######## mem_arbiter ########
$ cat src/rtl/mem_arbiter.sv
// mem_arbiter: two-master arbiter onto a single-cycle RAM/I-O bus.
// Round-robin on contention, with a bounded burst allowance for a master
// that was already streaming when the other master started requesting.
// Reads return one cycle after their grant, routed to the issuing master.
module mem_arbiter #(
    parameter int ADDR_W    = 9,
    parameter int DATA_W    = 16,
    parameter int BURST_MAX = 4
) (
    input  logic              clk,
    input  logic              reset,
    input  logic [1:0]        m0_cmd,
    input  logic [ADDR_W-1:0] m0_addr,
    input  logic [DATA_W-1:0] m0_wdata,
    output logic              m0_gnt,
    output logic [DATA_W-1:0] m0_rdata,
    output logic              m0_rvalid,
    input  logic [1:0]        m1_cmd,
    input  logic [ADDR_W-1:0] m1_addr,
    input  logic [DATA_W-1:0] m1_wdata,
    output logic              m1_gnt,
    output logic [DATA_W-1:0] m1_rdata,
    output logic              m1_rvalid,
    output logic [1:0]        mem_cmd,
    output logic [ADDR_W-1:0] mem_addr,
    output logic [DATA_W-1:0] mem_wdata,
    input  logic [DATA_W-1:0] mem_rdata
);

    typedef enum logic {MST0 = 1'b0, MST1 = 1'b1} mst_e;

    localparam logic [1:0] CMD_NONE = 2'b00;
    localparam logic [1:0] CMD_RD   = 2'b01;
    localparam logic [1:0] CMD_WR   = 2'b10;
    localparam logic [3:0] BMAX     = 4'(BURST_MAX);
    localparam logic [3:0] CNT_SAT  = 4'd15;

    mst_e              last_q, owner_q, win;
    logic [3:0]        cnt_q, cnt_d;
    logic              run_q, run_d;
    logic              pend_q, pend_d;
    logic [ADDR_W-1:0] addr_q;
    logic [DATA_W-1:0] wdata_q;

    logic              req0, req1, tie, keep, any_gnt;
    logic [1:0]        gcmd;
    logic [ADDR_W-1:0] gaddr;
    logic [DATA_W-1:0] gwdata;

    // Request decode and winner selection; reset masks every grant.
    // A run that began by winning a tie is a round-robin turn, so only a
    // run that was already going before contention may extend as a burst.
    always_comb begin
        req0 = (m0_cmd == CMD_RD) || (m0_cmd == CMD_WR);
        req1 = (m1_cmd == CMD_RD) || (m1_cmd == CMD_WR);
        tie  = req0 && req1;
        keep = run_q && (cnt_q < BMAX);
        if (tie)
            win = keep ? last_q : ((last_q == MST0) ? MST1 : MST0);
        else if (req1)
            win = MST1;
        else
            win = MST0;
        any_gnt = reset && (req0 || req1);
        m0_gnt  = any_gnt && (win == MST0);
        m1_gnt  = any_gnt && (win == MST1);
    end

    // Route the winner onto the bus; idle cycles hold the last address/data.
    always_comb begin
        gcmd      = (win == MST1) ? m1_cmd   : m0_cmd;
        gaddr     = (win == MST1) ? m1_addr  : m0_addr;
        gwdata    = (win == MST1) ? m1_wdata : m0_wdata;
        mem_cmd   = any_gnt ? gcmd   : CMD_NONE;
        mem_addr  = any_gnt ? gaddr  : addr_q;
        mem_wdata = any_gnt ? gwdata : wdata_q;
    end

    // Next-state for the consecutive-grant count, burst flag and read pending.
    always_comb begin
        if (win == last_q)
            cnt_d = (cnt_q == CNT_SAT) ? CNT_SAT : cnt_q + 4'd1;
        else
            cnt_d = 4'd1;
        run_d  = !tie || keep;
        pend_d = any_gnt && (gcmd == CMD_RD);
    end

    // Arbitration history, bus hold registers and read-return owner.
    always_ff @(posedge clk or negedge reset) begin
        if (!reset) begin
            last_q  <= MST1;
            owner_q <= MST0;
            cnt_q   <= 4'd0;
            run_q   <= 1'b0;
            pend_q  <= 1'b0;
            addr_q  <= '0;
            wdata_q <= '0;
        end else begin
            pend_q <= pend_d;
            if (any_gnt) begin
                last_q  <= win;
                owner_q <= win;
                cnt_q   <= cnt_d;
                run_q   <= run_d;
                addr_q  <= gaddr;
                wdata_q <= gwdata;
            end
        end
    end

    // Read return: only the owner sees data, everyone else sees zero.
    always_comb begin
        m0_rvalid = pend_q && (owner_q == MST0);
        m1_rvalid = pend_q && (owner_q == MST1);
        m0_rdata  = m0_rvalid ? mem_rdata : '0;
        m1_rdata  = m1_rvalid ? mem_rdata : '0;
    end

endmodule

$ cat config.mk
export PLATFORM = sky130hd
export DESIGN_NAME = mem_arbiter
export DESIGN_NICKNAME = d
export VERILOG_FILES = /design/src/rtl/mem_arbiter.sv
export SDC_FILE = /design/constraint.sdc
export NUM_CORES = 1
export LEC_CHECK = 0
export ABC_AREA = 1
export CORE_ASPECT_RATIO = 0.6
export CORE_MARGIN = 5
export CORE_UTILIZATION = 34
export DETAILED_ROUTE_END_ITERATION = 16
export PLACE_DENSITY = 0.8
export SETUP_SLACK_MARGIN = 0.3
export SLEW_MARGIN = 20
export SYNTH_ARGS = -nofsm -noshare
export SYNTH_HDL_FRONTEND = slang
export SYNTH_SLANG_ARGS = --single-unit
$ cat constraint.sdc
create_clock -name clk -period 2.14 [get_ports clk]
set_clock_uncertainty 0.05 [all_clocks]
set_input_delay 0.428 -clock clk [delete_from_list [all_inputs] [get_ports clk]]
set_output_delay 0.428 -clock clk [all_outputs]
set_load 0.02 [all_outputs]
######## freq_meter ########
--- src/rtl/freq_meter.sv ---
// freq_meter: gated frequency counter. Counts rising edges of an asynchronous
// square wave over a programmable window of clk cycles and hands each result
// out on a valid/ready interface. Edges arriving while a result waits for
// acceptance are dead time and are not counted.
module freq_meter #(
  parameter int SYNC_STAGES = 2,
  parameter int GATE_W      = 32,
  parameter int CNT_W       = 24
) (
  input  logic              clk,
  input  logic              rst_n,
  input  logic              enable,
  input  logic [GATE_W-1:0] gate_cycles,
  input  logic              sig_in,
  output logic [CNT_W-1:0]  freq_count,
  output logic              freq_valid,
  input  logic              freq_ready,
  output logic              overflow,
  output logic              busy
);

  typedef enum logic [1:0] {IDLE, GATE, REPORT} state_t;

  typedef struct packed {
    logic [CNT_W-1:0] count;
    logic             ovf;
  } result_t;

  state_t                 state_q, state_d;
  logic [SYNC_STAGES-1:0] sync_q;
  logic                   prev_q;
  logic                   edge_pulse;
  logic [GATE_W-1:0]      timer_q;
  logic [CNT_W-1:0]       cnt_q, cnt_nxt;
  logic                   sticky_q, sticky_nxt;
  logic                   cnt_sat;
  result_t                res_q;
  logic                   load_win, cnt_en, finish;

  // Synchronizer chain plus one delayed copy for rising-edge detection.
  always_ff @(posedge clk or negedge rst_n) begin
    if (!rst_n) begin
      sync_q <= '0;
      prev_q <= 1'b0;
    end else begin
      sync_q <= {sync_q[SYNC_STAGES-2:0], sig_in};
      prev_q <= sync_q[SYNC_STAGES-1];
    end
  end

  assign edge_pulse = sync_q[SYNC_STAGES-1] & ~prev_q;

  // Saturating count including this cycle's edge; the last window cycle
  // publishes these so an edge on that cycle still lands in the result.
  assign cnt_sat    = &cnt_q;
  assign cnt_nxt    = (edge_pulse && !cnt_sat) ? cnt_q + CNT_W'(1) : cnt_q;
  assign sticky_nxt = sticky_q | (edge_pulse & cnt_sat);

  // State register.
  always_ff @(posedge clk or negedge rst_n) begin
    if (!rst_n) state_q <= IDLE;
    else        state_q <= state_d;
  end

  // Next-state and datapath controls. In REPORT valid is always high, so
  // freq_ready alone completes the handshake.
  always_comb begin
    state_d  = state_q;
    load_win = 1'b0;
    cnt_en   = 1'b0;
    finish   = 1'b0;
    case (state_q)
      IDLE: begin
        if (enable && gate_cycles != '0) begin
          load_win = 1'b1;
          state_d  = GATE;
        end
      end
      GATE: begin
        if (!enable) begin
          state_d = IDLE;
        end else begin
          cnt_en = 1'b1;
          if (timer_q == '0) begin
            finish  = 1'b1;
            state_d = REPORT;
          end
        end
      end
      REPORT: begin
        if (freq_ready) begin
          state_d = IDLE;
          if (enable && gate_cycles != '0) begin
            load_win = 1'b1;
            state_d  = GATE;
          end
        end
      end
      default: state_d = IDLE;
    endcase
  end

  // Window timer, edge counter and sticky overflow.
  always_ff @(posedge clk or negedge rst_n) begin
    if (!rst_n) begin
      timer_q  <= '0;
      cnt_q    <= '0;
      sticky_q <= 1'b0;
    end else if (load_win) begin
      timer_q  <= gate_cycles - GATE_W'(1);
      cnt_q    <= '0;
      sticky_q <= 1'b0;
    end else if (cnt_en) begin
      timer_q  <= timer_q - GATE_W'(1);
      cnt_q    <= cnt_nxt;
      sticky_q <= sticky_nxt;
    end
  end

  // Result register: loaded once per completed window, held otherwise.
  always_ff @(posedge clk or negedge rst_n) begin
    if (!rst_n)      res_q <= '0;
    else if (finish) res_q <= '{count: cnt_nxt, ovf: sticky_nxt};
  end

  assign freq_count = res_q.count;
  assign overflow   = res_q.ovf;
  assign freq_valid = (state_q == REPORT);
  assign busy       = (state_q != IDLE);

endmodule

--- config.mk ---
export PLATFORM = sky130hd
export DESIGN_NAME = freq_meter
export DESIGN_NICKNAME = d
export VERILOG_FILES = /design/src/rtl/freq_meter.sv
export SDC_FILE = /design/constraint.sdc
export NUM_CORES = 1
export LEC_CHECK = 0
export CELL_PAD_IN_SITES_DETAIL_PLACEMENT = 1
export CELL_PAD_IN_SITES_GLOBAL_PLACEMENT = 1
export CORE_MARGIN = 2
export CORE_UTILIZATION = 53
export CTS_CLUSTER_DIAMETER = 120
export DETAILED_ROUTE_END_ITERATION = 10
export DONT_BUFFER_PORTS = 1
export HOLD_SLACK_MARGIN = 0.15
export PLACE_DENSITY_LB_ADDON = 0.08
export SETUP_SLACK_MARGIN = 0.05
export SYNTH_ARGS = -nofsm -noshare
export SYNTH_HDL_FRONTEND = slang
export SYNTH_SLANG_ARGS = --single-unit
--- constraint.sdc ---
create_clock -name clk -period 11.51 [get_ports clk]
set_input_delay 2.302 -clock clk [delete_from_list [all_inputs] [get_ports clk]]
set_output_delay 2.302 -clock clk [all_outputs]
set_load 0.005 [all_outputs]

==> gallery <==
The metal 4 layer.
Scale: 4 px per um. Supply wires on this layer in gray.
picture 1
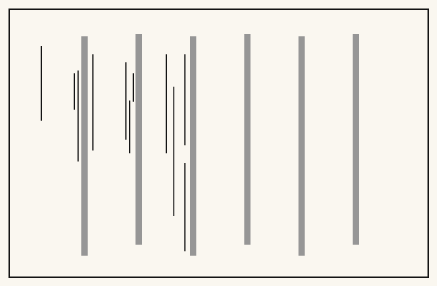
picture 2
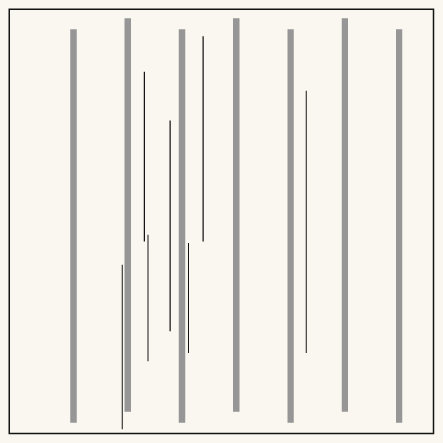
| from | picture |
|---|---|
| freq_meter | picture 2 |
| mem_arbiter | picture 1 |
Of these, largest die: picture 2

Key to picture 1:
wire length on this layer: 213 um
share of all routed wire: 2.3%
main direction: vertical
longest straight run: 32.0 um

==> freq_meter/detail.png <==
Window x 38 to 68, y 17 to 47 um. Cells in gray, sequential cells in the stronger gray; small squares are vias.
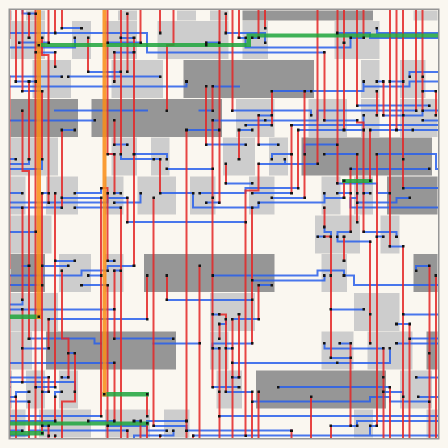
[orange] metal 4
[red] metal 2
[blue] metal 1
[green] metal 3
cells with their middle in the window: 53
sequential cells in the window: 7
netlist names of flops here include: cnt_q (4), timer_q (2)

==> flow_summary.json, freq_meter <==
{
  "run_status": "finished, final reports clean",
  "grt_max_degree": 88,
  "simple_gate_share_pct": 24.9,
  "required_ns": 11.78,
  "p_clk_uw": 229,
  "top_logic_kind": "simple AND/OR/NAND/NOR gates",
  "rsz0062_at_grt": "no",
  "post_cts_buffers": 0,
  "synth-edff-count": 0,
  "fin_util_pct": 56.7,
  "sh_comb_area_pct": 54.9,
  "synth_cells": 615,
  "placementRows": 37,
  "ir_worst_vdd_v": 0.0000710,
  "setup_viol": 0,
  "cts_tree": "yes",
  "grt_pass1_vias": 4786,
  "fp_util_pct": 53.8,
  "fin_worst_skew_ns": 0.00873,
  "chip_area_um2": 11200,
  "ff_type": "dfrtp_1",
  "tool_warnings": 26,
  "critPathArrivalTime_ns": 7.25,
  "fin_area_um2": 5780,
  "n_all_inverters": 1,
  "via_per_inst": 6.24,
  "p_comb_share_pct": 18.4,
  "ys_sh_mux_pct": 6.19,
  "firstDrtPassIters": 4,
  "crit_buf_inv": 0,
  "whs_path_depth": 0,
  "cp-start-kind": "primary input",
  "top_cell_area_share_pct": 39.7,
  "cts_sinks": 87,
  "r2r-end": "timer_q[18]$_DFFE_PN0P_",
  "drt-initial-drc-count": 186,
  "crit_family": "simple AND/OR/NAND/NOR gates",
  "antenna_cells_inserted": 0,
  "switchingPower_uw": 236,
  "ys_ff": 87
}
## freq_meter: registers in the layout (all words and copies together) (netlist names)
signal and flops:
sync_q 2, sticky_q 1, state_q 2, freq_count 24, timer_q 32, cnt_q 24
prev_q 1, overflow 1
## freq_meter: metal layers
metal	GRT usage [%]	wire (um)	vias up
li1	-	-	2199
met1	31.6	6140	2341
met2	47.5	7480	81
met3	3.96	502	17
met4	10.2	310	0
met5	0	0	-
## freq_meter: worst max-delay path by stage
stage	from	endpoint	slack, ns	cells after the start
floorplan	gate_cycles[13]	timer_q[18]$_DFFE_PN0P_	4.65	15
global placement	gate_cycles[13]	timer_q[30]$_DFFE_PN0P_	4.41	12
detailed placement	gate_cycles[13]	timer_q[18]$_DFFE_PN0P_	4.08	12
CTS	gate_cycles[13]	timer_q[18]$_DFFE_PN0P_	4.49	12
global route	gate_cycles[23]	timer_q[18]$_DFFE_PN0P_	4.15	12
finish	gate_cycles[13]	timer_q[18]$_DFFE_PN0P_	4.53	12
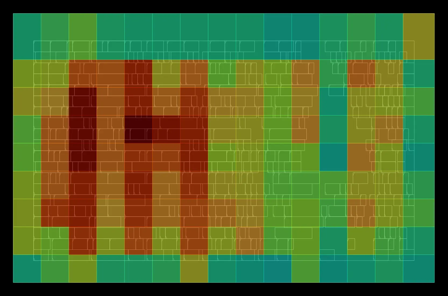
(mem_arbiter/congestion.png)
Final Core Density: 76.9%
met1 usage in global routing: 22.1%
met2 Track Usage GR: 38.2%

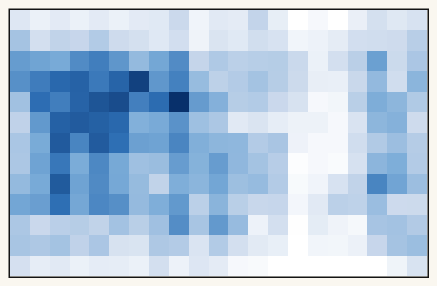
(mem_arbiter/metal_density.png)
Scale: 4 px per um. The die is cut into 21 by 13 equal tiles; white is low, dark blue is high, scaled to the fullest tile. Values are wire area over tile area, all layers added.
mean over tiles: 0.22
emptiest ninth of the die: south-east
tiles over half the peak: 23%

==> flow_summary.json, mem_arbiter <==
{
  "fp_util_pct": 35.4,
  "ir_worst_vdd_v": 0.000602,
  "crit_path_max_fanout": 8,
  "r2r.worst_path.cells": 11,
  "setup_viol": 29,
  "track_usage_pct": 21.1,
  "tool_warnings": 29,
  "largest_register_ffs": 16,
  "n_tap_cell": 66,
  "violations": "negative setup slack",
  "crit_family": "simple AND/OR/NAND/NOR gates",
  "power.share.switching_pct": 39.9,
  "dominant_cells": "buffers",
  "ys_ff": 33,
  "fmax_ghz": 0.421,
  "layout_top_cells": "nand2_1, clkdlybuf4s50_1, buf_4",
  "internal_power_uw": 2130,
  "p_total_uw": 3540,
  "sh_comb_area_pct": 28.0,
  "grt_max_degree": 26,
  "wl_met3_um": 955,
  "dp_cells": 479,
  "r2r-end": "wdata_q[8]$_DFF_PN0_",
  "portBuffers": 134,
  "crit_buf_inv": 3,
  "worst_slack_ns": -0.236,
  "met3_usage_pct": 10.2,
  "final_nets": 517,
  "die.size.y_um": 66.6,
  "pwr-share-clk_pct": 17.1,
  "run_status": "finished with violations",
  "endpoint": "mem_wdata[8]",
  "hold_slack_ns": 0.0571,
  "cts_tree": "yes",
  "pwr-share-seq_pct": 26.3,
  "rrSetupSlack_ns": 0.33,
  "ys_cells": 260,
  "grt_overflow": 0,
  "ys.warnings.count": 0
}
mem_arbiter: synth_stat cells:
| cell | number | share of area, % |
|---|---|---|
| nand2_1 | 101 | 21 |
| nor2_1 | 34 | 7.0 |
| nor2_2 | 1 | 0.34 |
| inv_1 | 28 | 5.8 |
| dfstp_2 | 1 | 1.4 |
| o22a_1 | 1 | 0.48 |
| nand4_1 | 1 | 0.34 |
| or2_2 | 1 | 0.34 |
| clkbuf_1 | 2 | 0.41 |
| buf_2 | 3 | 0.83 |
| o21ai_0 | 5 | 1.4 |
| or2_1 | 1 | 0.34 |
| buf_6 | 2 | 1.2 |
| nand2_2 | 1 | 0.34 |
| nand3_1 | 35 | 9.6 |
| a21oi_4 | 1 | 0.90 |
| buf_4 | 2 | 0.83 |
| nand3_2 | 2 | 1.1 |
| nand2_4 | 1 | 0.62 |
| inv_2 | 2 | 0.41 |
| ha_1 | 1 | 0.69 |
| a21oi_1 | 2 | 0.55 |
| dfrtp_1 | 32 | 44 |
mem_arbiter: per-stage QoR:
step / cell area (um2) / setup TNS (ns)
finish: 3940 / -5.18
global route: 3940 / -8.08
CTS: 3790 / -3.39
detailed placement: 3530 / -22.66
global placement: 3530 / -20.96
floorplan: 1920 / 0

######## reg_dump_engine ########
==> reg_dump_engine/clk_routes.png <==
Scale: 6 px per um.
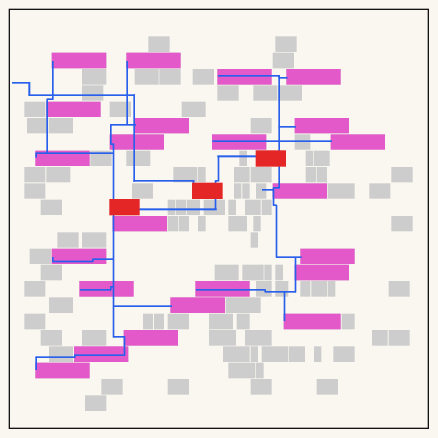

[config.mk]
export PLATFORM = sky130hd
export DESIGN_NAME = reg_dump_engine
export DESIGN_NICKNAME = d
export VERILOG_FILES = /design/src/rtl/reg_dump_engine.sv
export SDC_FILE = /design/constraint.sdc
export NUM_CORES = 1
export LEC_CHECK = 0
export CAP_MARGIN = 30
export CELL_PAD_IN_SITES_DETAIL_PLACEMENT = 0
export CELL_PAD_IN_SITES_GLOBAL_PLACEMENT = 1
export CORE_MARGIN = 2
export CORE_UTILIZATION = 25
export CTS_CLUSTER_SIZE = 16
export DETAILED_ROUTE_END_ITERATION = 10
export PLACE_DENSITY_LB_ADDON = 0.05
export SYNTH_ARGS = -nofsm -noshare
export SYNTH_HDL_FRONTEND = slang
export SYNTH_SLANG_ARGS = --single-unit
export TNS_END_PERCENT = 20
[constraint.sdc]
create_clock -name clk -period 2.1 [get_ports clk]
set_input_delay 0.42 -clock clk [delete_from_list [all_inputs] [get_ports clk]]
set_output_delay 0.42 -clock clk [all_outputs]
set_load 0.01 [all_outputs]
[src/rtl/reg_dump_engine.sv]
// -----------------------------------------------------------------------------
// reg_dump_engine
//
// Purpose:
//   On each rising edge of the CPU halt line, walks the CPU register file
//   through a single read port and streams every register out as an
//   {index, data} beat on a valid/ready port (for a UART or trace sink).
//   Each beat takes three cycles (READ, CAPT, SEND) when the sink is always
//   ready, and dump_valid drops for at least one cycle between beats.
//
// Optional feature (compile-time macro DUMP_CHECKSUM_EN):
//   When defined, a running XOR of all register values in the current dump is
//   kept and emitted as one extra beat with dump_idx = NUM_REGS after the last
//   register. dump_last then marks only that checksum beat. When undefined,
//   there is no checksum state or register, and dump_last marks register
//   NUM_REGS-1.
//
// Parameters:
//   NUM_REGS  registers dumped, indices 0..NUM_REGS-1 (>= 2)
//   DATA_W    register width in bits
//   IDX_W     index width; 2**IDX_W must exceed NUM_REGS
//
// Ports:
//   clk         in   system clock, rising edge
//   reset       in   asynchronous active-low reset
//   halt        in   CPU halt level; a rising edge requests a dump
//   rf_re       out  register-file read enable (one-cycle pulse per register)
//   rf_raddr    out  register-file read address
//   rf_rdata    in   register-file read data, valid the cycle after rf_re
//   dump_valid  out  beat valid
//   dump_ready  in   sink ready
//   dump_idx    out  register index of the beat
//   dump_data   out  register value of the beat
//   dump_last   out  final beat of the dump
//   busy        out  dump in progress
//   overrun     out  sticky: a halt rise was dropped (pending already full)
// -----------------------------------------------------------------------------
module reg_dump_engine #(
    parameter int NUM_REGS = 8,
    parameter int DATA_W   = 8,
    parameter int IDX_W    = 4
) (
    input  logic              clk,
    input  logic              reset,
    input  logic              halt,
    output logic              rf_re,
    output logic [IDX_W-1:0]  rf_raddr,
    input  logic [DATA_W-1:0] rf_rdata,
    output logic              dump_valid,
    input  logic              dump_ready,
    output logic [IDX_W-1:0]  dump_idx,
    output logic [DATA_W-1:0] dump_data,
    output logic              dump_last,
    output logic              busy,
    output logic              overrun
);

`ifdef DUMP_CHECKSUM_EN
    typedef enum logic [2:0] {
        S_IDLE = 3'd0,
        S_READ = 3'd1,
        S_CAPT = 3'd2,
        S_SEND = 3'd3,
        S_CSUM = 3'd4
    } state_t;
`else
    typedef enum logic [1:0] {
        S_IDLE = 2'd0,
        S_READ = 2'd1,
        S_CAPT = 2'd2,
        S_SEND = 2'd3
    } state_t;
`endif

    localparam logic [IDX_W-1:0] LAST_IDX = IDX_W'(NUM_REGS - 1);
`ifdef DUMP_CHECKSUM_EN
    localparam logic [IDX_W-1:0] CSUM_IDX = IDX_W'(NUM_REGS);
`endif

    state_t              state_q, state_d;
    logic                halt_q;
    logic [IDX_W-1:0]    idx_q, idx_d;
    logic                pending_q, pending_d;
    logic                overrun_q, overrun_d;
    logic                valid_q, valid_d;
    logic [IDX_W-1:0]    didx_q, didx_d;
    logic [DATA_W-1:0]   ddata_q, ddata_d;
    logic                last_q, last_d;
`ifdef DUMP_CHECKSUM_EN
    logic [DATA_W-1:0]   csum_q, csum_d;
`endif

    logic rise;
    logic xfer;
    logic finish;
    logic consume;

    assign rise = halt & ~halt_q;
    assign xfer = valid_q & dump_ready;

    always_comb begin
        state_d   = state_q;
        idx_d     = idx_q;
        pending_d = pending_q;
        overrun_d = overrun_q;
        valid_d   = valid_q;
        didx_d    = didx_q;
        ddata_d   = ddata_q;
        last_d    = last_q;
`ifdef DUMP_CHECKSUM_EN
        csum_d    = csum_q;
`endif
        finish    = 1'b0;
        consume   = 1'b0;

        case (state_q)
            S_IDLE: begin
                if (rise || pending_q) begin
                    state_d = S_READ;
                    idx_d   = '0;
                    consume = 1'b1;
`ifdef DUMP_CHECKSUM_EN
                    csum_d  = '0;
`endif
                end
            end
            S_READ: begin
                state_d = S_CAPT;
            end
            S_CAPT: begin
                ddata_d = rf_rdata;
                didx_d  = idx_q;
                valid_d = 1'b1;
                state_d = S_SEND;
`ifdef DUMP_CHECKSUM_EN
                csum_d  = csum_q ^ rf_rdata;
                last_d  = 1'b0;
`else
                last_d  = (idx_q == LAST_IDX);
`endif
            end
            S_SEND: begin
                if (xfer) begin
                    valid_d = 1'b0;
                    last_d  = 1'b0;
                    if (idx_q != LAST_IDX) begin
                        idx_d   = idx_q + 1'b1;
                        state_d = S_READ;
                    end else begin
`ifdef DUMP_CHECKSUM_EN
                        state_d = S_CSUM;
`else
                        finish  = 1'b1;
`endif
                    end
                end
            end
`ifdef DUMP_CHECKSUM_EN
            S_CSUM: begin
                // First CSUM cycle is the mandatory gap after the last
                // register beat; the checksum beat is loaded here.
                if (!valid_q) begin
                    didx_d  = CSUM_IDX;
                    ddata_d = csum_q;
                    last_d  = 1'b1;
                    valid_d = 1'b1;
                end else if (xfer) begin
                    valid_d = 1'b0;
                    last_d  = 1'b0;
                    finish  = 1'b1;
                end
            end
`endif
            default: begin
                state_d = S_IDLE;
            end
        endcase

        // A queued request restarts straight from the end of the current
        // dump so busy never dips between back-to-back dumps.
        if (finish) begin
            if (pending_q) begin
                state_d = S_READ;
                idx_d   = '0;
                consume = 1'b1;
`ifdef DUMP_CHECKSUM_EN
                csum_d  = '0;
`endif
            end else begin
                state_d = S_IDLE;
            end
        end

        if (consume) begin
            pending_d = 1'b0;
        end

        // In IDLE a rise starts the dump directly. While busy it queues one
        // request; the queue slot is free again if it is consumed this edge.
        if (rise && (state_q != S_IDLE)) begin
            if (!pending_q || consume) begin
                pending_d = 1'b1;
            end else begin
                overrun_d = 1'b1;
            end
        end
    end

    always_ff @(posedge clk or negedge reset) begin
        if (!reset) begin
            state_q   <= S_IDLE;
            // Reset to 1 so a halt that is already high at release is not
            // mistaken for a rising edge.
            halt_q    <= 1'b1;
            idx_q     <= '0;
            pending_q <= 1'b0;
            overrun_q <= 1'b0;
            valid_q   <= 1'b0;
            didx_q    <= '0;
            ddata_q   <= '0;
            last_q    <= 1'b0;
`ifdef DUMP_CHECKSUM_EN
            csum_q    <= '0;
`endif
        end else begin
            state_q   <= state_d;
            halt_q    <= halt;
            idx_q     <= idx_d;
            pending_q <= pending_d;
            overrun_q <= overrun_d;
            valid_q   <= valid_d;
            didx_q    <= didx_d;
            ddata_q   <= ddata_d;
            last_q    <= last_d;
`ifdef DUMP_CHECKSUM_EN
            csum_q    <= csum_d;
`endif
        end
    end

    assign rf_re      = (state_q == S_READ);
    assign rf_raddr   = idx_q;
    assign dump_valid = valid_q;
    assign dump_idx   = didx_q;
    assign dump_data  = ddata_q;
    assign dump_last  = last_q;
    assign busy       = (state_q != S_IDLE);
    assign overrun    = overrun_q;

endmodule

######## vga_timing_gen ########
### src/rtl/vga_timing_pkg.sv
// Shared raster timing definitions for the VGA timing generator.
// Holds the default 640x480@60 mode, a mode descriptor type and
// small helpers used to size counters and coordinate buses.
package vga_timing_pkg;

  typedef struct packed {
    int h_active;
    int h_fp;
    int h_sync;
    int h_bp;
    int v_active;
    int v_fp;
    int v_sync;
    int v_bp;
  } vga_timing_t;

  localparam vga_timing_t VGA_640X480_60 = '{
    h_active: 640, h_fp: 16, h_sync: 96, h_bp: 48,
    v_active: 480, v_fp: 10, v_sync: 2,  v_bp: 33
  };

  // Line length (pixels) or frame height (lines) of one axis.
  function automatic int total(input int active, input int fp,
                               input int sync, input int bp);
    return active + fp + sync + bp;
  endfunction

  // $clog2 clamped to one bit so a degenerate one-pixel axis still
  // produces a legal bus width.
  function automatic int pos_w(input int n);
    return (n > 1) ? $clog2(n) : 1;
  endfunction

endpackage

### src/rtl/vga_axis_counter.sv
// One raster axis: a wrapping up-counter that advances on enable and
// flags its terminal count. Used once per line (H) and once per frame (V).
module vga_axis_counter
  import vga_timing_pkg::*;
#(
  parameter int TOTAL = 800
) (
  input  logic                      pixelClk,
  input  logic                      rst,
  input  logic                      en,
  output logic [pos_w(TOTAL)-1:0]   count,
  output logic                      wrap
);

  localparam int              CW   = pos_w(TOTAL);
  localparam logic [CW-1:0]   LAST = CW'(TOTAL - 1);

  logic [CW-1:0] count_q, count_d;

  // wrap is the unqualified terminal count; the caller gates it with its
  // own enable so the V axis can chain off the H wrap.
  assign wrap  = (count_q == LAST);
  assign count = count_q;

  // Next count: hold, step, or return to 0 after the last position.
  always_comb begin
    count_d = count_q;
    if (en) begin
      count_d = wrap ? '0 : count_q + 1'b1;
    end
  end

  // Position register.
  always_ff @(posedge pixelClk or posedge rst) begin
    if (rst) begin
      count_q <= '0;
    end else begin
      count_q <= count_d;
    end
  end

endmodule

### src/rtl/vga_timing_gen.sv
// Parametrised raster timing generator. Produces registered sync,
// active-area coordinates, line/frame/vblank strobes and a completed-frame
// counter. Every output is decoded from the pre-increment (h,v) on the same
// enabled edge, so outputs lag the counters by one enabled cycle.
// rst is asynchronous; its release is expected to be synchronised upstream.
module vga_timing_gen
  import vga_timing_pkg::*;
#(
  parameter int H_ACTIVE = VGA_640X480_60.h_active,
  parameter int H_FP     = VGA_640X480_60.h_fp,
  parameter int H_SYNC   = VGA_640X480_60.h_sync,
  parameter int H_BP     = VGA_640X480_60.h_bp,
  parameter int V_ACTIVE = VGA_640X480_60.v_active,
  parameter int V_FP     = VGA_640X480_60.v_fp,
  parameter int V_SYNC   = VGA_640X480_60.v_sync,
  parameter int V_BP     = VGA_640X480_60.v_bp,
  parameter int H_POL    = 0,
  parameter int V_POL    = 0,
  parameter int FRAME_W  = 8
) (
  input  logic                         pixelClk,
  input  logic                         rst,
  input  logic                         pixelEn,
  output logic [pos_w(H_ACTIVE)-1:0]   xPos,
  output logic [pos_w(V_ACTIVE)-1:0]   yPos,
  output logic                         pixelActive,
  output logic                         hSync,
  output logic                         vSync,
  output logic                         lineStart,
  output logic                         frameStart,
  output logic                         vblankStart,
  output logic [FRAME_W-1:0]           frameCount
);

  localparam int H_TOTAL = total(H_ACTIVE, H_FP, H_SYNC, H_BP);
  localparam int V_TOTAL = total(V_ACTIVE, V_FP, V_SYNC, V_BP);
  localparam int HW      = pos_w(H_TOTAL);
  localparam int VW      = pos_w(V_TOTAL);
  localparam int XW      = pos_w(H_ACTIVE);
  localparam int YW      = pos_w(V_ACTIVE);

  localparam logic [HW-1:0] H_ACT_END  = HW'(H_ACTIVE);
  localparam logic [HW-1:0] H_SYNC_BEG = HW'(H_ACTIVE + H_FP);
  localparam logic [HW-1:0] H_SYNC_END = HW'(H_ACTIVE + H_FP + H_SYNC - 1);
  localparam logic [VW-1:0] V_ACT_END  = VW'(V_ACTIVE);
  localparam logic [VW-1:0] V_SYNC_BEG = VW'(V_ACTIVE + V_FP);
  localparam logic [VW-1:0] V_SYNC_END = VW'(V_ACTIVE + V_FP + V_SYNC - 1);
  localparam logic          H_ASSERT   = 1'(H_POL);
  localparam logic          V_ASSERT   = 1'(V_POL);

  if (H_ACTIVE < 1 || H_FP < 1 || H_SYNC < 1 || H_BP < 1 ||
      V_ACTIVE < 1 || V_FP < 1 || V_SYNC < 1 || V_BP < 1 || FRAME_W < 1) begin : g_bad_size
    $fatal(1, "vga_timing_gen: every timing parameter must be >= 1");
  end
  if (!(H_POL == 0 || H_POL == 1) || !(V_POL == 0 || V_POL == 1)) begin : g_bad_pol
    $fatal(1, "vga_timing_gen: H_POL and V_POL must be 0 or 1");
  end

  logic [HW-1:0] h_count;
  logic [VW-1:0] v_count;
  logic          h_wrap;
  logic          v_wrap;
  logic          v_en;

  assign v_en = pixelEn & h_wrap;

  vga_axis_counter #(.TOTAL(H_TOTAL)) u_h_axis (
    .pixelClk (pixelClk),
    .rst      (rst),
    .en       (pixelEn),
    .count    (h_count),
    .wrap     (h_wrap)
  );

  vga_axis_counter #(.TOTAL(V_TOTAL)) u_v_axis (
    .pixelClk (pixelClk),
    .rst      (rst),
    .en       (v_en),
    .count    (v_count),
    .wrap     (v_wrap)
  );

  logic [XW-1:0]      x_pos_q, x_pos_d;
  logic [YW-1:0]      y_pos_q, y_pos_d;
  logic               active_q, active_d;
  logic               hsync_q, hsync_d;
  logic               vsync_q, vsync_d;
  logic               line_start_q, line_start_d;
  logic               frame_start_q, frame_start_d;
  logic               vblank_start_q, vblank_start_d;
  logic [FRAME_W-1:0] frame_count_q, frame_count_d;

  // Decode the current (pre-increment) raster position into output values.
  always_comb begin
    active_d       = (h_count < H_ACT_END) && (v_count < V_ACT_END);
    x_pos_d        = active_d ? h_count[XW-1:0] : '0;
    y_pos_d        = active_d ? v_count[YW-1:0] : '0;
    hsync_d        = ((h_count >= H_SYNC_BEG) && (h_count <= H_SYNC_END)) ? H_ASSERT : ~H_ASSERT;
    vsync_d        = ((v_count >= V_SYNC_BEG) && (v_count <= V_SYNC_END)) ? V_ASSERT : ~V_ASSERT;
    line_start_d   = (h_count == '0);
    frame_start_d  = (h_count == '0) && (v_count == '0);
    vblank_start_d = (h_count == '0) && (v_count == V_ACT_END);
    frame_count_d  = frame_count_q;
    if (v_en && v_wrap) begin
      frame_count_d = frame_count_q + 1'b1;
    end
  end

  // Output registers: load on enabled edges only, so strobes hold while idle.
  always_ff @(posedge pixelClk or posedge rst) begin
    if (rst) begin
      x_pos_q        <= '0;
      y_pos_q        <= '0;
      active_q       <= 1'b0;
      hsync_q        <= ~H_ASSERT;
      vsync_q        <= ~V_ASSERT;
      line_start_q   <= 1'b0;
      frame_start_q  <= 1'b0;
      vblank_start_q <= 1'b0;
      frame_count_q  <= '0;
    end else if (pixelEn) begin
      x_pos_q        <= x_pos_d;
      y_pos_q        <= y_pos_d;
      active_q       <= active_d;
      hsync_q        <= hsync_d;
      vsync_q        <= vsync_d;
      line_start_q   <= line_start_d;
      frame_start_q  <= frame_start_d;
      vblank_start_q <= vblank_start_d;
      frame_count_q  <= frame_count_d;
    end
  end

  assign xPos        = x_pos_q;
  assign yPos        = y_pos_q;
  assign pixelActive = active_q;
  assign hSync       = hsync_q;
  assign vSync       = vsync_q;
  assign lineStart   = line_start_q;
  assign frameStart  = frame_start_q;
  assign vblankStart = vblank_start_q;
  assign frameCount  = frame_count_q;

endmodule
### config.mk
export PLATFORM = sky130hd
export DESIGN_NAME = vga_timing_gen
export DESIGN_NICKNAME = d
export VERILOG_FILES = /design/src/rtl/vga_timing_pkg.sv /design/src/rtl/vga_axis_counter.sv /design/src/rtl/vga_timing_gen.sv
export SDC_FILE = /design/constraint.sdc
export NUM_CORES = 1
export LEC_CHECK = 0
export ABC_AREA = 1
export CAP_MARGIN = 25
export CELL_PAD_IN_SITES_DETAIL_PLACEMENT = 0
export CELL_PAD_IN_SITES_GLOBAL_PLACEMENT = 1
export CORE_MARGIN = 1.5
export CORE_UTILIZATION = 37
export DETAILED_ROUTE_END_ITERATION = 10
export GPL_TIMING_DRIVEN = 0
export PLACE_DENSITY = 0.82
export SYNTH_ARGS = -nofsm -noshare
export SYNTH_HDL_FRONTEND = slang
export SYNTH_SLANG_ARGS = --single-unit
### constraint.sdc
create_clock -name pixelClk -period 1.65 [get_ports pixelClk]
set_input_delay 0.4125 -clock pixelClk [delete_from_list [all_inputs] [get_ports pixelClk]]
set_output_delay 0.4125 -clock pixelClk [all_outputs]
set_load 0.05 [all_outputs]
######## pc_call_stack_unit ########
File: src/rtl/pc_call_stack_unit_pkg.sv
// ----------------------------------------------------------------------------
// pc_call_stack_unit_pkg
//   Shared definitions for the program-counter / return-stack unit:
//   - pc_sel_e : encodings of the 2-bit jump-target select
//   - pc_cmd_e : the single command that wins arbitration in a given cycle
//   - clog2    : constant-foldable ceiling log2, used for port widths
//   - decode_cmd : priority resolution STALL > RET > CALL > L_PC > I_PC > hold
// ----------------------------------------------------------------------------
package pc_call_stack_unit_pkg;

   typedef enum logic [1:0] {
      PC_HOLD = 2'b00,   // current PC (a load with this select is a hold)
      PC_OD   = 2'b01,   // operand register OR2
      PC_DM   = 2'b10,   // data memory
      PC_R0   = 2'b11    // register R0
   } pc_sel_e;

   // Enumeration order doubles as the priority ranking, lowest first.
   typedef enum logic [2:0] {
      CMD_HOLD  = 3'd0,
      CMD_INC   = 3'd1,
      CMD_LOAD  = 3'd2,
      CMD_CALL  = 3'd3,
      CMD_RET   = 3'd4,
      CMD_STALL = 3'd5
   } pc_cmd_e;

   // Ceiling log2; clog2(1) = 0. Usable in parameter and port expressions.
   function automatic int clog2(input int value);
      int result;
      int v;
      result = 0;
      v      = value - 1;
      while (v > 0) begin
         result++;
         v = v >> 1;
      end
      return result;
   endfunction

   // Only the highest-priority asserted request is allowed to act.
   function automatic pc_cmd_e decode_cmd(input logic stall,
                                          input logic ret,
                                          input logic call,
                                          input logic load,
                                          input logic inc);
      if (stall)     return CMD_STALL;
      else if (ret)  return CMD_RET;
      else if (call) return CMD_CALL;
      else if (load) return CMD_LOAD;
      else if (inc)  return CMD_INC;
      else           return CMD_HOLD;
   endfunction

endpackage

File: src/rtl/pc_call_stack_unit_ret_stack.sv
// ----------------------------------------------------------------------------
// pc_ret_stack
//   DEPTH x AW last-in/first-out return-address stack.
//   Ports:
//     clk, rst_n    : clock, asynchronous active-low reset (clears sp only)
//     push_i        : write push_data_i at sp and increment sp (ignored if full)
//     pop_i         : decrement sp (ignored if empty); top_o is the entry popped
//     push_data_i   : AW-bit value to push
//     top_o         : entry at sp-1 (meaningless while empty)
//     sp_o          : number of valid entries, 0..DEPTH
//     full_o/empty_o: sp_o == DEPTH / sp_o == 0
//   The owner never asserts push_i and pop_i together.
// ----------------------------------------------------------------------------
module pc_ret_stack
   import pc_call_stack_unit_pkg::*;
#(
   parameter int AW    = 8,
   parameter int DEPTH = 4,
   parameter int SPW   = clog2(DEPTH + 1)
) (
   input  logic           clk,
   input  logic           rst_n,
   input  logic           push_i,
   input  logic           pop_i,
   input  logic [AW-1:0]  push_data_i,
   output logic [AW-1:0]  top_o,
   output logic [SPW-1:0] sp_o,
   output logic           full_o,
   output logic           empty_o
);

   localparam int             IW     = clog2(DEPTH);
   localparam logic [SPW-1:0] SP_ONE = SPW'(1);
   localparam logic [SPW-1:0] SP_MAX = SPW'(DEPTH);

   logic [AW-1:0]  mem_q [DEPTH];
   logic [SPW-1:0] sp_q, sp_d;
   logic [SPW-1:0] sp_m1;
   logic           wr_en;

   assign full_o  = (sp_q == SP_MAX);
   assign empty_o = (sp_q == '0);
   assign sp_o    = sp_q;
   assign wr_en   = push_i && !full_o;
   assign sp_m1   = sp_q - SP_ONE;
   // sp_q < DEPTH whenever a write happens and sp_q > 0 whenever top_o is
   // used, so the narrowed indices never leave the array.
   assign top_o   = mem_q[sp_m1[IW-1:0]];

   always_comb begin
      sp_d = sp_q;
      if (wr_en)
         sp_d = sp_q + SP_ONE;
      else if (pop_i && !empty_o)
         sp_d = sp_m1;
   end

   // NOTE: sequential state always uses non-blocking assignments so every
   // register samples pre-edge values regardless of block ordering.
   always_ff @(posedge clk or negedge rst_n) begin
      if (!rst_n)
         sp_q <= '0;
      else
         sp_q <= sp_d;
   end

   // NOTE: the storage array has no reset; emptying the stack only needs sp,
   // and stale entries are never observable.
   always_ff @(posedge clk) begin
      if (wr_en)
         mem_q[sp_q[IW-1:0]] <= push_data_i;
   end

endmodule

File: src/rtl/pc_call_stack_unit.sv
// ----------------------------------------------------------------------------
// pc_call_stack_unit
//   Program counter with 4-way jump-target mux, hardware return-address
//   stack (CALL/RET), stall, and sticky overflow/underflow flags.
//   Ports:
//     CLK, RST_N           : clock, asynchronous active-low reset
//     STALL                : freeze PC, stack and flags (CLR_ERR still acts)
//     I_PC, L_PC, CALL, RET: commands, priority STALL>RET>CALL>L_PC>I_PC
//     SEL                  : target select (see pc_sel_e)
//     OR2_in, DM_in, R0_in : candidate jump targets
//     CLR_ERR              : clear sticky flags (a same-cycle error wins)
//     PC_out               : registered program counter
//     SP_out               : valid return-stack entries
//     STK_FULL, STK_EMPTY  : decoded from SP_out
//     ERR_OVF, ERR_UNF     : sticky CALL-while-full / RET-while-empty
// ----------------------------------------------------------------------------
module pc_call_stack_unit
   import pc_call_stack_unit_pkg::*;
#(
   parameter int            AW        = 8,
   parameter int            DEPTH     = 4,
   parameter logic [AW-1:0] RESET_VEC = '0
) (
   input  logic                         CLK,
   input  logic                         RST_N,
   input  logic                         STALL,
   input  logic                         I_PC,
   input  logic                         L_PC,
   input  logic                         CALL,
   input  logic                         RET,
   input  logic [1:0]                   SEL,
   input  logic [AW-1:0]                OR2_in,
   input  logic [AW-1:0]                DM_in,
   input  logic [AW-1:0]                R0_in,
   input  logic                         CLR_ERR,
   output logic [AW-1:0]                PC_out,
   output logic [clog2(DEPTH+1)-1:0]    SP_out,
   output logic                         STK_FULL,
   output logic                         STK_EMPTY,
   output logic                         ERR_OVF,
   output logic                         ERR_UNF
);

   localparam int SPW = clog2(DEPTH + 1);

   pc_cmd_e       cmd;
   logic [AW-1:0] pc_q, pc_d;
   logic [AW-1:0] pc_inc;
   logic [AW-1:0] target;
   logic [AW-1:0] stk_top;
   logic          stk_full, stk_empty;
   logic          push, pop;
   logic          ovf_q, ovf_d;
   logic          unf_q, unf_d;

   assign cmd    = decode_cmd(STALL, RET, CALL, L_PC, I_PC);
   assign pc_inc = pc_q + AW'(1);   // wraps modulo 2^AW without a flag

   always_comb begin
      unique case (pc_sel_e'(SEL))
         PC_HOLD: target = pc_q;
         PC_OD:   target = OR2_in;
         PC_DM:   target = DM_in;
         PC_R0:   target = R0_in;
         default: target = pc_q;
      endcase
   end

   // NOTE: every signal driven here gets a default first, so no path through
   // the case leaves it unassigned and no latch is inferred.
   always_comb begin
      pc_d  = pc_q;
      push  = 1'b0;
      pop   = 1'b0;
      ovf_d = CLR_ERR ? 1'b0 : ovf_q;
      unf_d = CLR_ERR ? 1'b0 : unf_q;
      unique case (cmd)
         CMD_RET: begin
            if (stk_empty) begin
               unf_d = 1'b1;
            end else begin
               pop  = 1'b1;
               pc_d = stk_top;
            end
         end
         CMD_CALL: begin
            if (stk_full) begin
               ovf_d = 1'b1;
            end else begin
               push = 1'b1;
               pc_d = target;
            end
         end
         CMD_LOAD:  pc_d = target;
         CMD_INC:   pc_d = pc_inc;
         default: ;  // CMD_STALL and CMD_HOLD leave everything in place
      endcase
   end

   always_ff @(posedge CLK or negedge RST_N) begin
      if (!RST_N) begin
         pc_q  <= RESET_VEC;
         ovf_q <= 1'b0;
         unf_q <= 1'b0;
      end else begin
         pc_q  <= pc_d;
         ovf_q <= ovf_d;
         unf_q <= unf_d;
      end
   end

   pc_ret_stack #(
      .AW    (AW),
      .DEPTH (DEPTH),
      .SPW   (SPW)
   ) u_ret_stack (
      .clk         (CLK),
      .rst_n       (RST_N),
      .push_i      (push),
      .pop_i       (pop),
      .push_data_i (pc_inc),
      .top_o       (stk_top),
      .sp_o        (SP_out),
      .full_o      (stk_full),
      .empty_o     (stk_empty)
   );

   assign PC_out    = pc_q;
   assign STK_FULL  = stk_full;
   assign STK_EMPTY = stk_empty;
   assign ERR_OVF   = ovf_q;
   assign ERR_UNF   = unf_q;

endmodule

File: config.mk
export PLATFORM = sky130hd
export DESIGN_NAME = pc_call_stack_unit
export DESIGN_NICKNAME = d
export VERILOG_FILES = /design/src/rtl/pc_call_stack_unit_pkg.sv /design/src/rtl/pc_call_stack_unit_ret_stack.sv /design/src/rtl/pc_call_stack_unit.sv
export SDC_FILE = /design/constraint.sdc
export NUM_CORES = 1
export LEC_CHECK = 0
export CORE_MARGIN = 2
export CORE_UTILIZATION = 53
export CTS_BUF_LIST = sky130_fd_sc_hd__clkbuf_8
export DETAILED_ROUTE_END_ITERATION = 12
export PLACE_DENSITY_LB_ADDON = 0.25
export SKIP_CTS_REPAIR_TIMING = 1
export SYNTH_ARGS = -nofsm -noshare
export SYNTH_HDL_FRONTEND = slang
export SYNTH_SLANG_ARGS = --single-unit
File: constraint.sdc
create_clock -name CLK -period 2.3 [get_ports CLK]
set_input_delay 0.46 -clock CLK [delete_from_list [all_inputs] [get_ports CLK]]
set_output_delay 0.46 -clock CLK [all_outputs]
set_load 0.1 [all_outputs]
######## phase2speed_mc ########
## src/rtl/phase2speed_mc.sv

```systemverilog
// Multi-channel phase-to-speed converter: per-channel block average, gain, saturate.
// Define PHASE2SPEED_MC_ROUND_EN for round-half-away-from-zero instead of truncation.
module phase2speed_mc #(
  parameter int unsigned NCH     = 2,
  parameter int unsigned CH_W    = 1,
  parameter int unsigned N       = 11,
  parameter int unsigned PHASE_W = 19,
  parameter int unsigned SPEED_W = 16,
  parameter int unsigned SCALE_W = 18,
  parameter int          SCALE   = 65536,
  parameter int unsigned SHIFT   = 16
) (
  input  logic                      clock,
  input  logic                      reset,
  input  logic                      sample,
  input  logic signed [PHASE_W-1:0] phase,
  input  logic        [CH_W-1:0]    chan,
  output logic signed [SPEED_W-1:0] speed,
  output logic        [CH_W-1:0]    speed_ch,
  output logic                      ready,
  output logic                      sat
);

  localparam int unsigned ACC_W  = PHASE_W + N;
  localparam int unsigned PROD_W = ACC_W + SCALE_W;
  localparam int unsigned EXT_W  = PROD_W + 1;
  localparam int unsigned SH     = N + SHIFT;

  localparam logic signed [SCALE_W-1:0] ScaleC = SCALE_W'(SCALE);
  localparam logic signed [EXT_W-1:0]   SatMax = EXT_W'({1'b0, {(SPEED_W-1){1'b1}}});
  localparam logic signed [EXT_W-1:0]   SatMin = ~SatMax;
  localparam logic signed [SPEED_W-1:0] SpdMax = {1'b0, {(SPEED_W-1){1'b1}}};
  localparam logic signed [SPEED_W-1:0] SpdMin = {1'b1, {(SPEED_W-1){1'b0}}};
`ifdef PHASE2SPEED_MC_ROUND_EN
  localparam logic signed [EXT_W-1:0]   RndHalf   = EXT_W'(1) <<< (SH - 1);
  localparam logic signed [EXT_W-1:0]   RndHalfM1 = RndHalf - EXT_W'(1);
`endif

  // Per-channel block state
  logic signed [ACC_W-1:0] acc_q [NCH];
  logic signed [ACC_W-1:0] acc_d [NCH];
  logic        [N-1:0]     cnt_q [NCH];
  logic        [N-1:0]     cnt_d [NCH];

  // Stage 0 -> 1
  logic signed [ACC_W-1:0] sum_q, sum_d;
  logic        [CH_W-1:0]  ch0_q, ch0_d;
  logic                    v0_q, v0_d;

  // Stage 1 -> 2
  logic signed [PROD_W-1:0] prod_q, prod_d;
  logic        [CH_W-1:0]   ch1_q, ch1_d;
  logic                     v1_q, v1_d;

  // Output registers
  logic signed [SPEED_W-1:0] speed_q, speed_d;
  logic        [CH_W-1:0]    speed_ch_q, speed_ch_d;
  logic                      ready_q, ready_d;
  logic                      sat_q, sat_d;

  logic signed [EXT_W-1:0] ext;
  logic signed [EXT_W-1:0] q;

  // Stage 0: accumulate; the last sample of a block goes straight into sum_d.
  always_comb begin
    acc_d = acc_q;
    cnt_d = cnt_q;
    sum_d = sum_q;
    ch0_d = ch0_q;
    v0_d  = 1'b0;
    for (int unsigned c = 0; c < NCH; c++) begin
      if (sample && (32'(chan) == c)) begin
        if (cnt_q[c] != '1) begin
          acc_d[c] = acc_q[c] + ACC_W'(phase);
          cnt_d[c] = cnt_q[c] + N'(1);
        end else begin
          sum_d    = acc_q[c] + ACC_W'(phase);
          ch0_d    = chan;
          v0_d     = 1'b1;
          acc_d[c] = '0;
          cnt_d[c] = '0;
        end
      end
    end
  end

  // Stage 1: full-width signed gain multiply
  always_comb begin
    prod_d = PROD_W'(sum_q) * PROD_W'(ScaleC);
    ch1_d  = ch0_q;
    v1_d   = v0_q;
  end

  // Stage 2: divide by block length plus SHIFT, then saturate
  always_comb begin
    ext = EXT_W'(prod_q);
`ifdef PHASE2SPEED_MC_ROUND_EN
    ext = ext + (prod_q[PROD_W-1] ? RndHalfM1 : RndHalf);
`endif
    q          = ext >>> SH;
    speed_d    = speed_q;
    speed_ch_d = speed_ch_q;
    sat_d      = sat_q;
    ready_d    = v1_q;
    if (v1_q) begin
      speed_ch_d = ch1_q;
      if (q > SatMax) begin
        speed_d = SpdMax;
        sat_d   = 1'b1;
      end else if (q < SatMin) begin
        speed_d = SpdMin;
        sat_d   = 1'b1;
      end else begin
        speed_d = q[SPEED_W-1:0];
        sat_d   = 1'b0;
      end
    end
  end

  always_ff @(posedge clock) begin
    if (reset) begin
      for (int unsigned c = 0; c < NCH; c++) begin
        acc_q[c] <= '0;
        cnt_q[c] <= '0;
      end
      sum_q      <= '0;
      ch0_q      <= '0;
      v0_q       <= 1'b0;
      prod_q     <= '0;
      ch1_q      <= '0;
      v1_q       <= 1'b0;
      speed_q    <= '0;
      speed_ch_q <= '0;
      ready_q    <= 1'b0;
      sat_q      <= 1'b0;
    end else begin
      acc_q      <= acc_d;
      cnt_q      <= cnt_d;
      sum_q      <= sum_d;
      ch0_q      <= ch0_d;
      v0_q       <= v0_d;
      prod_q     <= prod_d;
      ch1_q      <= ch1_d;
      v1_q       <= v1_d;
      speed_q    <= speed_d;
      speed_ch_q <= speed_ch_d;
      ready_q    <= ready_d;
      sat_q      <= sat_d;
    end
  end

  assign speed    = speed_q;
  assign speed_ch = speed_ch_q;
  assign ready    = ready_q;
  assign sat      = sat_q;

endmodule
```

## config.mk

```make
export PLATFORM = sky130hd
export DESIGN_NAME = phase2speed_mc
export DESIGN_NICKNAME = d
export VERILOG_FILES = /design/src/rtl/phase2speed_mc.sv
export SDC_FILE = /design/constraint.sdc
export NUM_CORES = 1
export LEC_CHECK = 0
export CORE_MARGIN = 4
export CORE_UTILIZATION = 51
export DETAILED_ROUTE_END_ITERATION = 10
export PLACE_DENSITY_LB_ADDON = 0.15
export SLEW_MARGIN = 40
export SYNTH_ARGS = -nofsm -noshare
export SYNTH_HDL_FRONTEND = slang
export SYNTH_SLANG_ARGS = --single-unit
```

## constraint.sdc

```tcl
create_clock -name clock -period 4.97 [get_ports clock]
set_input_delay 0.497 -clock clock [delete_from_list [all_inputs] [get_ports clock]]
set_output_delay 0.497 -clock clock [all_outputs]
set_load 0.05 [all_outputs]
```

==> pc_call_stack_unit/clk_routes.png <==
Scale: 6 px per um.
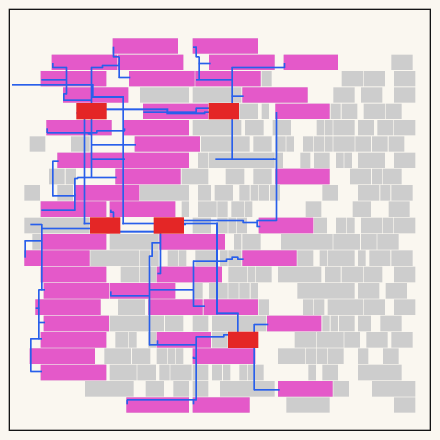
[blue] clock wires | length: 527 um
[magenta] flip-flops | count: 45
[red] clock drivers | count: 5
routed clock nets: 6

==> flow_summary.json, pc_call_stack_unit <==
{
  "run_status": "finished, final reports clean",
  "finalHoldViolCount": 0,
  "rrSetupSlack_ns": 0.16,
  "chip_area_um2": 4890,
  "path_cells": "inv_4 > ha_4 > ha_4 > nor4b_4 > and2_4",
  "antenna_cells_inserted": 0,
  "grt_pass1_vias": 1725,
  "syn-num-nets": 218,
  "crit_path_start": "u_ret_stack.sp_o[0]$_DFFE_PN0P_",
  "cp-start-kind": "register",
  "gp_congestion": 0.974,
  "ff_type": "edfxtp_1",
  "synth_area_um2": 2300,
  "ys_ff": 45,
  "powerComb_uw": 2050,
  "sh_comb_area_pct": 31.8,
  "n_tap_cell": 50,
  "xor_area_share_pct": 2.66,
  "post_drt_wl_per_cell_um": 19.3,
  "grt_first_pass_wirelength_um": 8600,
  "rsz0062_at_grt": "no",
  "n_all_inverters": 12,
  "comb_cells": 111,
  "worstReg2RegStart": "u_ret_stack.sp_o[0]$_DFFE_PN0P_",
  "ant_nets": 0,
  "fin_area_um2": 3070,
  "seq_share_pct": 42.2,
  "ys_cells": 175,
  "ys_seq_share_pct": 55.8,
  "required_ns": 2.29,
  "p_clk_uw": 707,
  "post_route_cells_drive_above_1_share_pct": 25.6,
  "syn_avg_cell_area_um2": 13.2,
  "final_nets": 276,
  "drt-initial-drc-count": 81,
  "synth_cells": 175,
  "placementRows": 23,
  "ys.warnings.count": 0,
  "htree_levels": 2,
  "hold_slack_ns": 0.529,
  "synth-edff-count": 32,
  "ys_sh_mux_pct": 8.26,
  "top_cells_by_count": "edfxtp_1, a21oi_1, dfrtp_1",
  "portBuffers": 48,
  "endpoint": "u_ret_stack.mem_q[3][6]$_DFFE_PP_"
}
[pc_call_stack_unit: per-layer routing]
| layer | wire length (um) | global-route usage (%) | vias up |
|---|---|---|---|
| li1 | - | - | 779 |
| met2 | 2530 | 37.1 | 88 |
| met4 | 80 | 6.62 | 0 |
| met5 | 0 | 0 | - |
| met1 | 2390 | 31.3 | 833 |
| met3 | 474 | 5.92 | 8 |
[pc_call_stack_unit: cell usage in the layout, fill, tap and decap left out, types with 4 or more instances in the layout]
cell type / instances
edfxtp_1: 32
a22oi_1: 5
mux4_2: 8
o21ai_1: 6
inv_1: 10
nand3_1: 5
clkbuf_8: 5
nand2_1: 11
clkdlybuf4s50_1: 33
ha_1: 6
and2_4: 4
dfrtp_1: 10
buf_4: 22
nor2_1: 9
a221oi_1: 5
xnor2_1: 4
a21oi_1: 14
[pc_call_stack_unit: sequential cells by signal, summed over array words and instances (netlist names)]
name / flops
u_ret_stack.sp_o: 3
u_ret_stack.mem_q: 32
ERR_UNF: 1
ERR_OVF: 1
PC_out: 8
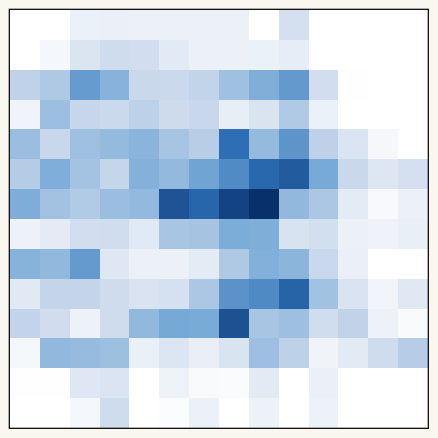
(reg_dump_engine/metal_density.png)
Scale: 6 px per um. The die is cut into 14 by 14 equal tiles; white is low, dark blue is high, scaled to the fullest tile. Values are wire area over tile area, all layers added.
emptiest ninth of the die: north-east
nearly empty tiles: 19%
fullest tile: 0.32
densest ninth of the die: center

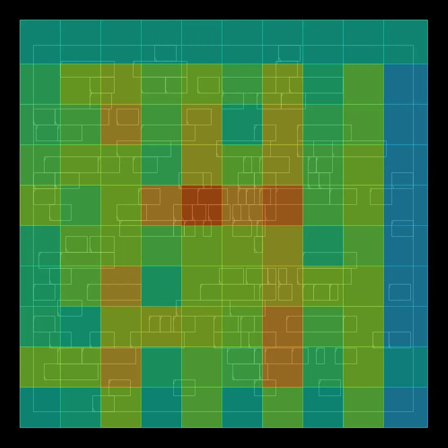
(reg_dump_engine/congestion.png)
met3 Resource Use GR: 3.63%
met1 usage in global routing: 13.3%

About reg_dump_engine/clk_routes.png:
[blue] clock wires | length: 313 um
[red] clock drivers | count: 3
[magenta] flip-flops | count: 23
routed clock nets: 4

==> flow_summary.json, reg_dump_engine <==
{
  "run_status": "finished, final reports clean",
  "grt_max_degree": 24,
  "rsz0062_at_grt": "no",
  "fin_crit_ns": 2.00,
  "fin_util_pct": 37.3,
  "wl_met3_um": 135,
  "ys_sh_mux_pct": 18.5,
  "num_vias": 781,
  "dp_cells": 170,
  "die_w_um": 69.6,
  "ys_chip_area_um2": 1080,
  "fin_worst_skew_ns": 0.00534,
  "critPathArrivalTime_ns": 1.58,
  "wl_um": 2300,
  "ys_sh_aoi_pct": 8.95,
  "whs_endpoint": "overrun$_DFFE_PN0P_",
  "fin_cells": 174,
  "synth_top_cell_by_count": "dfrtp_1",
  "powerComb_uw": 907,
  "cts_sinks": 23,
  "cp-start-kind": "register",
  "setup_tns_ns": 0,
  "path_depth": 4,
  "ys.warnings.count": 0,
  "gp_congestion": 0.718,
  "antenna_found_initial": 0
}
[reg_dump_engine: state kept, by name, summed over array words and instances, names as in the netlist]
signal and count:
overrun 1, rf_raddr 4, halt_q 1, dump_valid 1, dump_last 1, dump_data 8
state_q 2, pending_q 1, dump_idx 4
[reg_dump_engine: area by class of cell]
cell class,instances,area [um2],area share (%)
clock inverters,1,5.00,0.330
multi-input cells,56,468,30.9
flip-flops and latches,23,577,38.1
clock buffers,3,41.3,2.73
well taps,50,62.6,4.13
inverters,7,26.3,1.73
repair buffers,34,335,22.1
[reg_dump_engine: per-stage QoR]
step | area, um2 | setup WS [ns]
floorplan | 1080 | 0.503
global placement | 1470 | 0.248
detailed placement | 1470 | 0.240
CTS | 1520 | 0.0685
global route | 1520 | 0.00676
finish | 1520 | 0.0972
[reg_dump_engine: cells in the final DEF, fill, tap and decap left out, types with 2 or more instances in the layout]
cell type        synthesis  layout
a21oi_1                  4       4
buf_4                    0       2
clkbuf_8                 0       3
clkdlybuf4s50_1          0      32
dfrtp_1                 22      22
ha_1                     6       6
inv_1                    7       7
mux2_1                   2       2
mux2_2                  13      13
mux2i_1                  3       3
nand2_1                  4       4
nand3_1                  4       4
nor2_1                   5       5
o31ai_1                  3       3
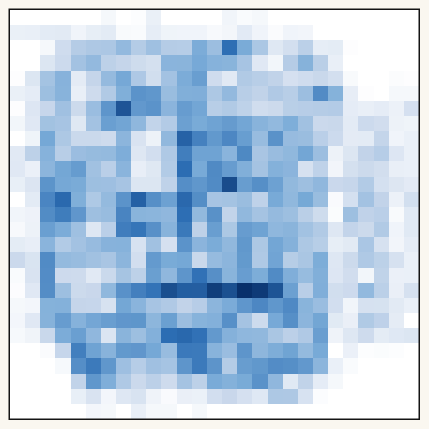
(phase2speed_mc/metal_density.png)
Scale: 3 px per um. The die is cut into 27 by 27 equal tiles; white is low, dark blue is high, scaled to the fullest tile. Values are wire area over tile area, all layers added.
fullest tile: 0.59
nearly empty tiles: 15%
tiles over half the peak: 19%
routed wire length: 20400 um
GRT Util Overall: 22.6%
Routed wire per std cell: 16.2 um
via count: 7222

==> flow_summary.json, phase2speed_mc <==
{
  "firstDrtPassIters": 5,
  "cellLeakagePower_uw": 0.00386,
  "fin_crit_ns": 3.59,
  "dp_cells": 1225,
  "worst_slack_ns": 1.38,
  "r2r.worst_path.cells": 11,
  "clockRootBuffer": "clkbuf_16",
  "synth-edff-count": 0,
  "ys_seq_share_pct": 34.2,
  "num_io_pins": 42,
  "seq_share_pct": 30.0,
  "synth_cells": 1005,
  "drcViolationCount": 0,
  "fin_worst_skew_ns": 0.00769,
  "max_cap_viol_count": 0,
  "ys.warnings.count": 0,
  "synth_cell_types": 76,
  "numCtsBuffers": 17,
  "grt_pass1_vias": 6804,
  "chip_area_um2": 18500,
  "clock_area_share_pct": 6.50,
  "fin_area_um2": 9530,
  "crit_family": "buffers and inverters",
  "place_area_um2": 8910,
  "fillers": 1502,
  "worst_slew_pin_slew_ns": 0.817,
  "endpoint": "sum_q[28]$_SDFF_PP0_",
  "ir_worst_vdd_v": 0.000237,
  "synth_area_um2": 8380,
  "hold_buffers": 0,
  "synth.largest_area_cell": "dfxtp_1",
  "via_per_inst": 5.75,
  "ff_count": 143,
  "whs_endpoint": "ready_d$_SDFF_PP0_",
  "run_status": "finished, final reports clean",
  "top_cells_by_count": "dfxtp_1, nor2_1, a21oi_1",
  "critPathArrivalTime_ns": 3.89,
  "slew_violations": 0,
  "rsz0062_at_grt": "no",
  "detailed_place_hpwl_um": 14700,
  "htree_levels": 4,
  "p_total_uw": 3130,
  "gp_congestion": 0.918,
  "setup_viol": 0
}
-- phase2speed_mc: worst register-to-register path, stage by stage, from the launching register on --
cell       delay (ns)
dfxtp_1          0.32
ha_1             0.22
fa_1             0.41
a21o_1           0.19
a21oi_2          0.20
o21ai_1          0.20
a311o_1          0.39
a21oi_2          0.25
o41ai_1          0.12
xnor2_1          0.27
nor2_1           0.09
a2111oi_1        0.36
-- phase2speed_mc: power breakdown --
| group | switching [uW] | internal, uW | total (uW) |
|---|---|---|---|
| Sequential | 22.9 | 1180 | 1210 |
| Clock | 502 | 842 | 1340 |
| Combinational | 348 | 231 | 579 |
| Total | 873 | 2260 | 3130 |
-- phase2speed_mc: logic make-up after synthesis --
kind of cell,count (synthesis),share of synthesized area (%)
compound gates,298,23.4
buf+inv,62,3.49
flops,143,34.2
simple gates,363,21.2
fa+ha+maj,62,9.44
mux,5,0.612
xor+xnor,72,7.70
-- phase2speed_mc: routing by layer --
metal | part of all wire, % | routed length [um] | GRT usage, %
met1 | 47 | 9560 | 30.0
met2 | 46 | 9360 | 36.5
met3 | 4.8 | 989 | 4.85
met4 | 2.4 | 490 | 8.01
met5 | 0 | 0 | 0
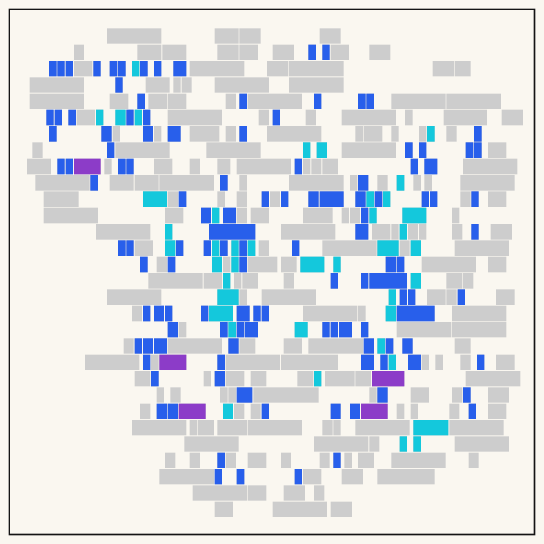
(vga_timing_gen/logic_types.png)
Scale: 6 px per um.
[purple] fa/ha/maj cells | cells: 5 | most used: ha_1
[blue] nand cells | cells: 123 | most used: nand2_1
[cyan] nor cells | cells: 41 | most used: nor2_1
Commonest Layout Cell: nand2_1
Comb area share: 35.7%
final std cells w/o fill: 467

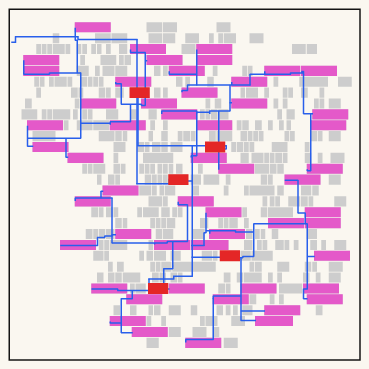
(vga_timing_gen/clk_routes.png)
Scale: 4 px per um.
[red] clock drivers | count: 5
[blue] clock wires | length: 705 um
[magenta] flip-flops | count: 53
flops lie: spread over the die
clk pwr: 890 uW
clk_skew: 0.00850 ns
Clock Latency Late Sink: 0.31 ns
clock power share: 22.0%

==> flow_summary.json, vga_timing_gen <==
{
  "run_status": "finished, final reports clean",
  "areaGrowthSynthToFinish_pct": 27.4,
  "seq_share_pct": 39.7,
  "ys_chip_area_um2": 2630,
  "synth_top_cell_by_count": "nand2_1",
  "required_ns": 1.24,
  "path_cells": "clkdlybuf4s15_1",
  "numCtsBuffers": 5,
  "fmax_ghz": 0.618,
  "clockBufferCount": 6,
  "xor_area_share_pct": 4.95,
  "num_vias": 2240,
  "endpoint": "frameCount[6]",
  "hold_buffers": 0,
  "r2r.worst_path.cells": 7,
  "grt_first_pass_wirelength_um": 10400,
  "final_nets": 378,
  "dominant_cells": "flip-flops and latches",
  "ys_sh_mux_pct": 0,
  "cellLeakagePower_uw": 0.00158,
  "synth.largest_area_cell": "dfrtp_1",
  "hold_path.class": "in2async",
  "ff_type": "dfrtp_1",
  "cts_sinks": 53,
  "firstDrtPassIters": 4,
  "track_usage_pct": 17.5,
  "comb_area_um2": 1190,
  "wl_um": 6040,
  "fillers": 699,
  "fin_area_um2": 3350,
  "clockRootBuffer": "clkbuf_8",
  "critPathArrivalTime_ns": 1.21,
  "syn-num-nets": 327,
  "power_leader": "registers",
  "place_area_um2": 3120,
  "rsz0062_at_grt": "yes",
  "ys.warnings.count": 0,
  "nonClkBufAreaFrac_pct": 13.8
}
[vga_timing_gen: metrics by stage]
step | utilization [%] | total power [uW] | setup WS, ns | instances | setup TNS [ns]
after floorplan | - | 2730 | 0.188 | 319 | 0
after global placement | 45.4 | 3160 | -0.394 | 450 | -14.33
after detailed placement | 45.7 | 3200 | -0.399 | 451 | -9.93
after CTS | 47.4 | 4000 | 0.000731 | 460 | 0
after global routing | 49.0 | 4280 | -0.0947 | 467 | -0.129
final | 49.0 | 4040 | 0.0322 | 467 | 0
[vga_timing_gen: what timing repair did]
item | 4_1_cts | 5_1_grt
resized | 57 | 43
cloned | 0 | 1
setup buffers | 1 | 6
endpoints found under the setup margin | 53 | 44
pin swaps | 1 | 9
[vga_timing_gen: state kept, by name, summed over array words and instances (netlist names)]
signal,cells
frameCount,8
xPos,10
frameStart,1
yPos,9
pixelActive,1
vSync,1
vblankStart,1
u_v_axis.count,10
u_h_axis.count,10
lineStart,1
hSync,1
[vga_timing_gen: metal layers]
layer / GRT usage (%) / share of wire (%) / vias up
met5: 0 / 0 / -
met3: 2.84 / 2.6 / 6
met1: 20.7 / 44 / 1090
met4: 5.19 / 1.1 / 0
li1: - / - / 1112
met2: 32.2 / 52 / 32


==> layout pictures side by side <==
Zoomed window.
image #1
Window x 20 to 50, y 6 to 36 um. Cells in gray, sequential cells in the stronger gray; small squares are vias.
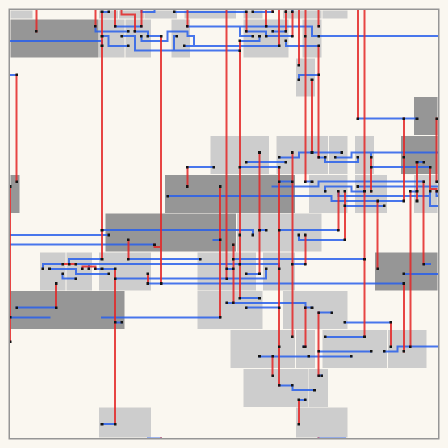
image #2
Window x 53 to 83, y 26 to 56 um. Cells in gray, sequential cells in the stronger gray; small squares are vias.
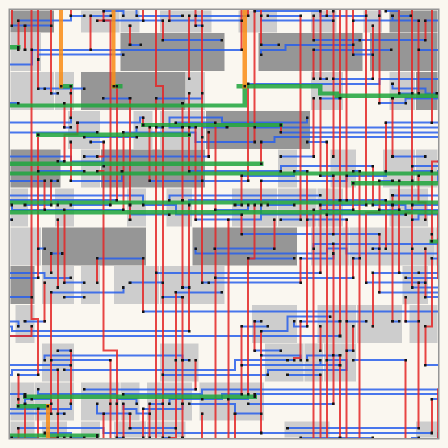
image #3
Window x 29 to 59, y 11 to 41 um. Cells in gray, sequential cells in the stronger gray; small squares are vias.
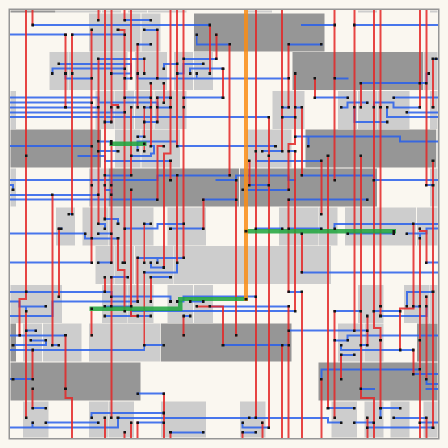
image #4
Window x 20 to 50, y 6 to 36 um. Cells in gray, sequential cells in the stronger gray; small squares are vias.
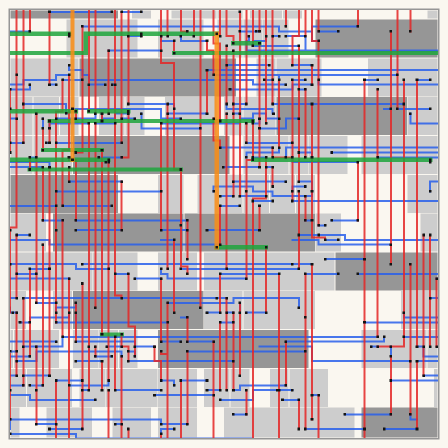
image #5
Window x 37 to 67, y 5 to 35 um. Cells in gray, sequential cells in the stronger gray; small squares are vias.
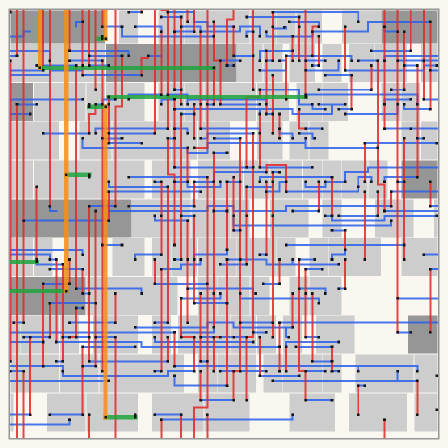
- reg_dump_engine = image #1
- vga_timing_gen = image #3
- mem_arbiter = image #5
- phase2speed_mc = image #2
- pc_call_stack_unit = image #4

Key to image #5:
[red] metal 2
[green] metal 3
[blue] metal 1
[orange] metal 4
most frequent: nand2_1 (20), buf_4 (20), nand3_1 (10)
cells with their middle in the window: 98
sequential cells in the window: 4
netlist names of flops here include: wdata_q (2)


==> layout pictures side by side <==
Routing congestion.
shot_01.png
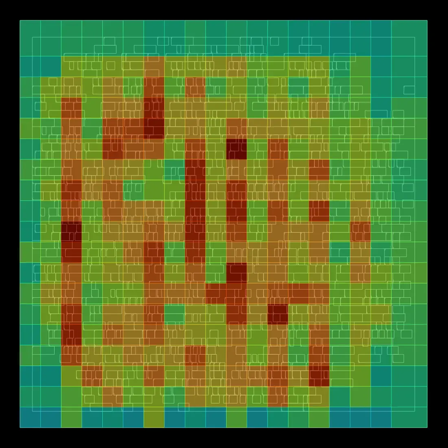
shot_02.png
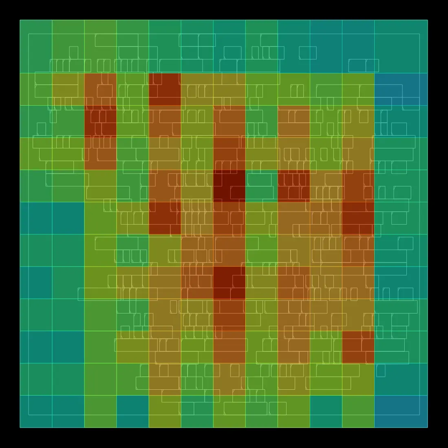
shot_03.png
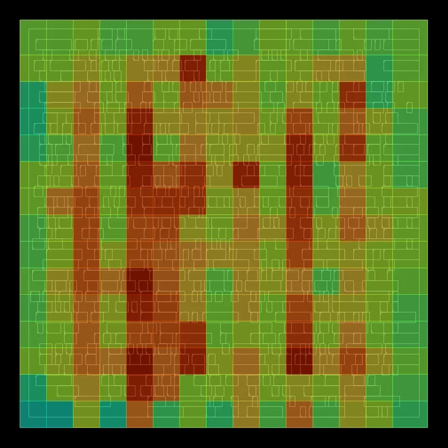
shot_01.png: phase2speed_mc
shot_03.png: freq_meter
shot_02.png: vga_timing_gen
The one with the most wire per cell is shot_03.png.
The one with the lowest utilization is shot_02.png.

Power is estimated from default activity; no workload was simulated.
